==================== design 1
Figure 1. Drive-strength map (design 1).
Drawn at 4 px/µm.
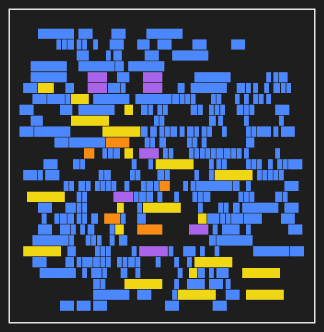

[src/rtl/vga_timing_gen.sv]
// Raster timing source: pixel coordinates, active-video flag, syncs, line/frame strobes
// and a wrapping frame counter. All outputs are registers and move together with x/y.
module vga_timing_gen #(
    parameter int H_ACTIVE = 640,
    parameter int H_FP     = 16,
    parameter int H_SYNC   = 96,
    parameter int H_BP     = 48,
    parameter int V_ACTIVE = 480,
    parameter int V_FP     = 10,
    parameter int V_SYNC   = 2,
    parameter int V_BP     = 33,
    parameter int SYNC_POL = 0
) (
    input  logic       clk,
    input  logic       rst,
    input  logic       pixel_en,
    output logic [9:0] x,
    output logic [9:0] y,
    output logic       active,
    output logic       hsync,
    output logic       vsync,
    output logic       line_start,
    output logic       frame_start,
    output logic [7:0] frame_count
);

    localparam int H_TOTAL = H_ACTIVE + H_FP + H_SYNC + H_BP;
    localparam int V_TOTAL = V_ACTIVE + V_FP + V_SYNC + V_BP;

    generate
        if (H_TOTAL > 1024 || V_TOTAL > 1024) begin : g_bad_timing
            $error("vga_timing_gen: H_TOTAL and V_TOTAL must not exceed 1024");
        end
    endgenerate

    localparam logic [9:0] H_LAST       = 10'(H_TOTAL - 1);
    localparam logic [9:0] V_LAST       = 10'(V_TOTAL - 1);
    localparam logic [9:0] H_ACT_END    = 10'(H_ACTIVE);
    localparam logic [9:0] V_ACT_END    = 10'(V_ACTIVE);
    localparam logic [9:0] H_SYNC_START = 10'(H_ACTIVE + H_FP);
    localparam logic [9:0] H_SYNC_END   = 10'(H_ACTIVE + H_FP + H_SYNC);
    localparam logic [9:0] V_SYNC_START = 10'(V_ACTIVE + V_FP);
    localparam logic [9:0] V_SYNC_END   = 10'(V_ACTIVE + V_FP + V_SYNC);
    localparam logic       SYNC_ON      = (SYNC_POL != 0);

    logic [9:0] x_q, x_d, y_q, y_d;
    logic       active_q, active_d;
    logic       hsync_q, hsync_d;
    logic       vsync_q, vsync_d;
    logic       line_start_q, line_start_d;
    logic       frame_start_q, frame_start_d;
    logic [7:0] frame_count_q, frame_count_d;

    logic       x_wrap, y_wrap;
    logic [9:0] x_nxt, y_nxt;

    always_comb begin
        x_wrap = (x_q == H_LAST);
        y_wrap = (y_q == V_LAST);
        x_nxt  = x_wrap ? 10'd0 : x_q + 10'd1;
        if (x_wrap) begin
            y_nxt = y_wrap ? 10'd0 : y_q + 10'd1;
        end else begin
            y_nxt = y_q;
        end
    end

    // Decoded flags are computed from the next coordinates so they land on the
    // same edge as x/y and never lag them.
    always_comb begin
        x_d           = x_q;
        y_d           = y_q;
        active_d      = active_q;
        hsync_d       = hsync_q;
        vsync_d       = vsync_q;
        line_start_d  = 1'b0;
        frame_start_d = 1'b0;
        frame_count_d = frame_count_q;
        if (pixel_en) begin
            x_d      = x_nxt;
            y_d      = y_nxt;
            active_d = (x_nxt < H_ACT_END) && (y_nxt < V_ACT_END);
            hsync_d  = ((x_nxt >= H_SYNC_START) && (x_nxt < H_SYNC_END)) ? SYNC_ON : ~SYNC_ON;
            vsync_d  = ((y_nxt >= V_SYNC_START) && (y_nxt < V_SYNC_END)) ? SYNC_ON : ~SYNC_ON;
            line_start_d  = x_wrap;
            frame_start_d = x_wrap && y_wrap;
            if (x_wrap && y_wrap) begin
                frame_count_d = frame_count_q + 8'd1;
            end
        end
    end

    // Reset parks the raster on its last pixel so the first enabled edge is a frame start.
    always_ff @(posedge clk or posedge rst) begin
        if (rst) begin
            x_q           <= H_LAST;
            y_q           <= V_LAST;
            active_q      <= 1'b0;
            hsync_q       <= ~SYNC_ON;
            vsync_q       <= ~SYNC_ON;
            line_start_q  <= 1'b0;
            frame_start_q <= 1'b0;
            frame_count_q <= 8'd0;
        end else begin
            x_q           <= x_d;
            y_q           <= y_d;
            active_q      <= active_d;
            hsync_q       <= hsync_d;
            vsync_q       <= vsync_d;
            line_start_q  <= line_start_d;
            frame_start_q <= frame_start_d;
            frame_count_q <= frame_count_d;
        end
    end

    assign x           = x_q;
    assign y           = y_q;
    assign active      = active_q;
    assign hsync       = hsync_q;
    assign vsync       = vsync_q;
    assign line_start  = line_start_q;
    assign frame_start = frame_start_q;
    assign frame_count = frame_count_q;

endmodule
[config.mk]
export PLATFORM = sky130hd
export DESIGN_NAME = vga_timing_gen
export DESIGN_NICKNAME = d
export VERILOG_FILES = /design/src/rtl/vga_timing_gen.sv
export SDC_FILE = /design/constraint.sdc
export NUM_CORES = 1
export LEC_CHECK = 0
export ABC_AREA = 1
export CORE_AREA = 2 2 74 76
export CTS_CLUSTER_DIAMETER = 150
export DETAILED_ROUTE_END_ITERATION = 6
export DIE_AREA = 0 0 76 78
export PLACE_DENSITY_LB_ADDON = 0.1
export REMOVE_ABC_BUFFERS = 1
export SYNTH_ARGS = -nofsm -noshare
export SYNTH_HDL_FRONTEND = slang
export SYNTH_SLANG_ARGS = --single-unit
[constraint.sdc]
create_clock -name clk -period 4.1 [get_ports clk]
set_clock_uncertainty 0.1 [all_clocks]
set_input_delay 0.615 -clock clk [delete_from_list [all_inputs] [get_ports clk]]
set_output_delay 0.615 -clock clk [all_outputs]
set_load 0.05 [all_outputs]
==================== design 2
==> src/rtl/rom_fetch_sequencer_pkg.sv <==
// Shared definitions for the ROM fetch sequencer: default widths, long-instruction marker
// bit and the fetch FSM state encoding.
package rom_fetch_sequencer_pkg;

    localparam int unsigned DEF_ADDR_W   = 12;
    localparam int unsigned DEF_DATA_W   = 8;
    localparam int unsigned DEF_LONG_BIT = 3;
    localparam logic [DEF_ADDR_W-1:0] DEF_RESET_PC = 12'h000;

    localparam logic [1:0] S_IDLE   = 2'd0;
    localparam logic [1:0] S_FETCH1 = 2'd1;
    localparam logic [1:0] S_FETCH2 = 2'd2;
    localparam logic [1:0] S_ISSUE  = 2'd3;

    typedef enum logic [1:0] {
        StIdle   = S_IDLE,
        StFetch1 = S_FETCH1,
        StFetch2 = S_FETCH2,
        StIssue  = S_ISSUE
    } state_e;

endpackage

==> src/rtl/rom_fetch_sequencer_program_counter.sv <==
// Program counter: synchronous reset, jump load and increment, wrapping modulo 2^ADDR_W.
// Load has priority over increment.
module rom_fetch_sequencer_program_counter #(
    parameter int unsigned        ADDR_W   = 12,
    parameter logic [ADDR_W-1:0]  RESET_PC = '0
) (
    input  logic              clk,
    input  logic              reset,
    input  logic              load,
    input  logic [ADDR_W-1:0] load_value,
    input  logic              inc,
    output logic [ADDR_W-1:0] pc
);

    logic [ADDR_W-1:0] pc_q, pc_d;

    always_comb begin
        pc_d = pc_q;
        if (load) begin
            pc_d = load_value;
        end else if (inc) begin
            pc_d = pc_q + ADDR_W'(1);
        end
    end

    always_ff @(posedge clk) begin
        if (reset) begin
            pc_q <= RESET_PC;
        end else begin
            pc_q <= pc_d;
        end
    end

    assign pc = pc_q;

endmodule

==> src/rtl/rom_fetch_sequencer.sv <==
// Fetches 1- or 2-byte instructions from an asynchronous program ROM into an issue register
// and hands them to the decoder over a valid/ready handshake.
module rom_fetch_sequencer
    import rom_fetch_sequencer_pkg::*;
#(
    parameter int unsigned        ADDR_W   = DEF_ADDR_W,
    parameter int unsigned        DATA_W   = DEF_DATA_W,
    parameter int unsigned        LONG_BIT = DEF_LONG_BIT,
    parameter logic [ADDR_W-1:0]  RESET_PC = DEF_RESET_PC
) (
    input  logic                clk,
    input  logic                reset,
    input  logic                enable,
    input  logic                load_pc,
    input  logic [ADDR_W-1:0]   load_addr,
    output logic [ADDR_W-1:0]   rom_addr,
    input  logic [DATA_W-1:0]   rom_data,
    output logic                out_valid,
    input  logic                out_ready,
    output logic [DATA_W/2-1:0] opcode,
    output logic [DATA_W/2-1:0] operand,
    output logic [DATA_W-1:0]   imm,
    output logic                is_long,
    output logic [ADDR_W-1:0]   pc_out
);

    localparam int unsigned NIB_W = DATA_W / 2;

    state_e              state_q, state_d;
    logic [ADDR_W-1:0]   pc;
    logic [DATA_W-1:0]   ir_q;
    logic [DATA_W-1:0]   imm_q;
    logic [ADDR_W-1:0]   pc_out_q;
    logic                capture_first;
    logic                capture_imm;
    logic                pc_inc;

    rom_fetch_sequencer_program_counter #(
        .ADDR_W   (ADDR_W),
        .RESET_PC (RESET_PC)
    ) u_pc (
        .clk        (clk),
        .reset      (reset),
        .load       (load_pc),
        .load_value (load_addr),
        .inc        (pc_inc),
        .pc         (pc)
    );

    always_ff @(posedge clk) begin
        if (reset) begin
            state_q <= StIdle;
        end else begin
            state_q <= state_d;
        end
    end

    // A jump discards whatever is in flight or held, including an instruction being accepted.
    always_comb begin
        state_d = state_q;
        if (load_pc) begin
            state_d = enable ? StFetch1 : StIdle;
        end else begin
            unique case (state_q)
                StIdle: begin
                    if (enable) begin
                        state_d = StFetch1;
                    end
                end
                StFetch1: begin
                    state_d = rom_data[NIB_W + LONG_BIT] ? StFetch2 : StIssue;
                end
                StFetch2: begin
                    state_d = StIssue;
                end
                StIssue: begin
                    if (out_ready) begin
                        state_d = enable ? StFetch1 : StIdle;
                    end
                end
                default: begin
                    state_d = StIdle;
                end
            endcase
        end
    end

    always_comb begin
        out_valid     = (state_q == StIssue);
        capture_first = (state_q == StFetch1) && !load_pc;
        capture_imm   = (state_q == StFetch2) && !load_pc;
        pc_inc        = capture_first || capture_imm;
    end

    always_ff @(posedge clk) begin
        if (reset) begin
            ir_q     <= '0;
            imm_q    <= '0;
            pc_out_q <= '0;
        end else begin
            if (capture_first) begin
                ir_q     <= rom_data;
                imm_q    <= '0;
                pc_out_q <= pc;
            end
            if (capture_imm) begin
                imm_q <= rom_data;
            end
        end
    end

    assign rom_addr = pc;
    assign opcode   = ir_q[DATA_W-1:NIB_W];
    assign operand  = ir_q[NIB_W-1:0];
    assign imm      = imm_q;
    assign is_long  = ir_q[NIB_W + LONG_BIT];
    assign pc_out   = pc_out_q;

endmodule

==> config.mk <==
export PLATFORM = sky130hd
export DESIGN_NAME = rom_fetch_sequencer
export DESIGN_NICKNAME = d
export VERILOG_FILES = /design/src/rtl/rom_fetch_sequencer_pkg.sv /design/src/rtl/rom_fetch_sequencer_program_counter.sv /design/src/rtl/rom_fetch_sequencer.sv
export SDC_FILE = /design/constraint.sdc
export NUM_CORES = 1
export LEC_CHECK = 0
export ABC_CLOCK_PERIOD_IN_PS = 2000
export CAP_MARGIN = 5
export CELL_PAD_IN_SITES_DETAIL_PLACEMENT = 1
export CELL_PAD_IN_SITES_GLOBAL_PLACEMENT = 1
export CORE_MARGIN = 10
export CORE_UTILIZATION = 32
export DETAILED_ROUTE_END_ITERATION = 8
export GPL_TIMING_DRIVEN = 0
export PLACE_DENSITY = 0.89
export SLEW_MARGIN = 20
export SYNTH_ARGS = -nofsm -noshare
export SYNTH_HDL_FRONTEND = slang
export SYNTH_SLANG_ARGS = --single-unit
==> constraint.sdc <==
create_clock -name clk -period 2 [get_ports clk]
set_clock_uncertainty 0.15 [all_clocks]
set_input_delay 0.3 -clock clk [delete_from_list [all_inputs] [get_ports clk]]
set_output_delay 0.3 -clock clk [all_outputs]
set_load 0.02 [all_outputs]
==================== design 3
$ cat src/rtl/fifo_128_32_pkg.sv
// fifo_128_32_pkg: widths, pointer types and occupancy helper for the 128x32 FWFT FIFO
package fifo_128_32_pkg;
  localparam int DW = 32;
  localparam int AW = 7;
  localparam int DEPTH = 1 << AW;
  typedef logic [DW-1:0] word_t;
  typedef logic [AW:0] ptr_t;
  typedef logic [AW-1:0] addr_t;
  function automatic ptr_t occupancy(input ptr_t w, input ptr_t r);
    return w - r;
  endfunction
endpackage

$ cat src/rtl/fifo_128_32_ram.sv
// ram_128_32: simple dual-port 128x32 RAM with a registered read port held while re is low
import fifo_128_32_pkg::*;
module ram_128_32 (
  input  logic  clk,
  input  logic  rst,
  input  logic  we,
  input  addr_t wa,
  input  word_t wd,
  input  logic  re,
  input  addr_t ra,
  output word_t rd
);
  word_t mem [DEPTH];
  always_ff @(posedge clk)
    if (we && !rst) mem[wa] <= wd;
  always_ff @(posedge clk)
    if (rst) rd <= '0;
    else if (re) rd <= mem[ra];
endmodule

$ cat src/rtl/fifo_128_32.sv
// fifo_128_32: first-word-fall-through FIFO, 128 words in RAM plus the RAM read register as head stage
import fifo_128_32_pkg::*;
module fifo_128_32 #(
  parameter int AF_THRESH = 120
) (
  input  logic        clk,
  input  logic        rst,
  input  logic        flush,
  input  logic [31:0] s_data,
  input  logic        s_valid,
  output logic        s_ready,
  output logic [31:0] m_data,
  output logic        m_valid,
  input  logic        m_ready,
  output logic [7:0]  level,
  output logic        almost_full
);
  ptr_t wptr, rptr, wptr_n, rptr_n, ram_cnt;
  logic hv, hv_n, push, pop, re;
  logic [7:0] level_n;
  assign ram_cnt = occupancy(wptr, rptr);
  assign s_ready = rst && !flush && (ram_cnt != ptr_t'(DEPTH));
  assign push = s_valid && s_ready;
  assign pop = hv && m_ready;
  // prefetch keeps the head register full whenever the RAM has a word to give
  assign re = !flush && (ram_cnt != '0) && (!hv || m_ready);
  assign m_valid = hv;
  always_comb begin
    wptr_n = flush ? '0 : wptr + ptr_t'(push);
    rptr_n = flush ? '0 : rptr + ptr_t'(re);
    hv_n = flush ? 1'b0 : re ? 1'b1 : pop ? 1'b0 : hv;
    level_n = occupancy(wptr_n, rptr_n) + 8'(hv_n);
  end
  always_ff @(posedge clk or negedge rst)
    if (!rst) begin
      wptr <= '0;
      rptr <= '0;
      hv <= 1'b0;
      level <= '0;
      almost_full <= 1'b0;
    end else begin
      wptr <= wptr_n;
      rptr <= rptr_n;
      hv <= hv_n;
      level <= level_n;
      almost_full <= level_n >= 8'(AF_THRESH);
    end
  ram_128_32 u_ram (
    .clk(clk),
    .rst(!rst),
    .we(push),
    .wa(wptr[AW-1:0]),
    .wd(s_data),
    .re(re),
    .ra(rptr[AW-1:0]),
    .rd(m_data)
  );
endmodule

$ cat config.mk
export PLATFORM = sky130hd
export DESIGN_NAME = fifo_128_32
export DESIGN_NICKNAME = d
export VERILOG_FILES = /design/src/rtl/fifo_128_32_pkg.sv /design/src/rtl/fifo_128_32_ram.sv /design/src/rtl/fifo_128_32.sv
export SDC_FILE = /design/constraint.sdc
export NUM_CORES = 2
export LEC_CHECK = 0
export CELL_PAD_IN_SITES_DETAIL_PLACEMENT = 0
export CELL_PAD_IN_SITES_GLOBAL_PLACEMENT = 2
export CORE_UTILIZATION = 25
export DETAILED_ROUTE_END_ITERATION = 8
export HOLD_SLACK_MARGIN = 0.15
export PLACE_DENSITY = 0.53
export SLEW_MARGIN = 30
export SYNTH_ARGS = -nofsm -noshare
export SYNTH_HDL_FRONTEND = slang
export SYNTH_SLANG_ARGS = --single-unit
$ cat constraint.sdc
create_clock -name clk -period 10.3 [get_ports clk]
set_input_delay 1.545 -clock clk [delete_from_list [all_inputs] [get_ports clk]]
set_output_delay 1.545 -clock clk [all_outputs]
set_load 0.005 [all_outputs]
==================== design 4
### src/rtl/arith_engine_seq_if.sv
// Handshake/result bus of the arithmetic engine.
//   master: operand producer and result consumer (drives in_valid/in1/in2/op/out_ready)
//   slave : the engine (drives in_ready, out, flags, err, busy)
interface arith_engine_seq_if #(
    parameter int WIDTH = 8
);
    logic             in_valid;
    logic             in_ready;
    logic [WIDTH-1:0] in1;
    logic [WIDTH-1:0] in2;
    logic [3:0]       op;
    logic             out_valid;
    logic             out_ready;
    logic [WIDTH-1:0] out;
    logic             flag_z;
    logic             flag_c;
    logic             flag_v;
    logic             err;
    logic             busy;

    modport master (
        output in_valid, in1, in2, op, out_ready,
        input  in_ready, out_valid, out, flag_z, flag_c, flag_v, err, busy
    );

    modport slave (
        input  in_valid, in1, in2, op, out_ready,
        output in_ready, out_valid, out, flag_z, flag_c, flag_v, err, busy
    );
endinterface

### src/rtl/arith_engine_seq.sv
// Single-entry handshaked arithmetic engine: OR/NAND/NOR/AND, ADD/SUB, logical
// shifts, and an iterative shift-add multiply (one multiplier bit per cycle).
// Results and status flags are registered and held until the consumer takes them.
// Ports:
//   clk   - clock, rising edge
//   rst_n - asynchronous active-low reset
//   bus   - arith_engine_seq_if.slave: operand handshake in, result/flags out
module arith_engine_seq #(
    parameter int WIDTH = 8
) (
    input  logic               clk,
    input  logic               rst_n,
    arith_engine_seq_if.slave  bus
);
    localparam int                 CW       = $clog2(WIDTH);
    localparam logic [CW-1:0]      CNT_LAST = CW'(WIDTH - 1);
    localparam logic [WIDTH-1:0]   W_VAL    = WIDTH[WIDTH-1:0];
    localparam logic [3:0]         OP_MUL   = 4'd8;

    typedef enum logic [1:0] {S_IDLE, S_MUL, S_HOLD} state_t;

    state_t             r_state;
    logic [WIDTH-1:0]   r_out;
    logic               r_z, r_c, r_v, r_err, r_busy, r_out_valid;
    logic [CW-1:0]      r_cnt;
    logic [2*WIDTH-1:0] r_mcand;
    logic [WIDTH-1:0]   r_mplier;
    logic [2*WIDTH-1:0] r_acc;

    logic               w_accept;
    logic [WIDTH:0]     w_sum, w_dif, w_shl, w_shr;
    logic [WIDTH-1:0]   w_res;
    logic               w_c, w_v, w_err;
    logic [2*WIDTH-1:0] w_acc_nxt;

    // In HOLD the slot frees exactly when the current result is taken.
    assign bus.in_ready = (r_state == S_IDLE) | ((r_state == S_HOLD) & bus.out_ready);
    assign w_accept     = bus.in_valid & bus.in_ready;

    assign w_sum = {1'b0, bus.in1} + {1'b0, bus.in2};
    assign w_dif = {1'b0, bus.in1} - {1'b0, bus.in2};
    // Extra bit on the far side of each shift catches the last bit shifted out;
    // amount 0 leaves that bit 0, so no special case is needed.
    assign w_shl = {1'b0, bus.in1} << bus.in2;
    assign w_shr = {bus.in1, 1'b0} >> bus.in2;

    assign w_acc_nxt = r_acc + (r_mplier[0] ? r_mcand : '0);

    always_comb begin
        w_res = '0;
        w_c   = 1'b0;
        w_v   = 1'b0;
        w_err = 1'b0;
        case (bus.op)
            4'd0: w_res = bus.in1 | bus.in2;
            4'd1: w_res = ~(bus.in1 & bus.in2);
            4'd2: w_res = ~(bus.in1 | bus.in2);
            4'd3: w_res = bus.in1 & bus.in2;
            4'd4: begin
                w_res = w_sum[WIDTH-1:0];
                w_c   = w_sum[WIDTH];
                w_v   = (bus.in1[WIDTH-1] == bus.in2[WIDTH-1]) &
                        (w_sum[WIDTH-1] != bus.in1[WIDTH-1]);
            end
            4'd5: begin
                w_res = w_dif[WIDTH-1:0];
                w_c   = w_dif[WIDTH];
                w_v   = (bus.in1[WIDTH-1] != bus.in2[WIDTH-1]) &
                        (w_dif[WIDTH-1] != bus.in1[WIDTH-1]);
            end
            4'd6: if (bus.in2 < W_VAL) begin
                w_res = w_shl[WIDTH-1:0];
                w_c   = w_shl[WIDTH];
            end
            4'd7: if (bus.in2 < W_VAL) begin
                w_res = w_shr[WIDTH:1];
                w_c   = w_shr[0];
            end
            OP_MUL: ;  // handled by the iterative datapath
            default: w_err = 1'b1;
        endcase
    end

    always_ff @(posedge clk or negedge rst_n) begin
        if (!rst_n) begin
            r_state     <= S_IDLE;
            r_out       <= '0;
            r_z         <= 1'b0;
            r_c         <= 1'b0;
            r_v         <= 1'b0;
            r_err       <= 1'b0;
            r_busy      <= 1'b0;
            r_out_valid <= 1'b0;
            r_cnt       <= '0;
            r_mcand     <= '0;
            r_mplier    <= '0;
            r_acc       <= '0;
        end else begin
            case (r_state)
                S_IDLE, S_HOLD: begin
                    if (w_accept) begin
                        if (bus.op == OP_MUL) begin
                            r_state     <= S_MUL;
                            r_busy      <= 1'b1;
                            r_out_valid <= 1'b0;
                            r_cnt       <= '0;
                            r_acc       <= '0;
                            r_mcand     <= {{WIDTH{1'b0}}, bus.in1};
                            r_mplier    <= bus.in2;
                        end else begin
                            r_state     <= S_HOLD;
                            r_out_valid <= 1'b1;
                            r_out       <= w_res;
                            r_z         <= ~w_err & (w_res == '0);
                            r_c         <= w_c;
                            r_v         <= w_v;
                            r_err       <= w_err;
                        end
                    end else if (r_state == S_HOLD && bus.out_ready) begin
                        r_state     <= S_IDLE;
                        r_out_valid <= 1'b0;
                    end
                end
                S_MUL: begin
                    r_acc    <= w_acc_nxt;
                    r_mcand  <= r_mcand << 1;
                    r_mplier <= r_mplier >> 1;
                    r_cnt    <= r_cnt + CW'(1);
                    // Last partial product folds straight into the result register.
                    if (r_cnt == CNT_LAST) begin
                        r_state     <= S_HOLD;
                        r_busy      <= 1'b0;
                        r_out_valid <= 1'b1;
                        r_out       <= w_acc_nxt[WIDTH-1:0];
                        r_z         <= (w_acc_nxt[WIDTH-1:0] == '0);
                        r_c         <= |w_acc_nxt[2*WIDTH-1:WIDTH];
                        r_v         <= 1'b0;
                        r_err       <= 1'b0;
                    end
                end
                default: r_state <= S_IDLE;
            endcase
        end
    end

    assign bus.out       = r_out;
    assign bus.flag_z    = r_z;
    assign bus.flag_c    = r_c;
    assign bus.flag_v    = r_v;
    assign bus.err       = r_err;
    assign bus.busy      = r_busy;
    assign bus.out_valid = r_out_valid;
endmodule
### src/flat_wrapper.sv
// flat-port wrapper written by rule: the top's interface ports become plain ports
module arith_engine_seq_flat 
#(
    parameter int WIDTH = 8
)
  (clk, rst_n, bus_in_valid, bus_in1, bus_in2, bus_op, bus_out_ready, bus_in_ready, bus_out_valid, bus_out, bus_flag_z, bus_flag_c, bus_flag_v, bus_err, bus_busy);
  arith_engine_seq_if #(.WIDTH(WIDTH)) bus_i ();
  input  logic clk;
  input  logic rst_n;
  input wire logic [$bits(bus_i.in_valid)-1:0] bus_in_valid;
  input wire logic [$bits(bus_i.in1)-1:0] bus_in1;
  input wire logic [$bits(bus_i.in2)-1:0] bus_in2;
  input wire logic [$bits(bus_i.op)-1:0] bus_op;
  input wire logic [$bits(bus_i.out_ready)-1:0] bus_out_ready;
  output wire logic [$bits(bus_i.in_ready)-1:0] bus_in_ready;
  output wire logic [$bits(bus_i.out_valid)-1:0] bus_out_valid;
  output wire logic [$bits(bus_i.out)-1:0] bus_out;
  output wire logic [$bits(bus_i.flag_z)-1:0] bus_flag_z;
  output wire logic [$bits(bus_i.flag_c)-1:0] bus_flag_c;
  output wire logic [$bits(bus_i.flag_v)-1:0] bus_flag_v;
  output wire logic [$bits(bus_i.err)-1:0] bus_err;
  output wire logic [$bits(bus_i.busy)-1:0] bus_busy;
  assign bus_i.in_valid = bus_in_valid;
  assign bus_i.in1 = bus_in1;
  assign bus_i.in2 = bus_in2;
  assign bus_i.op = bus_op;
  assign bus_i.out_ready = bus_out_ready;
  assign bus_in_ready = bus_i.in_ready;
  assign bus_out_valid = bus_i.out_valid;
  assign bus_out = bus_i.out;
  assign bus_flag_z = bus_i.flag_z;
  assign bus_flag_c = bus_i.flag_c;
  assign bus_flag_v = bus_i.flag_v;
  assign bus_err = bus_i.err;
  assign bus_busy = bus_i.busy;
  arith_engine_seq #(.WIDTH(WIDTH)) u_core (.clk(clk), .rst_n(rst_n), .bus(bus_i));
endmodule
### config.mk
export PLATFORM = sky130hd
export DESIGN_NAME = arith_engine_seq_flat
export DESIGN_NICKNAME = d
export VERILOG_FILES = /design/src/rtl/arith_engine_seq_if.sv /design/src/rtl/arith_engine_seq.sv /design/src/flat_wrapper.sv
export SDC_FILE = /design/constraint.sdc
export NUM_CORES = 1
export LEC_CHECK = 0
export CORE_ASPECT_RATIO = 0.9
export CORE_UTILIZATION = 40
export CTS_CLUSTER_SIZE = 40
export DETAILED_ROUTE_END_ITERATION = 10
export SYNTH_ARGS = -nofsm -noshare
export SYNTH_HDL_FRONTEND = slang
export SYNTH_SLANG_ARGS = --single-unit
### constraint.sdc
create_clock -name clk -period 3 [get_ports clk]
set_input_delay 0.9 -clock clk [delete_from_list [all_inputs] [get_ports clk]]
set_output_delay 0.9 -clock clk [all_outputs]
set_load 0.05 [all_outputs]

==> notes/layouts.md <==
Pictures saved along the way, in no particular order.

Routing congestion map.
image #1
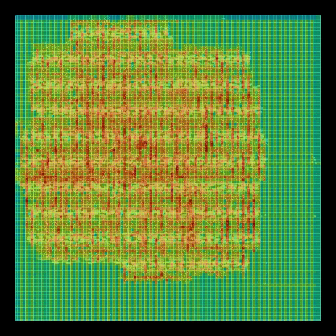
image #2
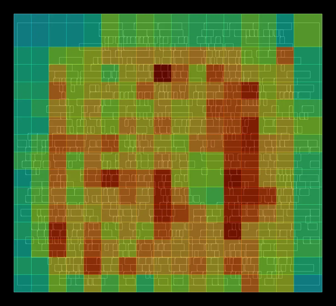
image #3
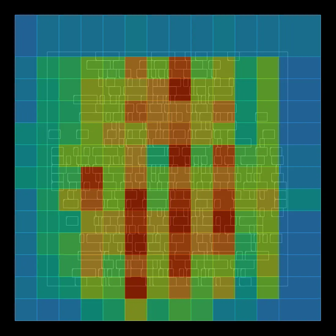
image #4
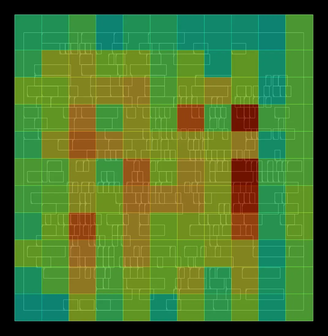
image #3: design 2
image #2: design 4
image #1: design 3
image #4: design 1
- highest track usage: image #2

Figure 2. Close-up of the layout (design 1).
Region (6, 46) to (31, 71) µm. Cells in gray, sequential cells in the stronger gray; small squares are vias.
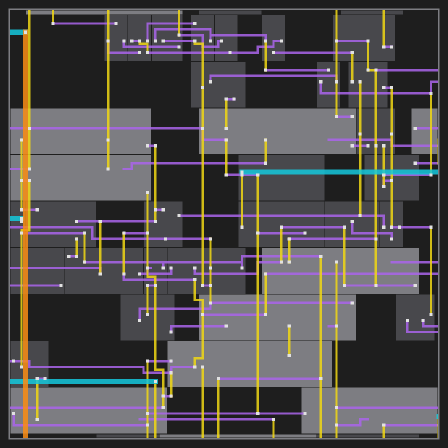
[orange] met4
[yellow] met2
[purple] met1
[cyan] met3
netlist names of flops here include: `frame_count` (5)
sequential cells in the window: 8
most frequent: dfrtp_1 (6), nand2_1 (5), xnor2_1 (4)
cells with their middle in the window: 33

About Figure 1:
[yellow] drive 2 | cells: 20 | most used: dfstp_2
[orange] drive 3 to 4 | cells: 5 | most used: buf_4
[purple] drive 6 and up | cells: 8 | most used: clkbuf_8
[blue] drive 1 or less | cells: 284 | most used: nand2_1
area growth from synthesis to layout: 26.9%
post-route setup slack: 1.41 ns

==> impl.org, design 1 <==
* Flow results

** Power
- Cell-internal power :: 0.703 mW
- Worst voltage drop across the vdd grid :: 242 µV
- After layout, the design draws a total of 1.21 mW.

** Synthesis
- Post-Synth Adder-Cell Area :: 2.50%

** Outcome
- The flow ran to the end, and the final reports show no timing, DRC or antenna violations.

** Floorplanning
- The floorplan step defined a core boundary enclosing 5040 µm².

** STA
- Final-layout setup total negative slack :: 0 ns
- Minimum period implied by the final worst setup slack :: 2.69 ns
- Setup repair after global routing left no endpoint under its margin.

** Run
- Reported max-cap violation count :: 0

** Worst setup path
- Crit path max-delay family :: buffers and inverters
- STA classifies the critical path endpoint as a register.
- Cell count along the critical path :: 11
- The capture point of the critical path was reported as vsync$_DFFE_PP1P_.

** Drt
- Vias per std cell :: 4.82
- After detailed routing, the total wire length is 4.59 mm.
- Number of remaining DRC errors :: 0
design 1: routing by layer:
metal / share of wire, % / global-route usage (%) / wire length [µm] / up-vias
met5: 0 / 0 / 0 / -
met1: 53 / 23.8 / 2420 / 860
met2: 41 / 24.9 / 1870 / 51
met4: 1.7 / 6.18 / 76 / 0
met3: 4.8 / 4.19 / 220 / 7
li1: - / - / - / 947
design 1: layout make-up:
class	instances	area [µm²]
clock inverters	1	5.00
multi-input cells	200	1000
fillers	516	2500
flip-flops and latches	33	841
inverters	39	146
repair buffers	37	365
clock buffers	7	96.3
well taps	70	87.6
Figure 3. Close-up of the layout (design 3).
Region (187, 587) to (212, 612) µm. Cells in gray, sequential cells in the stronger gray; small squares are vias.
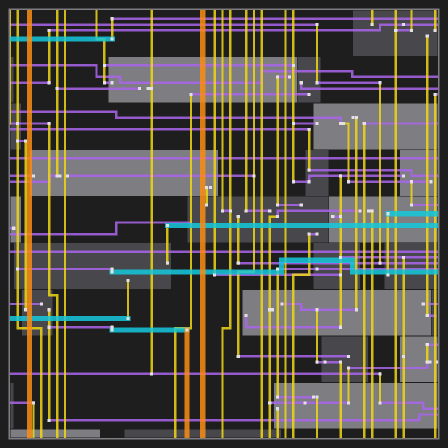
[purple] met1
[yellow] met2
[cyan] met3
[orange] met4
most frequent: edfxtp_1 (6), mux4_2 (2), buf_4 (2)
netlist names of flops here include: `u_ram.mem` (6)
cells with their middle in the window: 14
sequential cells in the window: 6

==> impl.org, design 3 <==
* Flow results

** Outcome
- Status :: completed

** Power
- Register share of total power :: 44.8%
- Power attributed to the clock group is 15.8 mW.
- For the sequential group, total power comes out at 18.9 mW.

** Floorplanning
- Std-Cell Core Area :: 632000 µm²
- X dimension of the die :: 799 µm

** Synthesis
- Among the non-sequential cells, multiplexers take the most area.
- In this run, synthesis inferred 4096 flip-flops with an integrated enable.
- Counting every net in the synthesized netlist gives 7225.
- In this run, the synthesized area fraction spent on and/or/nand/nor cells is recorded as 2.22%.
- The synth_stat.txt file lists the number of cells as 7162.

** Clock network
- Looking at the worst setup and hold paths, the clock pins of their registers show a slew of 0.06 ns.
- Clock root buffer master :: sky130_fd_sc_hd__clkbuf_16
- After clock tree synthesis, the setup repair step added 0 buffers.

** STA
- Finish-stage setup viols :: 0
- After layout, the minimum clock period comes to 6.53 ns.

** Placed design
- At the end of routability-driven placement, the weighted congestion stood at 0.797.
- HPWL reported at the end of detailed placement :: 289 mm

** Global route
- The layer flagged by global routing as most heavily used is met2.

** Run
- In this run the tools logged warnings totalling 36.

** Worst hold path
- Hold crit path type :: register to register

** Worst setup path
- Type of the setup path with the least slack :: register to output port
- Standard cell with the maximum stage delay on the critical path :: sky130_fd_sc_hd__dfrtp_4

** Cells and area
- The flow measured a signed area growth from synthesis to layout of 17.1%.
==> design 3: final cells by class <==
class	count	area, µm²
Fill cell	61161	446000
Sequential cell	4154	124000
Multi-Input combinational cell	2558	33500
Clock buffer	553	11700
Tap cell	8379	10500
Timing Repair Buffer	376	3290
Clock inverter	273	2620
Inverter	25	105
Antenna cell	17	42.5
==> design 3: stage by stage <==
step	cell area, µm²	total power, mW
floorplan	159000	24.1
global placement	171000	26.9
detailed placement	172000	26.9
CTS	186000	42.7
global route	186000	43.6
finish	186000	42.1
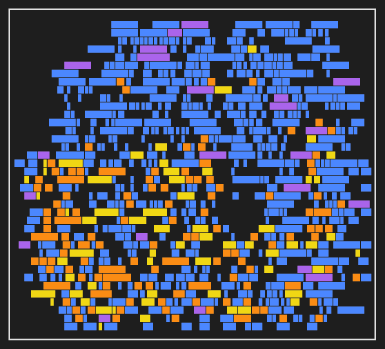
Figure 4: design 4, drive-strength map.
Drawn at 3 px/µm.
[orange] drive 3 to 4 | cells: 121 | most used: buf_4
[blue] drive 1 or less | cells: 549 | most used: nand2_1
[purple] drive 6 and up | cells: 22 | most used: clkbuf_16
[yellow] drive 2 | cells: 60 | most used: inv_2

==> impl.org, design 4 <==
* Flow results

** Worst setup path
- Capture point of the worst reg-to-reg path :: u_core.bus.flag_c$_DFFE_PN0P_
- On the worst path, the slowest cell contributes a delay of 0.39 ns.
- Setup crit start kind :: primary input
- On the critical path, the stage with the largest delay is an instance of sky130_fd_sc_hd__fa_2.

** Power
- Register share of total power :: 26.4%
- In the power breakdown, the biggest contributor is combinational logic.
- Tot Pwr :: 5.22 mW

** Synthesis
- By area the synthesized netlist is led by sky130_fd_sc_hd__dfrtp_1, sky130_fd_sc_hd__ha_1, sky130_fd_sc_hd__nand2_1.
- Synth warn :: 0
- Count of state elements after synthesis :: 59
- Averaged over all synthesized cells, the footprint is 8.24 µm².

** Drt
- In the final routing, the length of wire on met1 measures 8.11 mm.
- Tally of nets with antenna violations remaining after routing :: 0
- Per the detail_route report, vias per standard cell equal 5.60.

** Cells and area
- Post-layout net count :: 815
- Clock buf count :: 15
- Clock buffers and inverters, area share :: 4.39%
- In the final layout, the fill cell count is 1151.
- The layout report lists the non-clock buffer share of cell area as 18.1%.

** Floorplanning
- The floorplan step defined a die boundary enclosing 13300 µm².
- The floorplan report gives the top-level pin count as 39.
- In this run the horizontal extent of the chip is 122 µm.

** Clock network
- The clock passes through at most 2 buffers.

** STA
- Max-slew check failures listed in the final report amount to 0.
- Period utilization :: 97.6%

** Run
- Number of warnings in the stage logs :: 43

** Global route
- Pin count of the biggest net entering global routing :: 63
- The first global-routing pass estimated 26.6 mm of wire.
- Met3 Track Usage GR :: 5.03%
- Met2 usage :: 39.7%

** Placed design
- Per the post-place timing report, worst setup slack is -0.740 ns.

** Outcome
- Status :: completed
==> design 4: cell usage after synthesis, drive strengths merged, types with 6 or more instances <==
| library cell | n |
|---|---|
| o211ai | 7 |
| nand2b | 6 |
| a31oi | 21 |
| o21ai | 48 |
| xor2 | 13 |
| ha | 41 |
| nor2 | 44 |
| a21o | 8 |
| a21oi | 37 |
| nor3 | 15 |
| dfrtp | 59 |
| inv | 30 |
| buf | 16 |
| xnor2 | 14 |
| nand3 | 17 |
| clkbuf | 21 |
| mux2i | 11 |
| nand2 | 99 |
| and2 | 17 |
| a211oi | 8 |
Figure 5. Metal 1 (design 2).
Drawn at 4 px/µm.
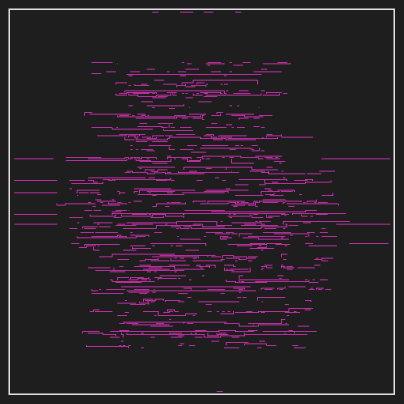
longest straight run: 43.2 µm
share of all routed wire: 41%
main direction: horizontal
wire length on this layer: 2610 µm
nets with wire on the layer: 292

==> impl.org, design 2 <==
* Flow results

** Worst setup path
- On the critical path the data arrives at 1.46 ns.
- Standard cell with the maximum stage delay on the critical path :: sky130_fd_sc_hd__clkdlybuf4s50_1
- STA puts the critical path data required time at 1.55 ns.
- Number of buffers and inverters on the critical path :: 1
- Critical Path Sink Type :: output port
- The worst-case reg-to-reg setup slack stands at 0.14 ns.
- The worst register-to-register path begins at state_q[1]$_SDFFE_PP0P_.

** Power
- Register share of total power :: 47.9%
- Comb pwr share :: 16.9%
- Standby leakage power :: 0.973 nW
- Clock group :: 0.666 mW
- Cell-internal power :: 1.39 mW

** Worst hold path
- Worst-case hold path end point :: u_pc.pc[11]$_SDFFE_PP0P_
- Startpoint of the tightest hold check path :: reset

** Synthesis
- Seq/Total Area, Yosys :: 45.6%
- Count of library flops with an enable pin :: 0
- In this run, distinct cell masters in the synthesized netlist total 35.
- The biggest area contributor in the post-synthesis netlist is sky130_fd_sc_hd__dfxtp_1.

** Placed design
- Placer's final routability congestion estimate :: 0.808
- Detailed placement finished with a half-perimeter wire length of 4.82 mm.
- Logged for this run, the post-placement worst setup slack is -0.115 ns.

** Clock network
- The number of clock buffers added by TritonCTS is 5.
- CTS tree :: done
- The skew report gives the latency at the later pin of the worst-skew pair as 0.29 ns.
- Clock-pin slew reported for the worst setup and hold paths after clock tree synthesis :: 0.08 ns

** Floorplanning
- In this run the vertical extent of the chip is 95.9 µm.
- Die Outline Area :: 9190 µm²
- According to the floorplan report, the die width is 95.9 µm.

** Drt
- Avg WL per Cell :: 17.6 µm
- The wire length recorded after detailed routing is 6.33 mm.

** Cells and area
- Core Util, Final :: 48.8%

** Outcome
- Status :: completed
-- design 2: through the flow --
stage                     hold slack [ns]  instance area (µm²)  power, mW
final                               0.245                 2700       1.90
after global routing                0.299                 2700       1.99
after CTS                           0.254                 2700       1.91
after detailed placement            0.299                 2580       1.25
after global placement              0.291                 2580       1.23
after floorplan                     0.286                 1840       1.08
-- design 2: final cells by class --
type,instances,area (µm²)
fill,682,2840
tap,72,90.1
inverter,8,30.0
clock inverter,3,40.0
multi-input combinational,150,908
sequential,42,842
timing repair buffer,65,653
clock buffer,5,68.8
buffer,15,71.3

==================== design 5
Figure 6. Placed cells, one color a class (design 5).
Drawn at 4 px/µm.
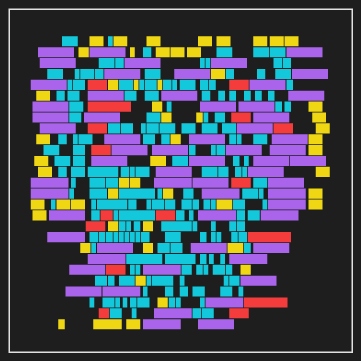

$ cat config.mk
export PLATFORM = sky130hd
export DESIGN_NAME = hex_display_scanner
export DESIGN_NICKNAME = d
export VERILOG_FILES = /design/src/rtl/hex_display_scanner.sv
export SDC_FILE = /design/constraint.sdc
export NUM_CORES = 1
export LEC_CHECK = 0
export CORE_MARGIN = 5
export CORE_UTILIZATION = 50
export CTS_CLUSTER_DIAMETER = 200
export DETAILED_ROUTE_END_ITERATION = 6
export GPL_TIMING_DRIVEN = 0
export PLACE_DENSITY = 0.75
export SYNTH_ARGS = -nofsm -noshare
export SYNTH_HDL_FRONTEND = slang
export SYNTH_SLANG_ARGS = --single-unit
$ cat constraint.sdc
create_clock -name clk -period 2.7 [get_ports clk]
set_clock_uncertainty 0.05 [all_clocks]
set_input_delay 0.54 -clock clk [delete_from_list [all_inputs] [get_ports clk]]
set_output_delay 0.54 -clock clk [all_outputs]
set_load 0.02 [all_outputs]
$ cat src/rtl/hex_display_scanner.sv
// Time-multiplexed hex scan controller for common-anode seven-segment digits.
// Optional leading-zero blanking is enabled by defining LEADING_ZERO_BLANK_EN.
module hex_display_scanner #(
    parameter int unsigned NUM_DIGITS = 4,
    parameter int unsigned PRESCALE   = 50000
) (
    input  logic                      clk,
    input  logic                      rst_n,
    input  logic                      load,
    input  logic [4*NUM_DIGITS-1:0]   data_in,
    output logic [3:0]                digit_nibble,
    output logic [NUM_DIGITS-1:0]     digit_en_n,
    output logic [2:0]                digit_idx,
    output logic                      frame_start,
    output logic                      update_pending
);

    localparam int unsigned     CntW    = (PRESCALE > 1) ? $clog2(PRESCALE) : 1;
    localparam logic [CntW-1:0] CntMax  = CntW'(PRESCALE - 1);
    localparam logic [2:0]      IdxLast = 3'(NUM_DIGITS - 1);

    logic [CntW-1:0]           cnt_q, cnt_d;
    logic [2:0]                idx_q, idx_d;
    logic [4*NUM_DIGITS-1:0]   disp_q, disp_d;
    logic [4*NUM_DIGITS-1:0]   pend_q, pend_d;
    logic                      pend_valid_q, pend_valid_d;
    logic                      tick, wrap;
    logic [3:0]                nibble_d;
    logic [NUM_DIGITS-1:0]     en_n_d;
    logic [NUM_DIGITS-1:0]     blank;
`ifdef LEADING_ZERO_BLANK_EN
    logic                      upper_zero;
`endif

    always_comb begin
        tick  = (cnt_q == '0);
        wrap  = tick && (idx_q == IdxLast);
        cnt_d = tick ? CntMax : cnt_q - 1'b1;
        idx_d = wrap ? 3'd0 : (tick ? idx_q + 3'd1 : idx_q);

        disp_d       = disp_q;
        pend_d       = pend_q;
        pend_valid_d = pend_valid_q;
        // A load landing on the wrap edge goes straight to the display.
        if (wrap) begin
            if (load) begin
                disp_d = data_in;
            end else if (pend_valid_q) begin
                disp_d = pend_q;
            end
            pend_valid_d = 1'b0;
        end else if (load) begin
            pend_d       = data_in;
            pend_valid_d = 1'b1;
        end

        blank = '0;
`ifdef LEADING_ZERO_BLANK_EN
        upper_zero = 1'b1;
        for (int i = NUM_DIGITS - 1; i >= 1; i--) begin
            upper_zero = upper_zero && (disp_d[4*i +: 4] == 4'h0);
            blank[i]   = upper_zero;
        end
`endif

        nibble_d = 4'h0;
        en_n_d   = '1;
        for (int i = 0; i < NUM_DIGITS; i++) begin
            if (idx_d == 3'(i)) begin
                nibble_d  = disp_d[4*i +: 4];
                en_n_d[i] = blank[i];
            end
        end
    end

    always_ff @(posedge clk or negedge rst_n) begin
        if (!rst_n) begin
            cnt_q        <= CntMax;
            idx_q        <= 3'd0;
            disp_q       <= '0;
            pend_q       <= '0;
            pend_valid_q <= 1'b0;
            digit_nibble <= 4'h0;
            digit_en_n   <= '1;
            frame_start  <= 1'b0;
        end else begin
            cnt_q        <= cnt_d;
            idx_q        <= idx_d;
            disp_q       <= disp_d;
            pend_q       <= pend_d;
            pend_valid_q <= pend_valid_d;
            digit_nibble <= nibble_d;
            digit_en_n   <= en_n_d;
            frame_start  <= wrap;
        end
    end

    assign digit_idx      = idx_q;
    assign update_pending = pend_valid_q;

endmodule

==================== design 6
`src/rtl/branch_resolve_unit_pkg.sv`:
```
// Shared branch-resolution definitions: condition codes, predictor counter reset value
// and the saturating counter step. Used by branch_cond_eval and branch_resolve_unit.
package branch_resolve_unit_pkg;

  typedef enum logic [2:0] {
    COND_NEVER = 3'b000,
    COND_JUMP  = 3'b001,
    COND_BEZ   = 3'b010,
    COND_BNE   = 3'b011,
    COND_BEQ   = 3'b100,
    COND_BLT   = 3'b101,
    COND_BGE   = 3'b110,
    COND_BLTU  = 3'b111
  } br_cond_e;

  localparam logic [1:0] CTR_RESET = 2'b01;

  function automatic logic [1:0] ctr_next(input logic [1:0] ctr, input logic taken);
    if (taken) return (ctr == 2'b11) ? ctr : ctr + 2'd1;
    return (ctr == 2'b00) ? ctr : ctr - 2'd1;
  endfunction

endpackage

```
`src/rtl/branch_cond_eval.sv`:
```
// Combinational branch condition evaluator: full-width compares of two operands,
// signed codes in two's complement.
module branch_cond_eval
  import branch_resolve_unit_pkg::*;
#(
  parameter int MAX_LENGTH = 32
) (
  input  logic [2:0]            cond,
  input  logic [MAX_LENGTH-1:0] r1,
  input  logic [MAX_LENGTH-1:0] r2,
  output logic                  taken
);

  logic signed [MAX_LENGTH-1:0] s1;
  logic signed [MAX_LENGTH-1:0] s2;

  assign s1 = r1;
  assign s2 = r2;

  always_comb begin
    taken = 1'b0;
    case (br_cond_e'(cond))
      COND_NEVER: taken = 1'b0;
      COND_JUMP:  taken = 1'b1;
      COND_BEZ:   taken = (r1 == '0);
      COND_BNE:   taken = (r1 != r2);
      COND_BEQ:   taken = (r1 == r2);
      COND_BLT:   taken = (s1 < s2);
      COND_BGE:   taken = (s1 >= s2);
      COND_BLTU:  taken = (r1 < r2);
      default:    taken = 1'b0;
    endcase
  end

endmodule

```
`src/rtl/branch_resolve_unit.sv`:
```
// Execute-stage branch resolution with a 2-bit saturating-counter predictor table.
// Predictor table is built only when BRANCH_PREDICT_EN is defined; otherwise static not-taken.
module branch_resolve_unit
  import branch_resolve_unit_pkg::*;
#(
  parameter int MAX_LENGTH = 32,
  parameter int PC_WIDTH   = 32,
  parameter int BHT_DEPTH  = 16
) (
  input  logic                  clk,
  input  logic                  rst,
  input  logic [PC_WIDTH-1:0]   pred_pc,
  output logic                  pred_taken,
  input  logic                  br_valid,
  input  logic [2:0]            br_cond,
  input  logic [PC_WIDTH-1:0]   br_pc,
  input  logic                  br_pred_taken,
  input  logic [MAX_LENGTH-1:0] registerval1,
  input  logic [MAX_LENGTH-1:0] registerval2,
  input  logic                  stall,
  output logic                  res_valid,
  output logic                  branch_taken,
  output logic                  mispredict
);

  localparam int IDX_W = $clog2(BHT_DEPTH);

  logic taken_p0;
  logic pred_bit_p0;
  logic accept_p0;
  logic shadow;

  branch_cond_eval #(.MAX_LENGTH(MAX_LENGTH)) u_eval (
    .cond  (br_cond),
    .r1    (registerval1),
    .r2    (registerval2),
    .taken (taken_p0)
  );

  // The wrong-path shadow is exactly the cycle in which the mispredict pulse is shown.
  assign shadow    = mispredict;
  assign accept_p0 = br_valid & ~stall & ~shadow;

`ifdef BRANCH_PREDICT_EN
  logic [IDX_W-1:0] pred_idx;
  logic [IDX_W-1:0] br_idx;
  logic [1:0]       bht [BHT_DEPTH];
  logic             unused_pc_bits;

  assign pred_idx    = pred_pc[IDX_W+1:2];
  assign br_idx      = br_pc[IDX_W+1:2];
  assign pred_taken  = bht[pred_idx][1];
  assign pred_bit_p0 = br_pred_taken;
  assign unused_pc_bits = ^{pred_pc[PC_WIDTH-1:IDX_W+2], pred_pc[1:0],
                            br_pc[PC_WIDTH-1:IDX_W+2], br_pc[1:0]};

  always_ff @(posedge clk) begin
    if (rst) begin
      for (int i = 0; i < BHT_DEPTH; i++) bht[i] <= CTR_RESET;
    end else if (accept_p0 && (br_cond != COND_NEVER)) begin
      bht[br_idx] <= ctr_next(bht[br_idx], taken_p0);
    end
  end
`else
  logic unused_pred_inputs;

  assign pred_taken  = 1'b0;
  assign pred_bit_p0 = 1'b0;
  assign unused_pred_inputs = ^{pred_pc, br_pc, br_pred_taken};
`endif

  // p0 -> p1: registered resolution outputs
  always_ff @(posedge clk) begin
    if (rst) begin
      res_valid    <= 1'b0;
      branch_taken <= 1'b0;
      mispredict   <= 1'b0;
    end else begin
      res_valid  <= accept_p0;
      mispredict <= accept_p0 & (taken_p0 ^ pred_bit_p0);
      if (accept_p0) branch_taken <= taken_p0;
    end
  end

endmodule

```
`config.mk`:
```
export PLATFORM = sky130hd
export DESIGN_NAME = branch_resolve_unit
export DESIGN_NICKNAME = d
export VERILOG_FILES = /design/src/rtl/branch_resolve_unit_pkg.sv /design/src/rtl/branch_cond_eval.sv /design/src/rtl/branch_resolve_unit.sv
export SDC_FILE = /design/constraint.sdc
export NUM_CORES = 1
export LEC_CHECK = 0
export ABC_AREA = 1
export CORE_MARGIN = 4
export CORE_UTILIZATION = 29
export DETAILED_ROUTE_END_ITERATION = 16
export GPL_TIMING_DRIVEN = 0
export PLACE_DENSITY = 0.9
export SLEW_MARGIN = 40
export SYNTH_ARGS = -nofsm -noshare
export SYNTH_HDL_FRONTEND = slang
export SYNTH_SLANG_ARGS = --single-unit
```
`constraint.sdc`:
```
create_clock -name clk -period 2.5 [get_ports clk]
set_clock_uncertainty 0.15 [all_clocks]
set_input_delay 0.375 -clock clk [delete_from_list [all_inputs] [get_ports clk]]
set_output_delay 0.375 -clock clk [all_outputs]
set_load 0.05 [all_outputs]
```
==================== design 7
<file path="config.mk">
export PLATFORM = sky130hd
export DESIGN_NAME = mul_div_unit
export DESIGN_NICKNAME = d
export VERILOG_FILES = /design/src/rtl/mul_div_unit.sv
export SDC_FILE = /design/constraint.sdc
export NUM_CORES = 1
export LEC_CHECK = 0
export ABC_CLOCK_PERIOD_IN_PS = 3480
export CAP_MARGIN = 0
export CELL_PAD_IN_SITES_DETAIL_PLACEMENT = 1
export CELL_PAD_IN_SITES_GLOBAL_PLACEMENT = 1
export CORE_MARGIN = 4
export CORE_UTILIZATION = 45
export CTS_CLUSTER_SIZE = 12
export DETAILED_ROUTE_END_ITERATION = 10
export GPL_ROUTABILITY_DRIVEN = 0
export HOLD_SLACK_MARGIN = 0.15
export PLACE_DENSITY = 0.87
export REMOVE_ABC_BUFFERS = 1
export SLEW_MARGIN = 5
export SYNTH_ARGS = -nofsm -noshare
export SYNTH_HDL_FRONTEND = slang
export SYNTH_SLANG_ARGS = --single-unit
</file>
<file path="constraint.sdc">
create_clock -name clock -period 3.48 [get_ports clock]
set_input_delay 0.696 -clock clock [delete_from_list [all_inputs] [get_ports clock]]
set_output_delay 0.696 -clock clock [all_outputs]
set_load 0.01 [all_outputs]
</file>
<file path="src/rtl/mul_div_unit.sv">
// mul_div_unit: iterative 32-bit multiply/divide for the execute stage.
// One operation per start pulse. Shift-add multiply, restoring divide,
// one iteration per cycle for 32 cycles, then the result is presented with done.
// Optional feature macro: MULDIV_SIGNED_EN adds two's-complement operand
// handling and a FIX state for sign correction. Without it, all operations
// are unsigned and signedOp is ignored.
module mul_div_unit #(
    parameter int WIDTH = 32
) (
    input  logic             clock,
    input  logic             reset,
    input  logic             start,
    input  logic [1:0]       op,
    input  logic             signedOp,
    input  logic [WIDTH-1:0] srcA,
    input  logic [WIDTH-1:0] srcB,
    output logic             busy,
    output logic             done,
    output logic [WIDTH-1:0] result
);

    localparam logic [1:0] OP_MUL  = 2'b00;
    localparam logic [1:0] OP_MULH = 2'b01;
    localparam logic [1:0] OP_DIV  = 2'b10;
    localparam logic [1:0] OP_REM  = 2'b11;
    localparam logic [5:0] LAST_ITER = 6'(WIDTH - 1);

`ifdef MULDIV_SIGNED_EN
    typedef enum logic [1:0] {S_IDLE, S_CALC, S_FIX, S_DONE} state_t;
`else
    typedef enum logic [1:0] {S_IDLE, S_CALC, S_DONE} state_t;
`endif

    state_t               r_state;
    state_t               w_state_nxt;
    logic [5:0]           r_cnt;
    logic [1:0]           r_op;
    logic                 r_dz;      // divisor was zero at latch time
    logic [WIDTH-1:0]     r_a_raw;   // dividend as given, for REM by zero
    logic [WIDTH-1:0]     r_opnd;    // multiplicand (MUL*) or divisor (DIV/REM)
    logic [2*WIDTH-1:0]   r_prod;    // {accumulator, multiplier}
    logic [WIDTH:0]       r_rem;
    logic [WIDTH-1:0]     r_quo;     // starts as dividend, fills with quotient bits
    logic [WIDTH-1:0]     r_result;

    logic                 w_a_neg;
    logic                 w_b_neg;
    logic [WIDTH-1:0]     w_a_mag;
    logic [WIDTH-1:0]     w_b_mag;
    logic [WIDTH:0]       w_mac;
    logic [WIDTH:0]       w_shift;
    logic [WIDTH+1:0]     w_diff;
    logic [WIDTH-1:0]     w_final;

`ifdef MULDIV_SIGNED_EN
    logic                 r_sgn;     // signed handling active for this op
    logic                 r_neg_q;   // operand signs differ: negate product/quotient
    logic                 r_neg_r;   // dividend negative: negate remainder
`else
    logic                 w_unused_signed;
    assign w_unused_signed = signedOp;
`endif

    // Operand conditioning: magnitudes when signed handling is in effect
    always_comb begin
        w_a_neg = 1'b0;
        w_b_neg = 1'b0;
`ifdef MULDIV_SIGNED_EN
        w_a_neg = signedOp & srcA[WIDTH-1];
        w_b_neg = signedOp & srcB[WIDTH-1];
`endif
        w_a_mag = w_a_neg ? (~srcA + 1'b1) : srcA;
        w_b_mag = w_b_neg ? (~srcB + 1'b1) : srcB;
    end

    // One multiply step and one restoring-divide step per cycle
    always_comb begin
        w_mac   = {1'b0, r_prod[2*WIDTH-1:WIDTH]} + (r_prod[0] ? {1'b0, r_opnd} : '0);
        w_shift = {r_rem[WIDTH-1:0], r_quo[WIDTH-1]};
        w_diff  = {1'b0, w_shift} - {2'b00, r_opnd};
    end

    // Output selection; divide-by-zero values bypass the datapath
    always_comb begin
        w_final = '0;
        case (r_op)
            OP_MUL:  w_final = r_prod[WIDTH-1:0];
            OP_MULH: w_final = r_prod[2*WIDTH-1:WIDTH];
            OP_DIV:  w_final = r_dz ? '1 : r_quo;
            OP_REM:  w_final = r_dz ? r_a_raw : r_rem[WIDTH-1:0];
            default: w_final = '0;
        endcase
    end

    // State register
    always_ff @(posedge clock or negedge reset) begin
        if (!reset) r_state <= S_IDLE;
        else        r_state <= w_state_nxt;
    end

    // Next-state and status outputs
    always_comb begin
        w_state_nxt = r_state;
        busy        = 1'b0;
        done        = 1'b0;
        case (r_state)
            S_IDLE: if (start) w_state_nxt = S_CALC;
            S_CALC: begin
                busy = 1'b1;
                if (r_cnt == LAST_ITER) begin
`ifdef MULDIV_SIGNED_EN
                    w_state_nxt = r_sgn ? S_FIX : S_DONE;
`else
                    w_state_nxt = S_DONE;
`endif
                end
            end
`ifdef MULDIV_SIGNED_EN
            S_FIX: begin
                busy        = 1'b1;
                w_state_nxt = S_DONE;
            end
`endif
            S_DONE: begin
                done        = 1'b1;
                w_state_nxt = S_IDLE;
            end
            default: w_state_nxt = S_IDLE;
        endcase
    end

    // Datapath: latch in IDLE, iterate in CALC, correct in FIX, publish in DONE
    always_ff @(posedge clock or negedge reset) begin
        if (!reset) begin
            r_cnt    <= '0;
            r_op     <= OP_MUL;
            r_dz     <= 1'b0;
            r_a_raw  <= '0;
            r_opnd   <= '0;
            r_prod   <= '0;
            r_rem    <= '0;
            r_quo    <= '0;
            r_result <= '0;
`ifdef MULDIV_SIGNED_EN
            r_sgn    <= 1'b0;
            r_neg_q  <= 1'b0;
            r_neg_r  <= 1'b0;
`endif
        end else begin
            case (r_state)
                S_IDLE: if (start) begin
                    r_op    <= op;
                    r_cnt   <= '0;
                    r_a_raw <= srcA;
                    r_dz    <= (srcB == '0);
                    r_opnd  <= op[1] ? w_b_mag : w_a_mag;
                    r_prod  <= {{WIDTH{1'b0}}, w_b_mag};
                    r_rem   <= '0;
                    r_quo   <= w_a_mag;
`ifdef MULDIV_SIGNED_EN
                    r_sgn   <= signedOp;
                    r_neg_q <= w_a_neg ^ w_b_neg;
                    r_neg_r <= w_a_neg;
`endif
                end
                S_CALC: begin
                    r_cnt  <= r_cnt + 6'd1;
                    r_prod <= {w_mac, r_prod[WIDTH-1:1]};
                    if (!w_diff[WIDTH+1]) begin
                        r_rem <= w_diff[WIDTH:0];
                        r_quo <= {r_quo[WIDTH-2:0], 1'b1};
                    end else begin
                        r_rem <= w_shift;
                        r_quo <= {r_quo[WIDTH-2:0], 1'b0};
                    end
                end
`ifdef MULDIV_SIGNED_EN
                S_FIX: if (!r_dz) begin
                    if (r_neg_q) begin
                        r_prod <= ~r_prod + 1'b1;
                        r_quo  <= ~r_quo + 1'b1;
                    end
                    if (r_neg_r) r_rem <= {1'b0, ~r_rem[WIDTH-1:0] + 1'b1};
                end
`endif
                S_DONE: r_result <= w_final;
                default: ;
            endcase
        end
    end

    // New value is visible in the done cycle, then held by r_result
    assign result = (r_state == S_DONE) ? w_final : r_result;

endmodule

</file>
==================== design 8
==> config.mk <==
export PLATFORM = sky130hd
export DESIGN_NAME = gap_sync_ctrl
export DESIGN_NICKNAME = d
export VERILOG_FILES = /design/src/rtl/hwag_pkg.sv /design/src/rtl/period_capture.sv /design/src/rtl/gap_sync_ctrl.sv
export SDC_FILE = /design/constraint.sdc
export NUM_CORES = 1
export LEC_CHECK = 0
export CAP_MARGIN = 20
export CORE_ASPECT_RATIO = 2
export CORE_MARGIN = 4
export CORE_UTILIZATION = 58
export CTS_CLUSTER_DIAMETER = 120
export DETAILED_ROUTE_END_ITERATION = 10
export PLACE_DENSITY_LB_ADDON = 0.25
export SLEW_MARGIN = 20
export SYNTH_ARGS = -nofsm -noshare
export SYNTH_HDL_FRONTEND = slang
export SYNTH_SLANG_ARGS = --single-unit
==> constraint.sdc <==
create_clock -name clk -period 3.6 [get_ports clk]
set_input_delay 0.36 -clock clk [delete_from_list [all_inputs] [get_ports clk]]
set_output_delay 0.36 -clock clk [all_outputs]
set_load 0.05 [all_outputs]
==> src/rtl/hwag_pkg.sv <==
// Shared definitions for the hardware angle-generator blocks: crank sync states,
// 60-2 wheel defaults and the error-counter width.
package hwag_pkg;

  typedef enum logic [1:0] {
    ST_IDLE,
    ST_FILL,
    ST_SEARCH,
    ST_SYNC
  } sync_state_t;

  localparam int TOOTH_NUM_DEF = 58;
  localparam int TOOTH_W       = 6;
  localparam int ERR_CNT_W     = 8;

  // Tooth index that follows tn on a wheel with `teeth` physical teeth.
  function automatic logic [TOOTH_W-1:0] next_tooth(input logic [TOOTH_W-1:0] tn,
                                                    input int teeth);
    return (tn == TOOTH_W'(teeth - 1)) ? '0 : tn + TOOTH_W'(1);
  endfunction

endpackage

==> src/rtl/period_capture.sv <==
// Tooth period measurement: free-running clock count since the last strobe and
// a three-deep history of captured periods.
module period_capture #(
  parameter int WIDTH = 24
) (
  input  logic             clk,
  input  logic             rst,
  input  logic             cap_strobe,
  output logic [WIDTH-1:0] cnt,
  output logic [WIDTH-1:0] cap0,
  output logic [WIDTH-1:0] cap1,
  output logic [WIDTH-1:0] cap2,
  output logic             cap_vld
);

  // NOTE: non-blocking assignments make cap2<=cap1<=cap0<=cnt all read the
  // pre-edge values, so the history shifts by exactly one slot per strobe.
  always_ff @(posedge clk or posedge rst) begin
    if (rst) begin
      cnt     <= '0;
      cap0    <= '0;
      cap1    <= '0;
      cap2    <= '0;
      cap_vld <= 1'b0;
    end else begin
      cap_vld <= cap_strobe;
      if (cap_strobe) begin
        cap2 <= cap1;
        cap1 <= cap0;
        cap0 <= cnt;
        cnt  <= WIDTH'(1);
      end else if (cnt != '1) begin
        cnt <= cnt + WIDTH'(1);
      end
    end
  end

endmodule

==> src/rtl/gap_sync_ctrl.sv <==
// Crank-wheel gap synchroniser for a missing-tooth wheel. Define
// GAP_SYNC_ERR_CNT_EN to enable the saturating sync-loss counter on err_cnt.
module gap_sync_ctrl
  import hwag_pkg::*;
#(
  parameter int WIDTH     = 24,
  parameter int TOOTH_NUM = TOOTH_NUM_DEF
) (
  input  logic                 clk,
  input  logic                 rst,
  input  logic                 cap_strobe,
  input  logic [WIDTH-1:0]     min,
  input  logic [WIDTH-1:0]     max,
  input  logic                 err_clr,
  output logic [TOOTH_W-1:0]   tooth_num,
  output logic                 sync,
  output logic                 gap_pulse,
  output logic                 err_pulse,
  output logic                 stall,
  output logic [ERR_CNT_W-1:0] err_cnt
);

  logic [WIDTH-1:0]   cnt, cap0, cap1, cap2, half1;
  logic               cap_vld, gap, noise, timeout;
  logic [TOOTH_W-1:0] nxt_tooth;
  logic [1:0]         fill_cnt;
  sync_state_t        state;

  period_capture #(.WIDTH(WIDTH)) u_capture (
    .clk        (clk),
    .rst        (rst),
    .cap_strobe (cap_strobe),
    .cnt        (cnt),
    .cap0       (cap0),
    .cap1       (cap1),
    .cap2       (cap2),
    .cap_vld    (cap_vld)
  );

  // A gap is a period more than twice as long as both of its neighbours.
  assign half1     = cap1 >> 1;
  assign gap       = (cap0 < half1) && (cap2 < half1);
  assign noise     = (cap0 <= min);
  assign timeout   = (state != ST_IDLE) && (cnt == max) && !cap_strobe;
  assign nxt_tooth = next_tooth(tooth_num, TOOTH_NUM);

  always_ff @(posedge clk or posedge rst) begin
    if (rst) begin
      state     <= ST_IDLE;
      fill_cnt  <= '0;
      tooth_num <= '0;
      sync      <= 1'b0;
      gap_pulse <= 1'b0;
      err_pulse <= 1'b0;
      stall     <= 1'b0;
    end else begin
      gap_pulse <= 1'b0;
      err_pulse <= 1'b0;
      if (cap_strobe) stall <= 1'b0;

      if (cap_vld) begin
        case (state)
          ST_IDLE: begin
            state    <= ST_FILL;
            fill_cnt <= '0;
          end
          ST_FILL: begin
            if (noise) begin
              fill_cnt <= '0;
            end else if (fill_cnt == 2'd2) begin
              state    <= ST_SEARCH;
              fill_cnt <= '0;
            end else begin
              fill_cnt <= fill_cnt + 2'd1;
            end
          end
          ST_SEARCH: begin
            if (gap && !noise) begin
              state     <= ST_SYNC;
              tooth_num <= TOOTH_W'(1);
              sync      <= 1'b1;
              gap_pulse <= 1'b1;
            end
          end
          ST_SYNC: begin
            // Gap must appear exactly on the 0->1 step and nowhere else.
            if (noise || (gap != (nxt_tooth == TOOTH_W'(1)))) begin
              state     <= ST_FILL;
              fill_cnt  <= '0;
              tooth_num <= '0;
              sync      <= 1'b0;
              err_pulse <= 1'b1;
            end else begin
              tooth_num <= nxt_tooth;
              gap_pulse <= (nxt_tooth == TOOTH_W'(1));
            end
          end
          default: state <= ST_IDLE;
        endcase
      end else if (timeout) begin
        state     <= ST_IDLE;
        stall     <= 1'b1;
        sync      <= 1'b0;
        tooth_num <= '0;
      end
    end
  end

`ifdef GAP_SYNC_ERR_CNT_EN
  always_ff @(posedge clk or posedge rst) begin
    if (rst) begin
      err_cnt <= '0;
    end else if (err_clr) begin
      err_cnt <= '0;
    end else if (err_pulse && (err_cnt != '1)) begin
      err_cnt <= err_cnt + ERR_CNT_W'(1);
    end
  end
`else
  logic unused_err_clr;
  assign unused_err_clr = err_clr;
  assign err_cnt        = '0;
`endif

endmodule

Figure 7. Drive-strength map (design 7).
Drawn at 2 px/µm.
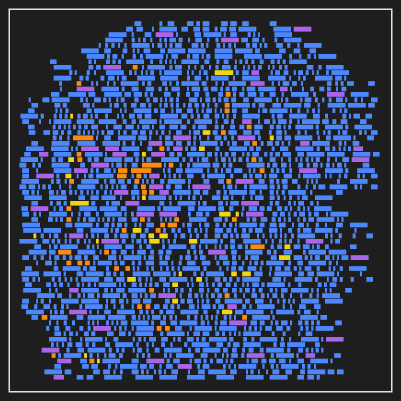
[orange] drive 3 to 4 | cells: 53 | most used: buf_4
[purple] drive 6 and up | cells: 57 | most used: clkbuf_16
[yellow] drive 2 | cells: 31 | most used: clkinv_2
[blue] drive 1 or less | cells: 1754 | most used: nand2_1
number of buffers other than clock buffers in the final layout: 161
post-route setup slack: 0.0161 ns

==> impl.org, design 7 <==
* Flow results

** Synthesis
- Sequential elements use 39.3% of the synthesized area.
- Top cell type by total area after synthesis :: sky130_fd_sc_hd__dfrtp_1
- For reference, the top cells by area after synthesis are sky130_fd_sc_hd__dfrtp_1, sky130_fd_sc_hd__nand2_1, sky130_fd_sc_hd__o21ai_0.
- Distinct cells, synth :: 68
- In the synthesized netlist the async set-or-reset flop fraction comes to 100%.
- In this run the mean area of a mapped cell was 8.33 µm².

** Worst setup path
- The data arrival time reported for the critical path is 3.91 ns.
- STA classifies the critical path endpoint as a register.
- Capture point of the worst reg-to-reg path :: r_rem[28]$_DFFE_PN0P_

** Drt
- Per the detail_route report, the via count comes to 14487.
- For this block, the routed nets add up to 53.6 mm of wire.
- The iteration count recorded for the first detailed-route pass is 5.

** STA
- Total count of max-transition violations in the final report :: 0
- Final Hold Violation Tally :: 0
- Hold is met by 0.140 ns.

** Power
- Tot Pwr :: 17.2 mW

** Global route
- The total overflow left after global routing is 0.

** Clock network
- Clock-pin slew reported for the worst setup and hold paths after clock tree synthesis :: 0.06 ns
- Clock root buffer master :: sky130_fd_sc_hd__clkbuf_16

** Placed design
- Placement Setup Slack :: 0.0486 ns

** Cells and area
- The fraction of final cell area spent on non-clock buffers in this run is 9.26%.
- Across the whole layout, storage elements account for 5890 µm².
- Clock cells make up 5.43% of the layout cell area.
- The final layout contains 2010 nets.

** Outcome
- The run finished with clean final reports.
## design 7: critical path: cells and delay by family, from the launching register on
family                     cells  cell delay, ns
AOI/OAI and AO/OA              6            1.65
adders and majority gates      2            0.64
DFF                            1            0.41
muxes                          1            0.29
and+or+nand+nor                2            0.25
buffers and inverters          1            0.08
## design 7: timing repair
action	CTS	global route
resized	1	16
pin swaps	0	5
setup buffers	4	6
hold buffers	0	0
setup endpoints to repair	15	26
## design 7: flip-flops by register name, indices dropped and copies added (netlist names)
register	flops
r_a_raw	32
r_cnt	6
r_dz	1
r_op	2
r_opnd	32
r_prod	64
r_quo	32
r_rem	32
r_result	32
r_state	2
Figure 8. Close-up of the layout (design 5).
Region (9, 52) to (34, 77) µm. Cells in gray, sequential cells in the stronger gray; small squares are vias.
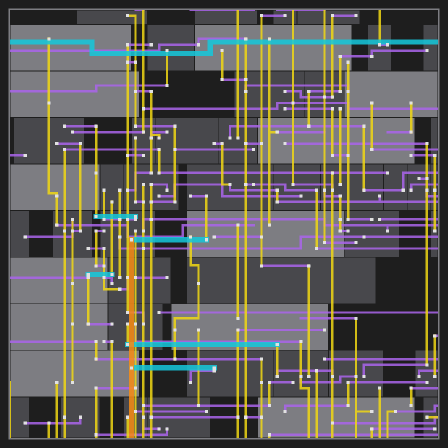
[cyan] met3
[purple] met1
[orange] met4
[yellow] met2
most frequent: dfrtp_1 (12), nand2_1 (5)
cells with their middle in the window: 40
netlist names of flops here include: `disp_q` (6), `pend_q` (6)
sequential cells in the window: 12

## Picture notes: Figure 6
[red] clock drivers and dummy loads | cells: 16 | share of their area: 7.2%
[cyan] all other logic | cells: 182 | share of their area: 36%
[purple] flip-flops | cells: 61 | share of their area: 43%
[yellow] other buffers and delay cells | cells: 54 | share of their area: 13%

==> impl.org, design 5 <==
* Flow results

** Worst setup path
- Number of buffers and inverters on the critical path :: 1
- Cell count along the critical path :: 9
- At the worst endpoint, the arrival time is 2.84 ns.
- Logic depth along the worst register-to-register path is recorded as 9.
- OpenSTA lists the critical path startpoint as digit_idx[1]$_DFF_PN0_.
- For the worst setup path, the data required time is 2.87 ns.
- The critical path's slowest stage uses the library cell sky130_fd_sc_hd__or4bb_4.
- Chain of cells forming the critical path :: ha_4 -> ha_4 -> or4bb_4 -> nor4_4 -> buf_4 -> mux2i_1 -> nand2_1 -> a22o_1 -> a221o_1
- Timing endpoint of the critical path :: digit_nibble[0]$_DFF_PN0_

** Cells and area
- Count of antenna diodes in the layout :: 0
- Area growth from synthesis to layout :: 30.0%
- At the end of the flow, the number of nets in the layout was 330.
- Ranked by total area, the top cell class in this layout is sequential cells.
- In the final layout, excluding clock inverters the inverter count is 11.
- Summing all multi-input logic gate instances after layout gives 1270 µm².
- The final layout report lists a non-clock buffer count of 54.
- The fraction of final cell area spent on clock buffers and inverters in this run is 6.99%.
- Fraction of standard cell area that is sequential :: 41.9%

** STA
- Checking max transition, the worst relative margin is 51.6%.
- Subtracting the final worst setup slack from the clock period gives 2.66 ns.
- For reference, the final report shows the max-slew violation count at 0.

** Synthesis
- The most used flip-flop cell after synthesis is sky130_fd_sc_hd__dfrtp_1.
- Yosys top cell by instances :: sky130_fd_sc_hd__dfrtp_1
- MUX area fraction :: 9.17%
- In the synthesized netlist the async set-or-reset flop fraction comes to 100%.
- Compound-cell area share of the yosys netlist :: 11.9%
- Mean area per synthesized cell :: 11.2 µm²
- Max-area cell share :: 42.3%

** Drt
- Total Routed Length :: 6.06 mm

** Global route
- Met2 usage :: 24.5%
- In the global route stage, met1 resource usage came out at 23.6%.

** Power
- Power per unit of standard cell area :: 568 nW/µm²

** Floorplanning
- Die Height :: 85.4 µm

** Clock network
- TritonCTS Buffers :: 9
- The clock tree synthesis step divided the H-tree into 3 levels.
- The clock drives 61 sinks.
- TritonCTS built the clock tree.

** Placed design
- As logged by OpenROAD, the buffers inserted on ports number 30.
- For this run the detailed placement stage logged an HPWL of 4.09 mm.

** Outcome
- The run finished with clean final reports.
-- design 5: worst register-to-register path: cells and delay by family (launching register included) --
| kind | cells | cell delay [ns] |
|---|---|---|
| compound gates | 2 | 0.54 |
| flops | 1 | 0.43 |
| fa+ha+maj | 2 | 0.31 |
| simple gates | 3 | 0.81 |
| buf+inv | 1 | 0.21 |
| mux | 1 | 0.20 |
-- design 5: power by group --
| group | switching [mW] | total (mW) | internal, mW |
|---|---|---|---|
| logic | 0.0504 | 0.107 | 0.0562 |
| clock network | 0.371 | 1.04 | 0.665 |
| registers | 0.0132 | 0.955 | 0.942 |
| total | 0.435 | 2.10 | 1.66 |
Figure 9. Placed cells, one color a class (design 6).
Drawn at 4 px/µm.
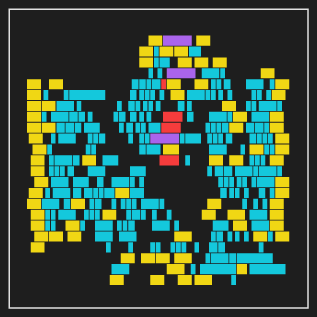
[purple] flip-flops | cells: 3 | share of their area: 2.8%
[yellow] other buffers and delay cells | cells: 75 | share of their area: 35%
[red] clock drivers and dummy loads | cells: 4 | share of their area: 2.1%
[cyan] all other logic | cells: 216 | share of their area: 60%

==> impl.org, design 6 <==
* Flow results

** Outcome
- The run finished with clean final reports.

** Floorplanning
- At the floorplan stage, the core utilization is reported as 31.0%.
- Die Outline Area :: 5520 µm²
- X dimension of the die :: 74.3 µm
- Number of rows created at floorplan :: 23

** Global route
- The first global-routing pass estimated 5.58 mm of wire.
- Global routing put the most usage on met2.
- Pin count of the biggest net entering global routing :: 6

** Clock network
- In this run the clock root is driven by a sky130_fd_sc_hd__clkbuf_8.

** Drt
- Count of TritonRoute iterations in the first routing pass :: 4

** Cells and area
- Logic share of the area :: 48.8%
- Fraction of standard cell area that is sequential :: 2.71%
- Total area of multi-input combinational cells :: 1080 µm²
- Area growth from synthesis to layout :: 74.1%
- Number of non-clock inverters in the layout :: 55
- Per the final layout report, the fraction of cells sized above drive strength 1 comes to 11.4%.

** Synthesis
- Most numerous cell types in the synthesized netlist :: sky130_fd_sc_hd__nand2_1, sky130_fd_sc_hd__inv_1, sky130_fd_sc_hd__ha_1, sky130_fd_sc_hd__nor2_1
- Per the synthesis report, the number of distinct cell types is 25.
- Number of standard cells reported by yosys :: 220
- The most common cell in the synthesized netlist is sky130_fd_sc_hd__nand2_1.
- Syn_nets :: 388

** STA
- Finish-stage setup viols :: 0
- The final timing report lists a max-slew violation count of 0.
- Final Hold Violation Tally :: 0

** Worst setup path
- For this design, the slowest cell found on the critical path is sky130_fd_sc_hd__clkdlybuf4s50_1.
- Maximum fanout count along the critical path :: 3
- STA classifies the critical path endpoint as a register.
- For the worst reg-to-reg path, the endpoint reported by OpenROAD is branch_taken$_SDFFE_PP0P_.

** Power
- Clock group :: 0.143 mW
- The share of total power dissipated in combinational logic is 61.3%.

** Placed design
- Once placement finished, the instance area stood at 2070 µm².

** Worst hold path
- In this run the most critical hold path is launched from branch_taken$_SDFFE_PP0P_.
-- design 6: cell families (layout without fill, tap and decap cells) --
family	after synthesis	after routing	synth area share, %
buf+inv	56	134	16.8
flops	3	3	4.71
simple gates	111	111	39.6
compound gates	17	17	7.16
fa+ha+maj	32	32	31.4
other cells	1	1	0.294
-- design 6: sequential cells by signal, summed over array words and instances (netlist names) --
register and count:
branch_taken 1, mispredict 1, res_valid 1
-- design 6: tightest hold or removal path, delay by kind of cell, from the launching register on --
| kind | cells | cell delay, ns |
|---|---|---|
| flip-flops | 1 | 0.31 |
| AND/OR/NAND/NOR | 2 | 0.13 |
Figure 10. Metal 1 (design 8).
Drawn at 4 px/µm.
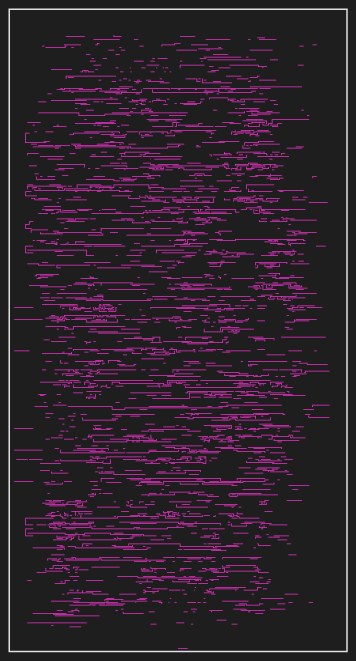
longest straight run: 24.4 µm
nets with wire on the layer: 770
wire length on this layer: 5430 µm

==> impl.org, design 8 <==
* Flow results

** Cells and area
- Area used by sequential logic in the layout :: 2780 µm²
- The layout summary lists the proportion of cells stronger than drive strength 1 as 11.4%.
- Post-route insts no fill :: 877
- Commonest non-fill, non-tap cells in the layout :: sky130_fd_sc_hd__dfrtp_1, sky130_fd_sc_hd__ha_1, sky130_fd_sc_hd__clkdlybuf4s50_1
- Number of buffers other than clock buffers in the final layout :: 70
- The net count of the finished layout is 859.
- The number of antenna diodes in the final layout is 0.

** Floorplanning
- IO Count :: 70
- Initial core utilization :: 59.1%

** Drt
- Vias per std cell :: 5.84
- In the per-layer summary, the met1 wirelength comes to 5.43 mm.
- Violation count after the first detailed-route iteration :: 208
- Per the detail_route log, the uppermost layer with routed signals is met4.

** Global route
- Peak-usage layer in the global routing report :: met2
- Met2 usage :: 42.5%
- Number of global-route vias before repair :: 5449
- Overall Global Routing Usage :: 23.5%

** Worst setup path
- Capture point of the worst reg-to-reg path :: fill_cnt[0]$_DFFE_PP0P_
- Data on the critical path is required at its endpoint by 3.84 ns.
- Endpoint arrival time on the critical path :: 3.52 ns
- The capture point of the critical path was reported as fill_cnt[0]$_DFFE_PP0P_.
- The worst setup path is launched from a register.
- In this run the worst path has a maximum fanout of 5.
- Beginning of the worst register-to-register path :: u_capture.cap0[22]$_DFFE_PP0P_

** Synthesis
- The synthesis stats list as the most numerous cell sky130_fd_sc_hd__dfrtp_1.
- Combinational family with the most area after synthesis :: adder cells
- Distinct cells, synth :: 54
- Most numerous cell types in the synthesized netlist :: sky130_fd_sc_hd__dfrtp_1, sky130_fd_sc_hd__ha_1, sky130_fd_sc_hd__inv_1, sky130_fd_sc_hd__nand2_1, sky130_fd_sc_hd__mux2_2

** STA
- The final timing report counts setup violations totalling 0.
- Maximum clock rate :: 304 MHz
- Post-route worst hold slack :: 0.232 ns
- Slew @ Worst Pin :: 1.06 ns
- Period utilization :: 91.3%

** Power
- Comb pwr share :: 20.4%

** Outcome
- The flow ran to the end, and the final reports show no timing, DRC or antenna violations.

** Placed design
- In this run, placement finished with an instance count of 861.
==> design 8: critical path, stage by stage (launching register included) <==
cell and delay, ns:
sky130_fd_sc_hd__dfrtp_1 0.42, sky130_fd_sc_hd__ha_1 0.21, sky130_fd_sc_hd__or4_1 0.51, sky130_fd_sc_hd__a221oi_2 0.18
sky130_fd_sc_hd__o21ai_1 0.12, sky130_fd_sc_hd__or4_4 0.53, sky130_fd_sc_hd__nor4_4 0.35, sky130_fd_sc_hd__xnor2_1 0.15
sky130_fd_sc_hd__a311o_1 0.37, sky130_fd_sc_hd__mux2_1 0.33

==================== design 9
Figure 11. Metal 1 (design 9).
Drawn at 6 px/µm.
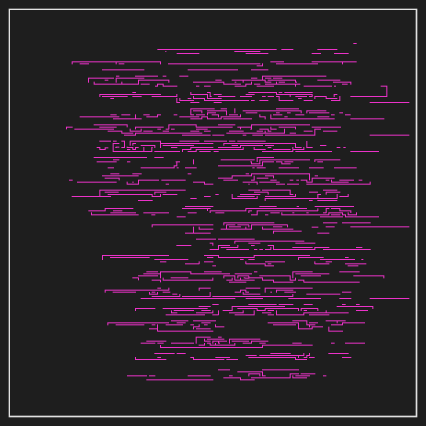

**src/rtl/decoder_scan_ctrl_if.sv**
```systemverilog
// Handshake/bus bundle between a scan sequencer and its controller:
// sweep controls in, decoder enable/select and status pulses out.
interface decoder_scan_ctrl_if;
    logic       start;
    logic       cont;
    logic       stop;
    logic       hold;
    logic [7:0] skip_mask;
    logic       E_out;
    logic [2:0] Sel;
    logic       busy;
    logic       done;
    logic       wrap;

    modport master (
        output start, cont, stop, hold, skip_mask,
        input  E_out, Sel, busy, done, wrap
    );

    modport slave (
        input  start, cont, stop, hold, skip_mask,
        output E_out, Sel, busy, done, wrap
    );
endinterface

```
**src/rtl/decoder_scan_ctrl.sv**
```systemverilog
// Sequencer for a 3-to-8 decoder: walks the unmasked selects, each preceded by
// an enable-low blanking gap and held for a fixed dwell, one-shot or continuous.
module decoder_scan_ctrl #(
    parameter int DWELL_CYC = 4,
    parameter int BLANK_CYC = 1,
    parameter int CNT_W     = 8
) (
    input logic               clk,
    input logic               rst,
    decoder_scan_ctrl_if.slave bus
);

    typedef enum logic [1:0] {S_IDLE, S_BLANK, S_DWELL} state_t;

    localparam state_t           ENTRY      = (BLANK_CYC == 0) ? S_DWELL : S_BLANK;
    localparam logic [CNT_W-1:0] DWELL_LAST = CNT_W'(DWELL_CYC - 1);
    localparam logic [CNT_W-1:0] BLANK_LAST = CNT_W'((BLANK_CYC > 0) ? BLANK_CYC - 1 : 0);

    state_t           r_state;
    logic [CNT_W-1:0] r_cnt;
    logic [7:0]       r_mask;
    logic [2:0]       r_sel;
    logic             r_done;
    logic             r_wrap;
    logic             r_e_out;
    logic             r_busy;

    state_t           w_state;
    logic [CNT_W-1:0] w_cnt;
    logic [7:0]       w_mask;
    logic [2:0]       w_sel;
    logic             w_done;
    logic             w_wrap;
    logic             w_e_out;
    logic             w_busy;
    logic [3:0]       w_first;
    logic [3:0]       w_next;

    // Returns {found, index} of the lowest unmasked select at or above 'from'.
    function automatic logic [3:0] find_from(input logic [7:0] mask, input logic [3:0] from);
        logic [3:0] res;
        int unsigned idx;
        res = '0;
        for (int unsigned k = 0; k < 8; k++) begin
            idx = 7 - k;
            if ((idx >= 32'(from)) && !mask[idx[2:0]])
                res = {1'b1, idx[2:0]};
        end
        return res;
    endfunction

    always_ff @(posedge clk) begin
        if (rst) begin
            r_state <= S_IDLE;
            r_cnt   <= '0;
            r_mask  <= '0;
            r_sel   <= '0;
            r_done  <= 1'b0;
            r_wrap  <= 1'b0;
            r_e_out <= 1'b0;
            r_busy  <= 1'b0;
        end else begin
            r_state <= w_state;
            r_cnt   <= w_cnt;
            r_mask  <= w_mask;
            r_sel   <= w_sel;
            r_done  <= w_done;
            r_wrap  <= w_wrap;
            r_e_out <= w_e_out;
            r_busy  <= w_busy;
        end
    end

    always_comb begin
        w_state = r_state;
        w_cnt   = r_cnt;
        w_mask  = r_mask;
        w_sel   = r_sel;
        w_done  = 1'b0;
        w_wrap  = 1'b0;
        w_first = find_from(bus.skip_mask, 4'd0);
        w_next  = find_from(r_mask, {1'b0, r_sel} + 4'd1);

        if (bus.stop) begin
            w_state = S_IDLE;
            w_cnt   = '0;
        end else if (!bus.hold) begin
            case (r_state)
                S_IDLE: begin
                    if (bus.start) begin
                        w_mask = bus.skip_mask;
                        w_cnt  = '0;
                        if (w_first[3]) begin
                            w_sel   = w_first[2:0];
                            w_state = ENTRY;
                        end else begin
                            w_done = 1'b1;
                        end
                    end
                end
                S_BLANK: begin
                    if (r_cnt == BLANK_LAST) begin
                        w_state = S_DWELL;
                        w_cnt   = '0;
                    end else begin
                        w_cnt = r_cnt + 1'b1;
                    end
                end
                S_DWELL: begin
                    if (r_cnt == DWELL_LAST) begin
                        w_cnt = '0;
                        if (w_next[3]) begin
                            w_sel   = w_next[2:0];
                            w_state = ENTRY;
                        end else if (bus.cont) begin
                            // Wrap re-samples the mask; an all-masked wrap ends the sweep.
                            w_mask = bus.skip_mask;
                            if (w_first[3]) begin
                                w_sel   = w_first[2:0];
                                w_state = ENTRY;
                                w_wrap  = 1'b1;
                            end else begin
                                w_state = S_IDLE;
                                w_done  = 1'b1;
                            end
                        end else begin
                            w_state = S_IDLE;
                            w_done  = 1'b1;
                        end
                    end else begin
                        w_cnt = r_cnt + 1'b1;
                    end
                end
                default: w_state = S_IDLE;
            endcase
        end
    end

    always_comb begin
        w_e_out = (w_state == S_DWELL);
        w_busy  = (w_state != S_IDLE);
    end

    assign bus.E_out = r_e_out;
    assign bus.Sel   = r_sel;
    assign bus.busy  = r_busy;
    assign bus.done  = r_done;
    assign bus.wrap  = r_wrap;

endmodule

```
**src/flat_wrapper.sv**
```systemverilog
// flat-port wrapper written by rule: the top's interface ports become plain ports
module decoder_scan_ctrl_flat 
#(
    parameter int DWELL_CYC = 4,
    parameter int BLANK_CYC = 1,
    parameter int CNT_W     = 8
)
  (clk, rst, bus_start, bus_cont, bus_stop, bus_hold, bus_skip_mask, bus_E_out, bus_Sel, bus_busy, bus_done, bus_wrap);
  decoder_scan_ctrl_if bus_i ();
  input logic clk;
  input logic rst;
  input wire logic [$bits(bus_i.start)-1:0] bus_start;
  input wire logic [$bits(bus_i.cont)-1:0] bus_cont;
  input wire logic [$bits(bus_i.stop)-1:0] bus_stop;
  input wire logic [$bits(bus_i.hold)-1:0] bus_hold;
  input wire logic [$bits(bus_i.skip_mask)-1:0] bus_skip_mask;
  output wire logic [$bits(bus_i.E_out)-1:0] bus_E_out;
  output wire logic [$bits(bus_i.Sel)-1:0] bus_Sel;
  output wire logic [$bits(bus_i.busy)-1:0] bus_busy;
  output wire logic [$bits(bus_i.done)-1:0] bus_done;
  output wire logic [$bits(bus_i.wrap)-1:0] bus_wrap;
  assign bus_i.start = bus_start;
  assign bus_i.cont = bus_cont;
  assign bus_i.stop = bus_stop;
  assign bus_i.hold = bus_hold;
  assign bus_i.skip_mask = bus_skip_mask;
  assign bus_E_out = bus_i.E_out;
  assign bus_Sel = bus_i.Sel;
  assign bus_busy = bus_i.busy;
  assign bus_done = bus_i.done;
  assign bus_wrap = bus_i.wrap;
  decoder_scan_ctrl #(.DWELL_CYC(DWELL_CYC), .BLANK_CYC(BLANK_CYC), .CNT_W(CNT_W)) u_core (.clk(clk), .rst(rst), .bus(bus_i));
endmodule
```
**config.mk**
```make
export PLATFORM = sky130hd
export DESIGN_NAME = decoder_scan_ctrl_flat
export DESIGN_NICKNAME = d
export VERILOG_FILES = /design/src/rtl/decoder_scan_ctrl_if.sv /design/src/rtl/decoder_scan_ctrl.sv /design/src/flat_wrapper.sv
export SDC_FILE = /design/constraint.sdc
export NUM_CORES = 1
export LEC_CHECK = 0
export CAP_MARGIN = 20
export CORE_MARGIN = 5
export CORE_UTILIZATION = 49
export DETAILED_ROUTE_END_ITERATION = 8
export PLACE_DENSITY = 0.79
export REMOVE_ABC_BUFFERS = 1
export SYNTH_ARGS = -nofsm -noshare
export SYNTH_HDL_FRONTEND = slang
export SYNTH_SLANG_ARGS = --single-unit
```
**constraint.sdc**
```tcl
create_clock -name clk -period 2.2 [get_ports clk]
set_clock_uncertainty 0.05 [all_clocks]
set_input_delay 0.33 -clock clk [delete_from_list [all_inputs] [get_ports clk]]
set_output_delay 0.33 -clock clk [all_outputs]
set_load 0.05 [all_outputs]
```
==================== design 10
## src/rtl/sevenseg_pkg.sv

```systemverilog
// Shared constants and types for the Basys3 seven-segment scan scheduler.
// Segment patterns are active-low in {g,f,e,d,c,b,a} order.
package sevenseg_pkg;

    localparam int unsigned BCD_DIGITS = 4;

    localparam logic [6:0] SEG_0   = 7'b1000000;
    localparam logic [6:0] SEG_1   = 7'b1111001;
    localparam logic [6:0] SEG_2   = 7'b0100100;
    localparam logic [6:0] SEG_3   = 7'b0110000;
    localparam logic [6:0] SEG_4   = 7'b0011001;
    localparam logic [6:0] SEG_5   = 7'b0010010;
    localparam logic [6:0] SEG_6   = 7'b0000010;
    localparam logic [6:0] SEG_7   = 7'b1111000;
    localparam logic [6:0] SEG_8   = 7'b0000000;
    localparam logic [6:0] SEG_9   = 7'b0010000;
    localparam logic [6:0] SEG_OFF = 7'b1111111;

    localparam logic [3:0] AN_OFF = 4'b1111;

    typedef enum logic [1:0] {
        StIdle   = 2'd0,
        StConv   = 2'd1,
        StCommit = 2'd2
    } conv_state_e;

    // Double-dabble correction step: bump every nibble >= 5 by 3 before the shift.
    function automatic logic [4*BCD_DIGITS-1:0] bcd_adjust(input logic [4*BCD_DIGITS-1:0] bcd);
        logic [4*BCD_DIGITS-1:0] res;
        res = bcd;
        for (int i = 0; i < BCD_DIGITS; i++) begin
            if (bcd[4*i +: 4] >= 4'd5) begin
                res[4*i +: 4] = bcd[4*i +: 4] + 4'd3;
            end
        end
        return res;
    endfunction

endpackage

```

## src/rtl/sevenseg_decode.sv

```systemverilog
// Combinational BCD nibble to active-low seven-segment pattern.
// Codes above 9 cannot come out of the converter; they decode to all-off.
module sevenseg_decode
    import sevenseg_pkg::*;
(
    input  logic [3:0] bcd_i,
    output logic [6:0] seg_o
);

    always_comb begin
        seg_o = SEG_OFF;
        case (bcd_i)
            4'd0:    seg_o = SEG_0;
            4'd1:    seg_o = SEG_1;
            4'd2:    seg_o = SEG_2;
            4'd3:    seg_o = SEG_3;
            4'd4:    seg_o = SEG_4;
            4'd5:    seg_o = SEG_5;
            4'd6:    seg_o = SEG_6;
            4'd7:    seg_o = SEG_7;
            4'd8:    seg_o = SEG_8;
            4'd9:    seg_o = SEG_9;
            default: seg_o = SEG_OFF;
        endcase
    end

endmodule

```

## src/rtl/sevenseg_scan_scheduler.sv

```systemverilog
// Sequential binary-to-BCD converter with a one-deep pending slot, an atomic display
// register, and a round-robin anode scanner with leading-zero blanking.
module sevenseg_scan_scheduler
    import sevenseg_pkg::*;
#(
    parameter int unsigned DIGIT_CYCLES = 100000,
    parameter int unsigned WIDTH        = 12,
    parameter int unsigned LZ_BLANK     = 1
) (
    input  logic             clk,
    input  logic             rst,
    input  logic [WIDTH-1:0] value,
    input  logic             value_valid,
    input  logic             blank,
    output logic             busy,
    output logic [6:0]       SEG,
    output logic [3:0]       AN
);

    localparam int unsigned BcdW = 4 * BCD_DIGITS;
    localparam int unsigned CntW = (DIGIT_CYCLES > 1) ? $clog2(DIGIT_CYCLES) : 1;

    conv_state_e           state_q;
    logic [BcdW+WIDTH-1:0] conv_q;
    logic [BcdW+WIDTH-1:0] conv_adj;
    logic [3:0]            bit_q;
    logic                  busy_q;
    logic [BcdW-1:0]       disp_q;
    logic [WIDTH-1:0]      pend_q;
    logic                  pend_vld_q;

    logic                  can_start;
    logic                  start;
    logic [WIDTH-1:0]      start_val;

    logic [CntW-1:0]       refr_q;
    logic [1:0]            idx_q;
    logic [3:0]            an_q;
    logic [6:0]            seg_q;
    logic [3:0]            digit_on;
    logic [3:0]            sel_nib;
    logic [6:0]            seg_dec;

    // Upper BcdW bits of conv_q hold the BCD accumulator, lower WIDTH bits the operand.
    always_comb begin
        conv_adj  = {bcd_adjust(conv_q[BcdW+WIDTH-1:WIDTH]), conv_q[WIDTH-1:0]};
        // COMMIT may chain straight into the next conversion so back-to-back work has no gap.
        can_start = (state_q == StIdle) || (state_q == StCommit);
        start     = can_start && (pend_vld_q || value_valid);
        start_val = pend_vld_q ? pend_q : value;
    end

    always_ff @(posedge clk) begin
        if (rst) begin
            state_q <= StIdle;
            conv_q  <= '0;
            bit_q   <= '0;
            busy_q  <= 1'b0;
            disp_q  <= '0;
        end else begin
            case (state_q)
                StIdle: begin
                    if (start) begin
                        state_q <= StConv;
                        conv_q  <= {{BcdW{1'b0}}, start_val};
                        bit_q   <= '0;
                        busy_q  <= 1'b1;
                    end
                end
                StConv: begin
                    conv_q <= conv_adj << 1;
                    bit_q  <= bit_q + 4'd1;
                    if (bit_q == 4'(WIDTH - 1)) begin
                        state_q <= StCommit;
                    end
                end
                StCommit: begin
                    disp_q <= conv_q[BcdW+WIDTH-1:WIDTH];
                    if (start) begin
                        state_q <= StConv;
                        conv_q  <= {{BcdW{1'b0}}, start_val};
                        bit_q   <= '0;
                    end else begin
                        state_q <= StIdle;
                        busy_q  <= 1'b0;
                    end
                end
                default: begin
                    state_q <= StIdle;
                    busy_q  <= 1'b0;
                end
            endcase
        end
    end

    // Latest strobe wins; a pending value handed to the converter frees the slot.
    always_ff @(posedge clk) begin
        if (rst) begin
            pend_q     <= '0;
            pend_vld_q <= 1'b0;
        end else if (can_start && pend_vld_q) begin
            pend_q     <= value;
            pend_vld_q <= value_valid;
        end else if (!can_start && value_valid) begin
            pend_q     <= value;
            pend_vld_q <= 1'b1;
        end else if (can_start) begin
            pend_vld_q <= 1'b0;
        end
    end

    always_comb begin
        digit_on[0] = 1'b1;
        digit_on[1] = (LZ_BLANK == 0) || (disp_q[BcdW-1:4] != '0);
        digit_on[2] = (LZ_BLANK == 0) || (disp_q[BcdW-1:8] != '0);
        digit_on[3] = (LZ_BLANK == 0) || (disp_q[BcdW-1:12] != '0);
        sel_nib     = disp_q[{idx_q, 2'b00} +: 4];
    end

    sevenseg_decode u_decode (
        .bcd_i (sel_nib),
        .seg_o (seg_dec)
    );

    // AN and SEG are registered from the same index so they always switch together.
    always_ff @(posedge clk) begin
        if (rst) begin
            refr_q <= '0;
            idx_q  <= '0;
            an_q   <= AN_OFF;
            seg_q  <= SEG_OFF;
        end else begin
            if (refr_q == CntW'(DIGIT_CYCLES - 1)) begin
                refr_q <= '0;
                idx_q  <= idx_q + 2'd1;
            end else begin
                refr_q <= refr_q + CntW'(1);
            end
            if (blank || !digit_on[idx_q]) begin
                an_q  <= AN_OFF;
                seg_q <= SEG_OFF;
            end else begin
                an_q  <= ~(4'b0001 << idx_q);
                seg_q <= seg_dec;
            end
        end
    end

    assign busy = busy_q;
    assign SEG  = seg_q;
    assign AN   = an_q;

endmodule

```

## config.mk

```make
export PLATFORM = sky130hd
export DESIGN_NAME = sevenseg_scan_scheduler
export DESIGN_NICKNAME = d
export VERILOG_FILES = /design/src/rtl/sevenseg_pkg.sv /design/src/rtl/sevenseg_decode.sv /design/src/rtl/sevenseg_scan_scheduler.sv
export SDC_FILE = /design/constraint.sdc
export NUM_CORES = 1
export LEC_CHECK = 0
export ABC_AREA = 1
export CAP_MARGIN = 20
export CORE_MARGIN = 4
export CORE_UTILIZATION = 35
export CTS_CLUSTER_SIZE = 14
export DETAILED_ROUTE_END_ITERATION = 12
export GPL_TIMING_DRIVEN = 1
export HOLD_SLACK_MARGIN = 0.12
export SETUP_SLACK_MARGIN = 0.02
export SYNTH_ARGS = -nofsm -noshare
export SYNTH_HDL_FRONTEND = slang
export SYNTH_SLANG_ARGS = --single-unit
```

## constraint.sdc

```tcl
create_clock -name clk -period 3.97 [get_ports clk]
set_input_delay 0.794 -clock clk [delete_from_list [all_inputs] [get_ports clk]]
set_output_delay 0.794 -clock clk [all_outputs]
set_load 0.01 [all_outputs]
```

==================== design 11
<file path="src/rtl/spin_node.sv">
// Clocked spin node: flips its spin when a strict majority of enabled couplings
// disagree, with post-flip hold time, saturating flip counter and stability flag.
module spin_node #(
  parameter int N_IN          = 4,
  parameter int HOLD_CYCLES   = 2,
  parameter int FLIP_W        = 16,
  parameter int STABLE_CYCLES = 64
) (
  input  logic              clk,
  input  logic              rst,
  input  logic              en,
  input  logic              load,
  input  logic              init_spin,
  input  logic [N_IN-1:0]   couple_in,
  input  logic [N_IN-1:0]   mask,
  output logic              spin,
  output logic [FLIP_W-1:0] flip_count,
  output logic              stable
);

  localparam int CNT_W  = $clog2(N_IN + 1);
  localparam int HOLD_W = (HOLD_CYCLES > 1) ? $clog2(HOLD_CYCLES) : 1;
  localparam int STAB_W = $clog2(STABLE_CYCLES + 1);
  localparam logic [HOLD_W-1:0] HOLD_INIT =
    (HOLD_CYCLES > 0) ? HOLD_W'(HOLD_CYCLES - 1) : '0;
  localparam logic [STAB_W-1:0] STAB_MAX = STAB_W'(STABLE_CYCLES);

  typedef enum logic [1:0] {IDLE, RUN, HOLD} state_t;

  state_t            state, state_n;
  logic              spin_n;
  logic [FLIP_W-1:0] flip_n;
  logic [HOLD_W-1:0] hold_cnt, hold_n;
  logic [STAB_W-1:0] stable_cnt, stable_n;
  logic [CNT_W-1:0]  disagree, active;
  logic              flip_req;

  // Vote; doubling disagree at CNT_W+1 bits keeps ties and empty masks from flipping.
  always_comb begin
    disagree = '0;
    active   = '0;
    for (int i = 0; i < N_IN; i++) begin
      if (mask[i]) begin
        active = active + CNT_W'(1);
        if (couple_in[i] != spin) disagree = disagree + CNT_W'(1);
      end
    end
    flip_req = {disagree, 1'b0} > {1'b0, active};
  end

  always_comb begin
    state_n  = state;
    spin_n   = spin;
    flip_n   = flip_count;
    hold_n   = hold_cnt;
    stable_n = stable_cnt;
    if (load) begin
      spin_n   = init_spin;
      flip_n   = '0;
      stable_n = '0;
      if (!en) begin
        state_n = IDLE;
      end else if (HOLD_CYCLES > 0) begin
        state_n = HOLD;
        hold_n  = HOLD_INIT;
      end else begin
        state_n = RUN;
      end
    end else begin
      case (state)
        IDLE: if (en) state_n = RUN;
        RUN: begin
          if (!en) begin
            state_n = IDLE;
          end else if (flip_req) begin
            spin_n   = ~spin;
            stable_n = '0;
            if (flip_count != '1) flip_n = flip_count + FLIP_W'(1);
            if (HOLD_CYCLES > 0) begin
              state_n = HOLD;
              hold_n  = HOLD_INIT;
            end
          end else if (stable_cnt != STAB_MAX) begin
            stable_n = stable_cnt + STAB_W'(1);
          end
        end
        HOLD: begin
          if (!en)                state_n = IDLE;
          else if (hold_cnt == 0) state_n = RUN;
          else                    hold_n  = hold_cnt - HOLD_W'(1);
        end
        default: state_n = IDLE;
      endcase
    end
  end

  always_ff @(posedge clk) begin
    if (rst) begin
      state      <= IDLE;
      spin       <= 1'b0;
      flip_count <= '0;
      hold_cnt   <= '0;
      stable_cnt <= '0;
    end else begin
      state      <= state_n;
      spin       <= spin_n;
      flip_count <= flip_n;
      hold_cnt   <= hold_n;
      stable_cnt <= stable_n;
    end
  end

  assign stable = (stable_cnt == STAB_MAX);

endmodule
</file>
<file path="config.mk">
export PLATFORM = sky130hd
export DESIGN_NAME = spin_node
export DESIGN_NICKNAME = d
export VERILOG_FILES = /design/src/rtl/spin_node.sv
export SDC_FILE = /design/constraint.sdc
export NUM_CORES = 1
export LEC_CHECK = 0
export CORE_MARGIN = 8
export CORE_UTILIZATION = 53
export CTS_BUF_LIST = sky130_fd_sc_hd__clkbuf_16
export DETAILED_ROUTE_END_ITERATION = 8
export PLACE_DENSITY = 0.82
export SLEW_MARGIN = 20
export SYNTH_ARGS = -nofsm -noshare
export SYNTH_HDL_FRONTEND = slang
export SYNTH_SLANG_ARGS = --single-unit
</file>
<file path="constraint.sdc">
create_clock -name clk -period 5.3 [get_ports clk]
set_clock_uncertainty 0.15 [all_clocks]
set_input_delay 1.06 -clock clk [delete_from_list [all_inputs] [get_ports clk]]
set_output_delay 1.06 -clock clk [all_outputs]
set_load 0.01 [all_outputs]
</file>
==================== design 12
==> src/rtl/outbus_arb.sv <==
// outbus_arb: round-robin arbiter sharing one simple-bus downstream port among N requesters, with watchdog
//   clk, resetn                            : clock, async active-low reset
//   reqaddr/reqwdata/reqwstrb/reqwr/reqreq : per-requester request slices
//   reqack/reqerr/reqrdata                 : completion pulse, error, broadcast read data
//   outaddr/outwdata/outwstrb/outwr/outreq : downstream request
//   outack/outerr/outrdata                 : downstream response
module outbus_arb #(
  parameter int N        = 2,
  parameter int ADDR     = 32,
  parameter int DATA     = 32,
  parameter int TIMEBITS = 20,
  parameter int TIMEOUT  = 1048575
) (
  input  logic                   clk,
  input  logic                   resetn,
  input  logic [N*ADDR-1:0]      reqaddr,
  input  logic [N*DATA-1:0]      reqwdata,
  input  logic [N*(DATA/8)-1:0]  reqwstrb,
  input  logic [N-1:0]           reqwr,
  input  logic [N-1:0]           reqreq,
  output logic [N-1:0]           reqack,
  output logic [N-1:0]           reqerr,
  output logic [DATA-1:0]        reqrdata,
  output logic [ADDR-1:0]        outaddr,
  output logic [DATA-1:0]        outwdata,
  output logic [DATA/8-1:0]      outwstrb,
  output logic                   outwr,
  output logic                   outreq,
  input  logic                   outack,
  input  logic                   outerr,
  input  logic [DATA-1:0]        outrdata
);
  localparam int GW = (N > 1) ? $clog2(N) : 1;
  localparam int SW = DATA / 8;
  localparam logic [TIMEBITS-1:0] TLOAD = TIMEBITS'(TIMEOUT);
  typedef enum logic {IDLE, BUSY} state_t;
  state_t state_q, state_d;
  logic [GW-1:0] grant_q, grant_d, last_q, last_d, pick, cand;
  logic [TIMEBITS-1:0] timer_q, timer_d;
  logic found, busy, done;
  assign busy = state_q == BUSY;
  // outack wins over a simultaneous watchdog expiry; TIMEOUT of 0 disables the watchdog
  assign done = busy && (outack || (TIMEOUT != 0 && timer_q == '0));
  always_ff @(posedge clk or negedge resetn)
    if (!resetn) begin
      state_q <= IDLE;
      grant_q <= '0;
      last_q  <= GW'(N - 1);
      timer_q <= '0;
    end else begin
      state_q <= state_d;
      grant_q <= grant_d;
      last_q  <= last_d;
      timer_q <= timer_d;
    end
  always_comb begin
    found = 1'b0;
    pick  = last_q;
    cand  = last_q;
    // scan last+1, last+2, ... so the most recent winner has lowest priority
    for (int k = 1; k <= N; k++) begin
      cand = GW'((int'(last_q) + k) % N);
      if (!found && reqreq[cand]) begin
        found = 1'b1;
        pick  = cand;
      end
    end
    state_d = state_q;
    grant_d = grant_q;
    last_d  = last_q;
    timer_d = timer_q;
    if (!busy) begin
      if (found) begin
        state_d = BUSY;
        grant_d = pick;
        last_d  = pick;
        timer_d = TLOAD;
      end
    end else begin
      timer_d = (timer_q == '0) ? '0 : timer_q - 1'b1;
      // completion or a withdrawn request both end the access
      if (done || !reqreq[grant_q]) state_d = IDLE;
    end
  end
  always_comb begin
    outreq   = busy;
    outaddr  = reqaddr[int'(grant_q)*ADDR +: ADDR];
    outwdata = reqwdata[int'(grant_q)*DATA +: DATA];
    outwstrb = reqwstrb[int'(grant_q)*SW +: SW];
    outwr    = busy & reqwr[grant_q];
    reqrdata = outrdata;
    reqack   = '0;
    reqerr   = '0;
    if (done) begin
      reqack[grant_q] = 1'b1;
      reqerr[grant_q] = outack ? outerr : 1'b1;
    end
  end
endmodule
==> config.mk <==
export PLATFORM = sky130hd
export DESIGN_NAME = outbus_arb
export DESIGN_NICKNAME = d
export VERILOG_FILES = /design/src/rtl/outbus_arb.sv
export SDC_FILE = /design/constraint.sdc
export NUM_CORES = 1
export LEC_CHECK = 0
export ABC_AREA = 1
export CAP_MARGIN = 20
export CORE_AREA = 3 3 108 110
export DETAILED_ROUTE_END_ITERATION = 8
export DIE_AREA = 0 0 111 113
export GPL_ROUTABILITY_DRIVEN = 0
export PLACE_DENSITY = 0.83
export SYNTH_ARGS = -nofsm -noshare
export SYNTH_HDL_FRONTEND = slang
export SYNTH_SLANG_ARGS = --single-unit
==> constraint.sdc <==
create_clock -name clk -period 1.4 [get_ports clk]
set_clock_uncertainty 0.15 [all_clocks]
set_input_delay 0.28 -clock clk [delete_from_list [all_inputs] [get_ports clk]]
set_output_delay 0.28 -clock clk [all_outputs]
set_load 0.02 [all_outputs]

## Gallery

Placed cells, one color a class.
(a)
Drawn at 6 px/µm.
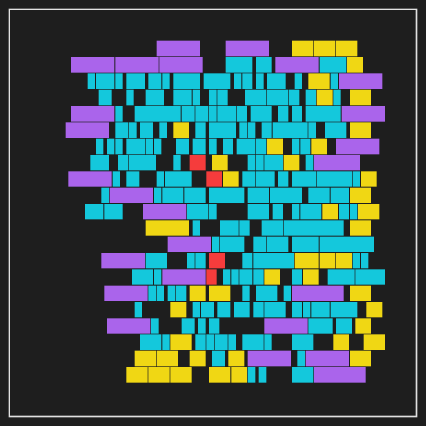
(b)
Drawn at 3 px/µm.
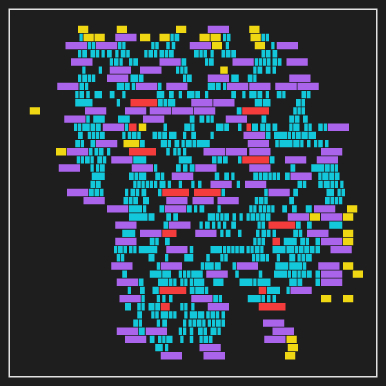
(c)
Drawn at 4 px/µm.
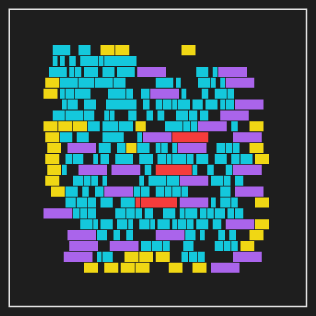
(d)
Drawn at 3 px/µm.
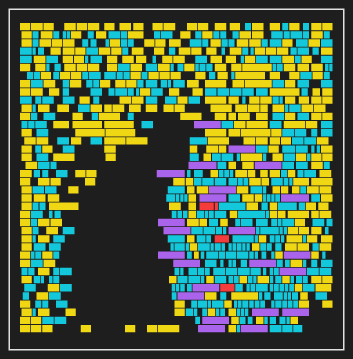
(b) is design 10.
(d) is design 12.
(c) is design 11.
(a) is design 9.

Key to (c):
[cyan] all other logic | cells: 173 | share of their area: 56%
[purple] flip-flops | cells: 27 | share of their area: 25%
[yellow] other buffers and delay cells | cells: 32 | share of their area: 15%
[red] clock drivers and dummy loads | cells: 4 | share of their area: 3.7%

Figure 12. Drive-strength map (design 11).
Drawn at 4 px/µm.
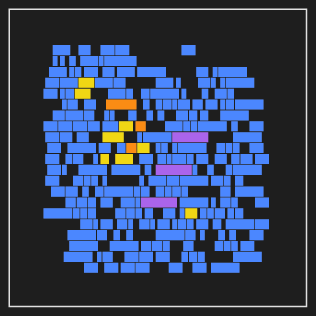
[yellow] drive 2 | cells: 8
[blue] drive 1 or less | cells: 222 | most used: clkdlybuf4s50_1
[purple] drive 6 and up | cells: 3 | most used: clkbuf_16
[orange] drive 3 to 4 | cells: 3 | most used: buf_4
area growth from synthesis to layout: 22.7%
post-layout instance area: 2180 µm²

==> impl.org, design 11 <==
* Flow results

** Floorplanning
- Before placement the cells fill 54.2% of the core.

** Worst setup path
- Required time of the worst setup path :: 5.34 ns
- Among all stages on the critical path, the largest delay is contributed by sky130_fd_sc_hd__or4_1.
- Endpoint arrival time on the critical path :: 4.85 ns
- Capture point of the worst reg-to-reg path :: flip_count[14]$_SDFFE_PP0P_
- The worst setup path is launched from a primary input.
- Type of the setup path with the least slack :: primary input to register

** Cells and area
- Non-clock buffering takes up 14.4% of total cell area after layout.
- Count of antenna diodes in the layout :: 0
- Multi-input gates account for 53.4% of the area.
- Largest registers in the final layout :: flip_count: 16 flops, stable_cnt: 7 flops, state: 2 flops
- The clock network takes up 3.61% of total cell area after layout.

** STA
- Post-route setup slack :: 0.494 ns
- Final Hold Violation Tally :: 0
- Maximum clock rate :: 208 MHz

** Outcome
- Status :: completed

** Power
- Net switching component of the power :: 0.133 mW

** Clock network
- Total of cells resized after clock tree synthesis :: 0

** Synthesis
- Counting flops with a built-in enable in the synthesized netlist gives 0.
- Counting flops and latches in the post-synthesis netlist gives 27.

** Worst hold path
- In the hold timing report, the worst path depth is 1.
-- design 11: placed cells by master, fill, tap and decap left out, drive strengths merged, types with 3 or more instances in the layout --
master         instances
a21oi                 21
and4                   5
clkbuf                 3
clkdlybuf4s50         30
dfxtp                 27
ha                    11
inv                    8
nand2                 17
nand3                  8
nand4                  5
nor2                   8
nor2b                  4
nor3                   4
o21ai                 12
o31ai                  6
or3                   11
or4                    6
xnor2                  7
xor2                   5
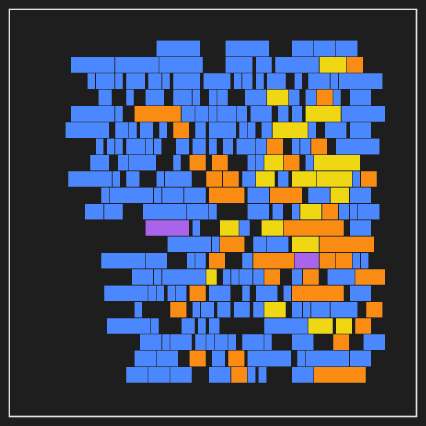
Figure 13: design 9, drive-strength map.
Drawn at 6 px/µm.
[purple] drive 6 and up | cells: 2
[blue] drive 1 or less | cells: 186 | most used: nand2_1
[orange] drive 3 to 4 | cells: 35 | most used: buf_4
[yellow] drive 2 | cells: 18
area growth from synthesis to layout: 33.9%
post-layout instance area: 2180 µm²
number of buffers other than clock buffers in the final layout: 44
post-route setup slack: -0.00963 ns

Figure 14. Close-up of the layout (design 9).
Region (4, 38) to (29, 63) µm. Cells in gray, sequential cells in the stronger gray; small squares are vias.
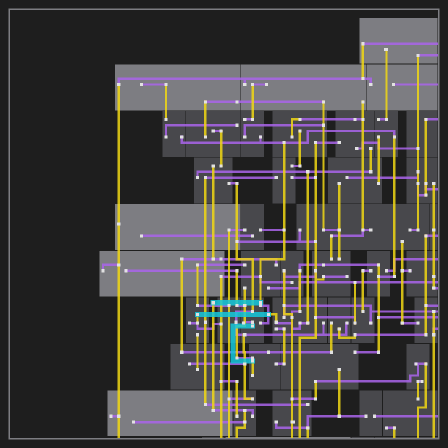
[yellow] met2
[purple] met1
[cyan] met3
sequential cells in the window: 7
most frequent: nor2_1 (7), dfxtp_1 (7), nand2_1 (6)
netlist names of flops here include: `u_core.r_cnt` (6), `u_core.r_state` (1)
cells with their middle in the window: 39

About Figure 11:
longest straight run: 19.8 µm
wire length on this layer: 1840 µm
via count: 1608
met1 track demand over resource in global routing: 23.1%

==> impl.org, design 9 <==
* Flow results

** Outcome
- Status :: complete, but fails checks
- The final reports fail on negative setup slack.

** Worst setup path
- Worst stage delay on the critical path :: 0.39 ns
- STA classifies the critical path endpoint as a register.
- STA lists the startpoint of the worst register-to-register path as u_core.bus.Sel[0]$_SDFFE_PP0P_.
- Type of the setup path with the least slack :: register to register

** Drt
- Vias per std cell :: 5.60
- The routed design has 3.93 mm of wire.

** Cells and area
- Commonest non-fill, non-tap cells in the layout :: sky130_fd_sc_hd__nand2_1, sky130_fd_sc_hd__buf_4, sky130_fd_sc_hd__dfxtp_1
- Count of fill cells added during filler insertion :: 259
- Post-layout net count :: 265
- Non-clock buffer share :: 18.2%
- Among logic cells in the layout, the one with the most instances is sky130_fd_sc_hd__nand2_1.
- Cells with a size suffix above 1 make up 22.8% of the layout.
- The layout report gives the multi-input gate share of total cell area as 51.8%.

** Global route
- The number of global-route vias before repair was 1485.

** Floorplanning
- Die Outline Area :: 4570 µm²
- Number of rows created at floorplan :: 21

** Synthesis
- Summed instance area of the synthesized netlist :: 1630 µm²
- In this run, synthesis produced a sequential element count of 25.
- Async SR Flop Fraction :: 0%
- Per the synthesis report, the XOR/XNOR share of the synthesized area is 3.77%.
- Prevailing post-synth register cell :: sky130_fd_sc_hd__dfxtp_1

** Clock network
- At the later pin of the worst-skew pair, clock insertion delay measures 0.32 ns.
- Per the CTS log, the buffer count on the longest clock path is 2.

** STA
- The final report lists the setup-violating endpoint count as 1.
- Post-route setup slack :: -0.00963 ns
- Based on the critical path, the design can be clocked at up to 453 MHz.
==> design 9: per-layer routing <==
layer / track usage (%) / vias to the layer above / part of all wire [%]
met1: 23.1 / 766 / 47
met3: 2.16 / 6 / 3.5
met4: 6.08 / 0 / 1.5
met2: 30.9 / 38 / 48
met5: 0 / - / 0
li1: - / 798 / -
==> design 9: where the power goes <==
part | total, mW | switching (mW) | internal (mW) | leakage (nW)
clock | 0.209 | 0.141 | 0.0681 | 0.0177
combinational | 0.173 | 0.0876 | 0.0854 | 0.679
sequential | 0.474 | 0.0122 | 0.462 | 0.204
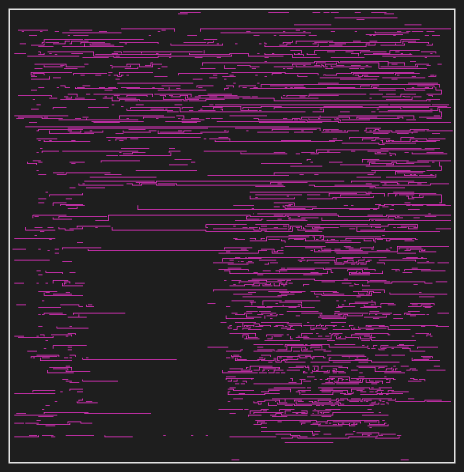
Figure 15: design 12, metal 1.
Drawn at 4 px/µm.
nets with wire on the layer: 792
share of all routed wire: 35%
main direction: horizontal

==> impl.org, design 12 <==
* Flow results

** Cells and area
- Total area of multi-input combinational cells :: 2820 µm²
- The final design was reported to hold multi-input combinational gates totalling 371.
- Clock cells make up 0.605% of the layout cell area.
- Area growth from synthesis to layout :: 182%
- Number of buffers other than clock buffers in the final layout :: 331
- For this run, the script counts the antenna cells in the layout as 1.
- Summing all flip-flop and latch instances after layout gives 579 µm².
- Count of fill cells added during filler insertion :: 731
- The non-clock inverters instantiated in the layout total 28.

** Synthesis
- The synthesis report lists the most area-consuming cells as sky130_fd_sc_hd__nand2_1, sky130_fd_sc_hd__dfrtp_1, sky130_fd_sc_hd__buf_4.
- The synthesis report gives the async set-or-reset register share as 100%.
- Combinational family with the most area after synthesis :: simple AND/OR/NAND/NOR gates
- The average instance in the mapped netlist occupies 5.57 µm².
- The net count after synthesis is 652.

** Global route
- On met1, the global router reports a usage of 30.4%.
- Number of global-route vias before repair :: 4433

** STA
- Across all setup checks in the final design, the least slack found is -0.786 ns.
- Final-layout setup total negative slack :: -44.56 ns
- From the final report, the count of setup violators was given as 97.
- Period utilization :: 156%
- Relative slew slack :: 81.2%

** Worst setup path
- Critical Path Sink Type :: output port
- Beginning of the worst register-to-register path :: timer_q[10]$_DFFE_PN0P_
- Looking at the setup timing report, the critical path kind is register to output port.

** Clock network
- In this run, post-CTS hold repair placed 0 buffers.
- Once the clock tree was built, the setup fixing pass inserted 37 buffers.
- The CTS report gives the tree buffer count as 3.

** Power
- After layout, the design draws a total of 14.8 mW.
- Per report_power, the Clock row totals 0.450 mW.
- Summed over all sequential cells, the power is 1.32 mW.
- Switching Fraction :: 47.7%
- Cell-internal power :: 7.74 mW

** Floorplanning
- The horizontal die dimension reported for this design is 111 µm.
- Die Outline Area :: 12500 µm²
- Initial core utilization :: 24.4%

** Outcome
- Failing checks :: negative setup slack
- Status :: complete, but fails checks

** Drt
- In the post-route report, total wirelength is listed as 19.1 mm.

** Run
- In this run the tools logged warnings totalling 30.

** Placed design
- Port buffering added 217 buffers.
==> design 12: flip-flops by register name, indices dropped and copies added, names as in the netlist <==
signal   count
timer_q     20
outreq       1
grant_q      1
last_q       1
==> design 12: worst max-delay path: cells and delay by family (launching register included) <==
kind          cells  cell delay (ns)
buf+inv           1             0.14
simple gates      7             0.92
flops             1             0.42
Figure 16. Close-up of the layout (design 10).
Region (18, 79) to (43, 104) µm. Cells in gray, sequential cells in the stronger gray; small squares are vias.
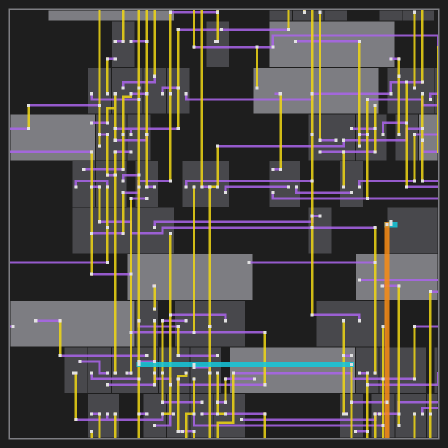
[purple] met1
[cyan] met3
[yellow] met2
[orange] met4
sequential cells in the window: 7
most frequent: nand2_1 (8), dfxtp_1 (7)
netlist names of flops here include: `conv_q` (4), `state_q` (2)
cells with their middle in the window: 45

==> impl.org, design 10 <==
* Flow results

** Clock network
- TritonCTS built the clock tree.
- On the reported timing paths, the clock transition at the registers reads 0.07 ns.

** Cells and area
- The finished layout holds 819 standard cells, fillers aside.
- Commonest non-fill, non-tap cells in the layout :: sky130_fd_sc_hd__nand2_1, sky130_fd_sc_hd__dfxtp_1, sky130_fd_sc_hd__nor2_1
- In the final layout, flip-flops and latches occupy 1880 µm².

** Power
- Switching Fraction :: 25.2%

** Worst setup path
- Setup slack of the most critical reg-to-reg path :: 1.89 ns
- Setup crit start kind :: primary input

** Drt
- Avg WL per Cell :: 11.4 µm
- Met2 WL post-DR :: 4.37 mm

** Global route
- Sum of overflow across all layers after global routing :: 0
- Entering global routing, the biggest net connects 40 pins.

** Floorplanning
- Number of rows created at floorplan :: 41
- Die Height :: 122 µm

** Outcome
- The run finished with clean final reports.

** STA
- The slew check shows that the tightest pin keeps a relative margin of 49.6%.

** Synthesis
- Count of library flops with an enable pin :: 0
- The number of cells reported by Yosys stat comes to 627.
## design 10: final cells by class
| type | count | area share (%) |
|---|---|---|
| well taps | 172 | 4.14 |
| multi-input cells | 459 | 45.0 |
| inverters | 49 | 3.59 |
| flip-flops and latches | 94 | 36.2 |
| repair buffers | 30 | 5.78 |
| clock inverters | 5 | 0.698 |
| clock buffers | 10 | 4.60 |
## design 10: critical path: stages
cell and delay, ns:
sky130_fd_sc_hd__clkdlybuf4s50_1 0.40, sky130_fd_sc_hd__buf_4 0.24, sky130_fd_sc_hd__or2_2 0.34, sky130_fd_sc_hd__a21oi_1 0.60, sky130_fd_sc_hd__nand3_1 0.14


==> gallery <==
Metal 1.
picture 1
Drawn at 4 px/µm.
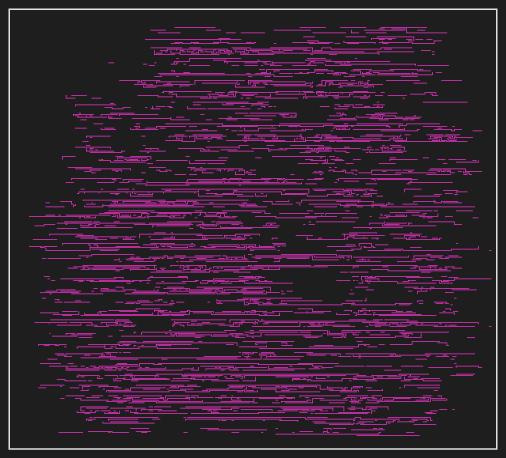
picture 2
Drawn at 6 px/µm.
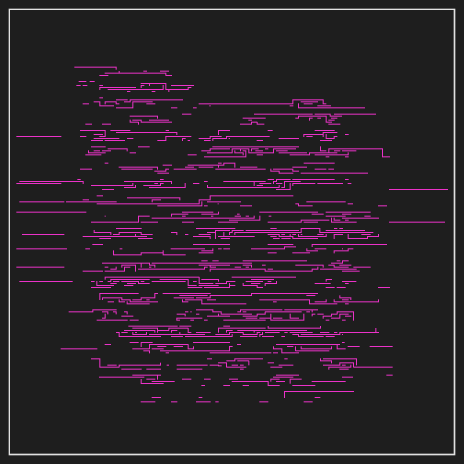
picture 3
Drawn at 1 px/µm.
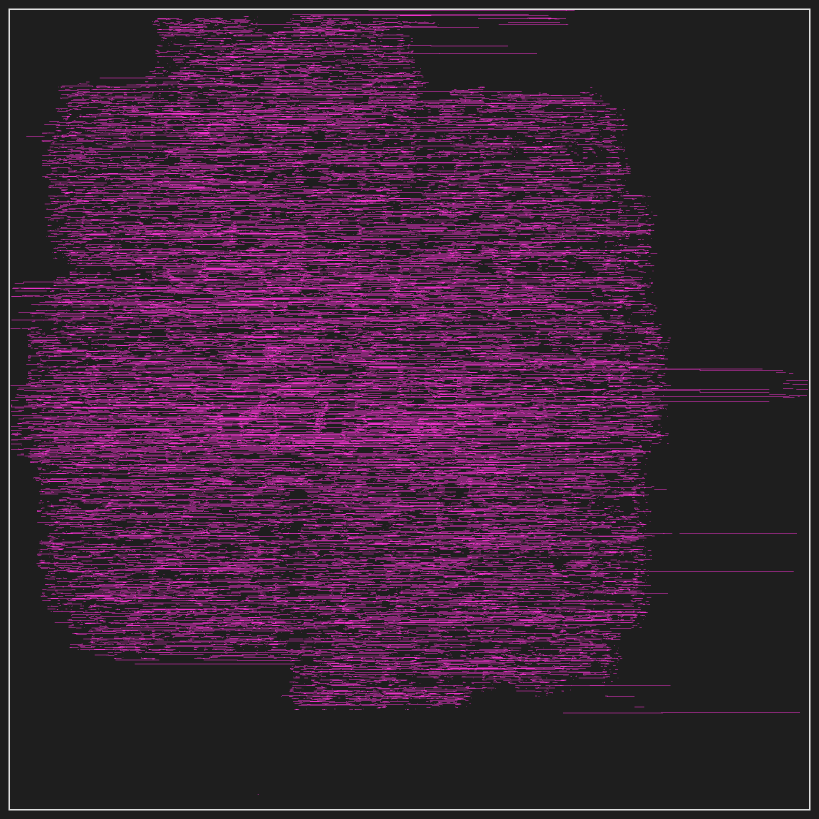
picture 4
Drawn at 6 px/µm.
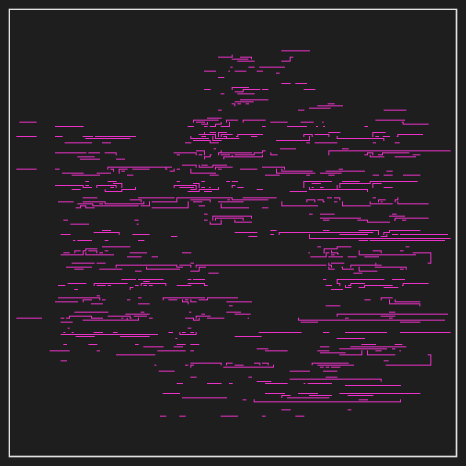
picture 5
Drawn at 6 px/µm.
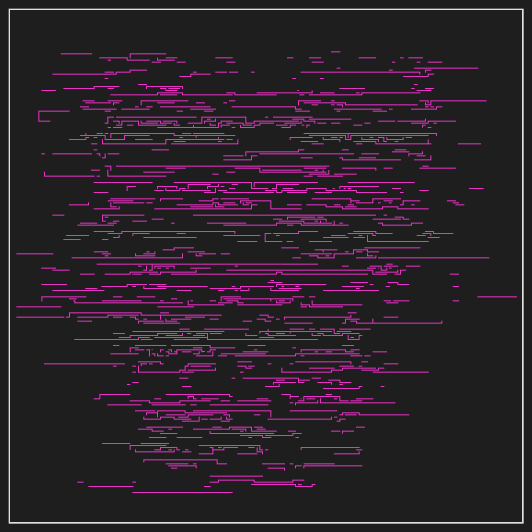
picture 6
Drawn at 6 px/µm.
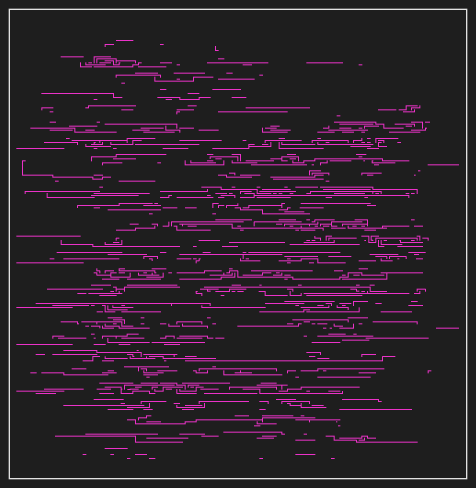
Design 6 is picture 4.
Design 11 is picture 2.
Design 1 is picture 6.
Design 5 is picture 5.
Design 4 is picture 1.
Design 3 is picture 3.


## Gallery

Drive-strength map.
Plate I
Drawn at 4 px/µm.
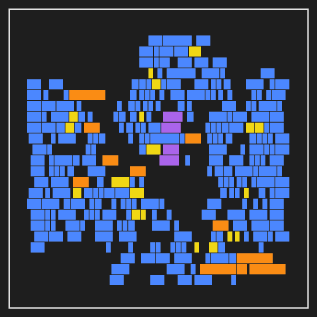
Plate II
Drawn at 3 px/µm.
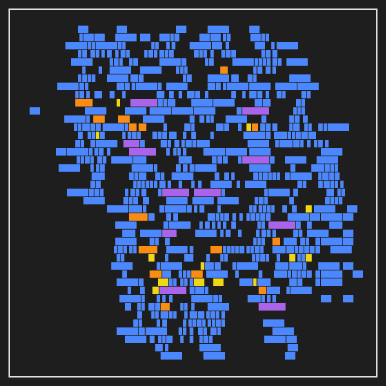
Plate III
Drawn at 3 px/µm.
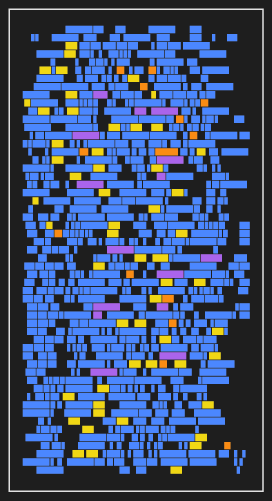
Plate IV
Drawn at 4 px/µm.
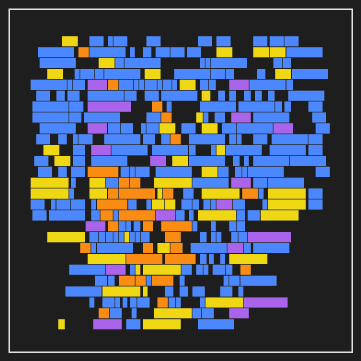
Plate V
Drawn at 4 px/µm.
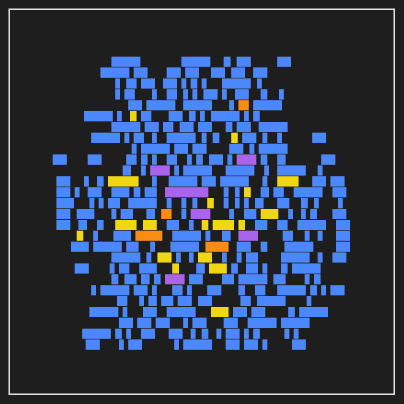
Plate VI
Drawn at 3 px/µm.
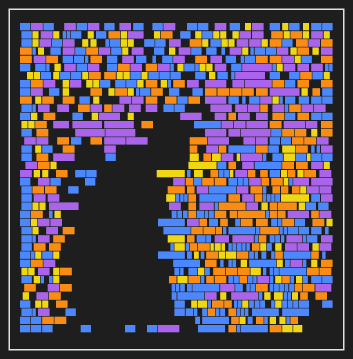
Of these, smallest die: Plate I
For design 6, see Plate I.
For design 2, see Plate V.
For design 8, see Plate III.
For design 12, see Plate VI.
For design 5, see Plate IV.
For design 10, see Plate II.

Power figures rest on the tool's default switching activity, not on a simulated workload.
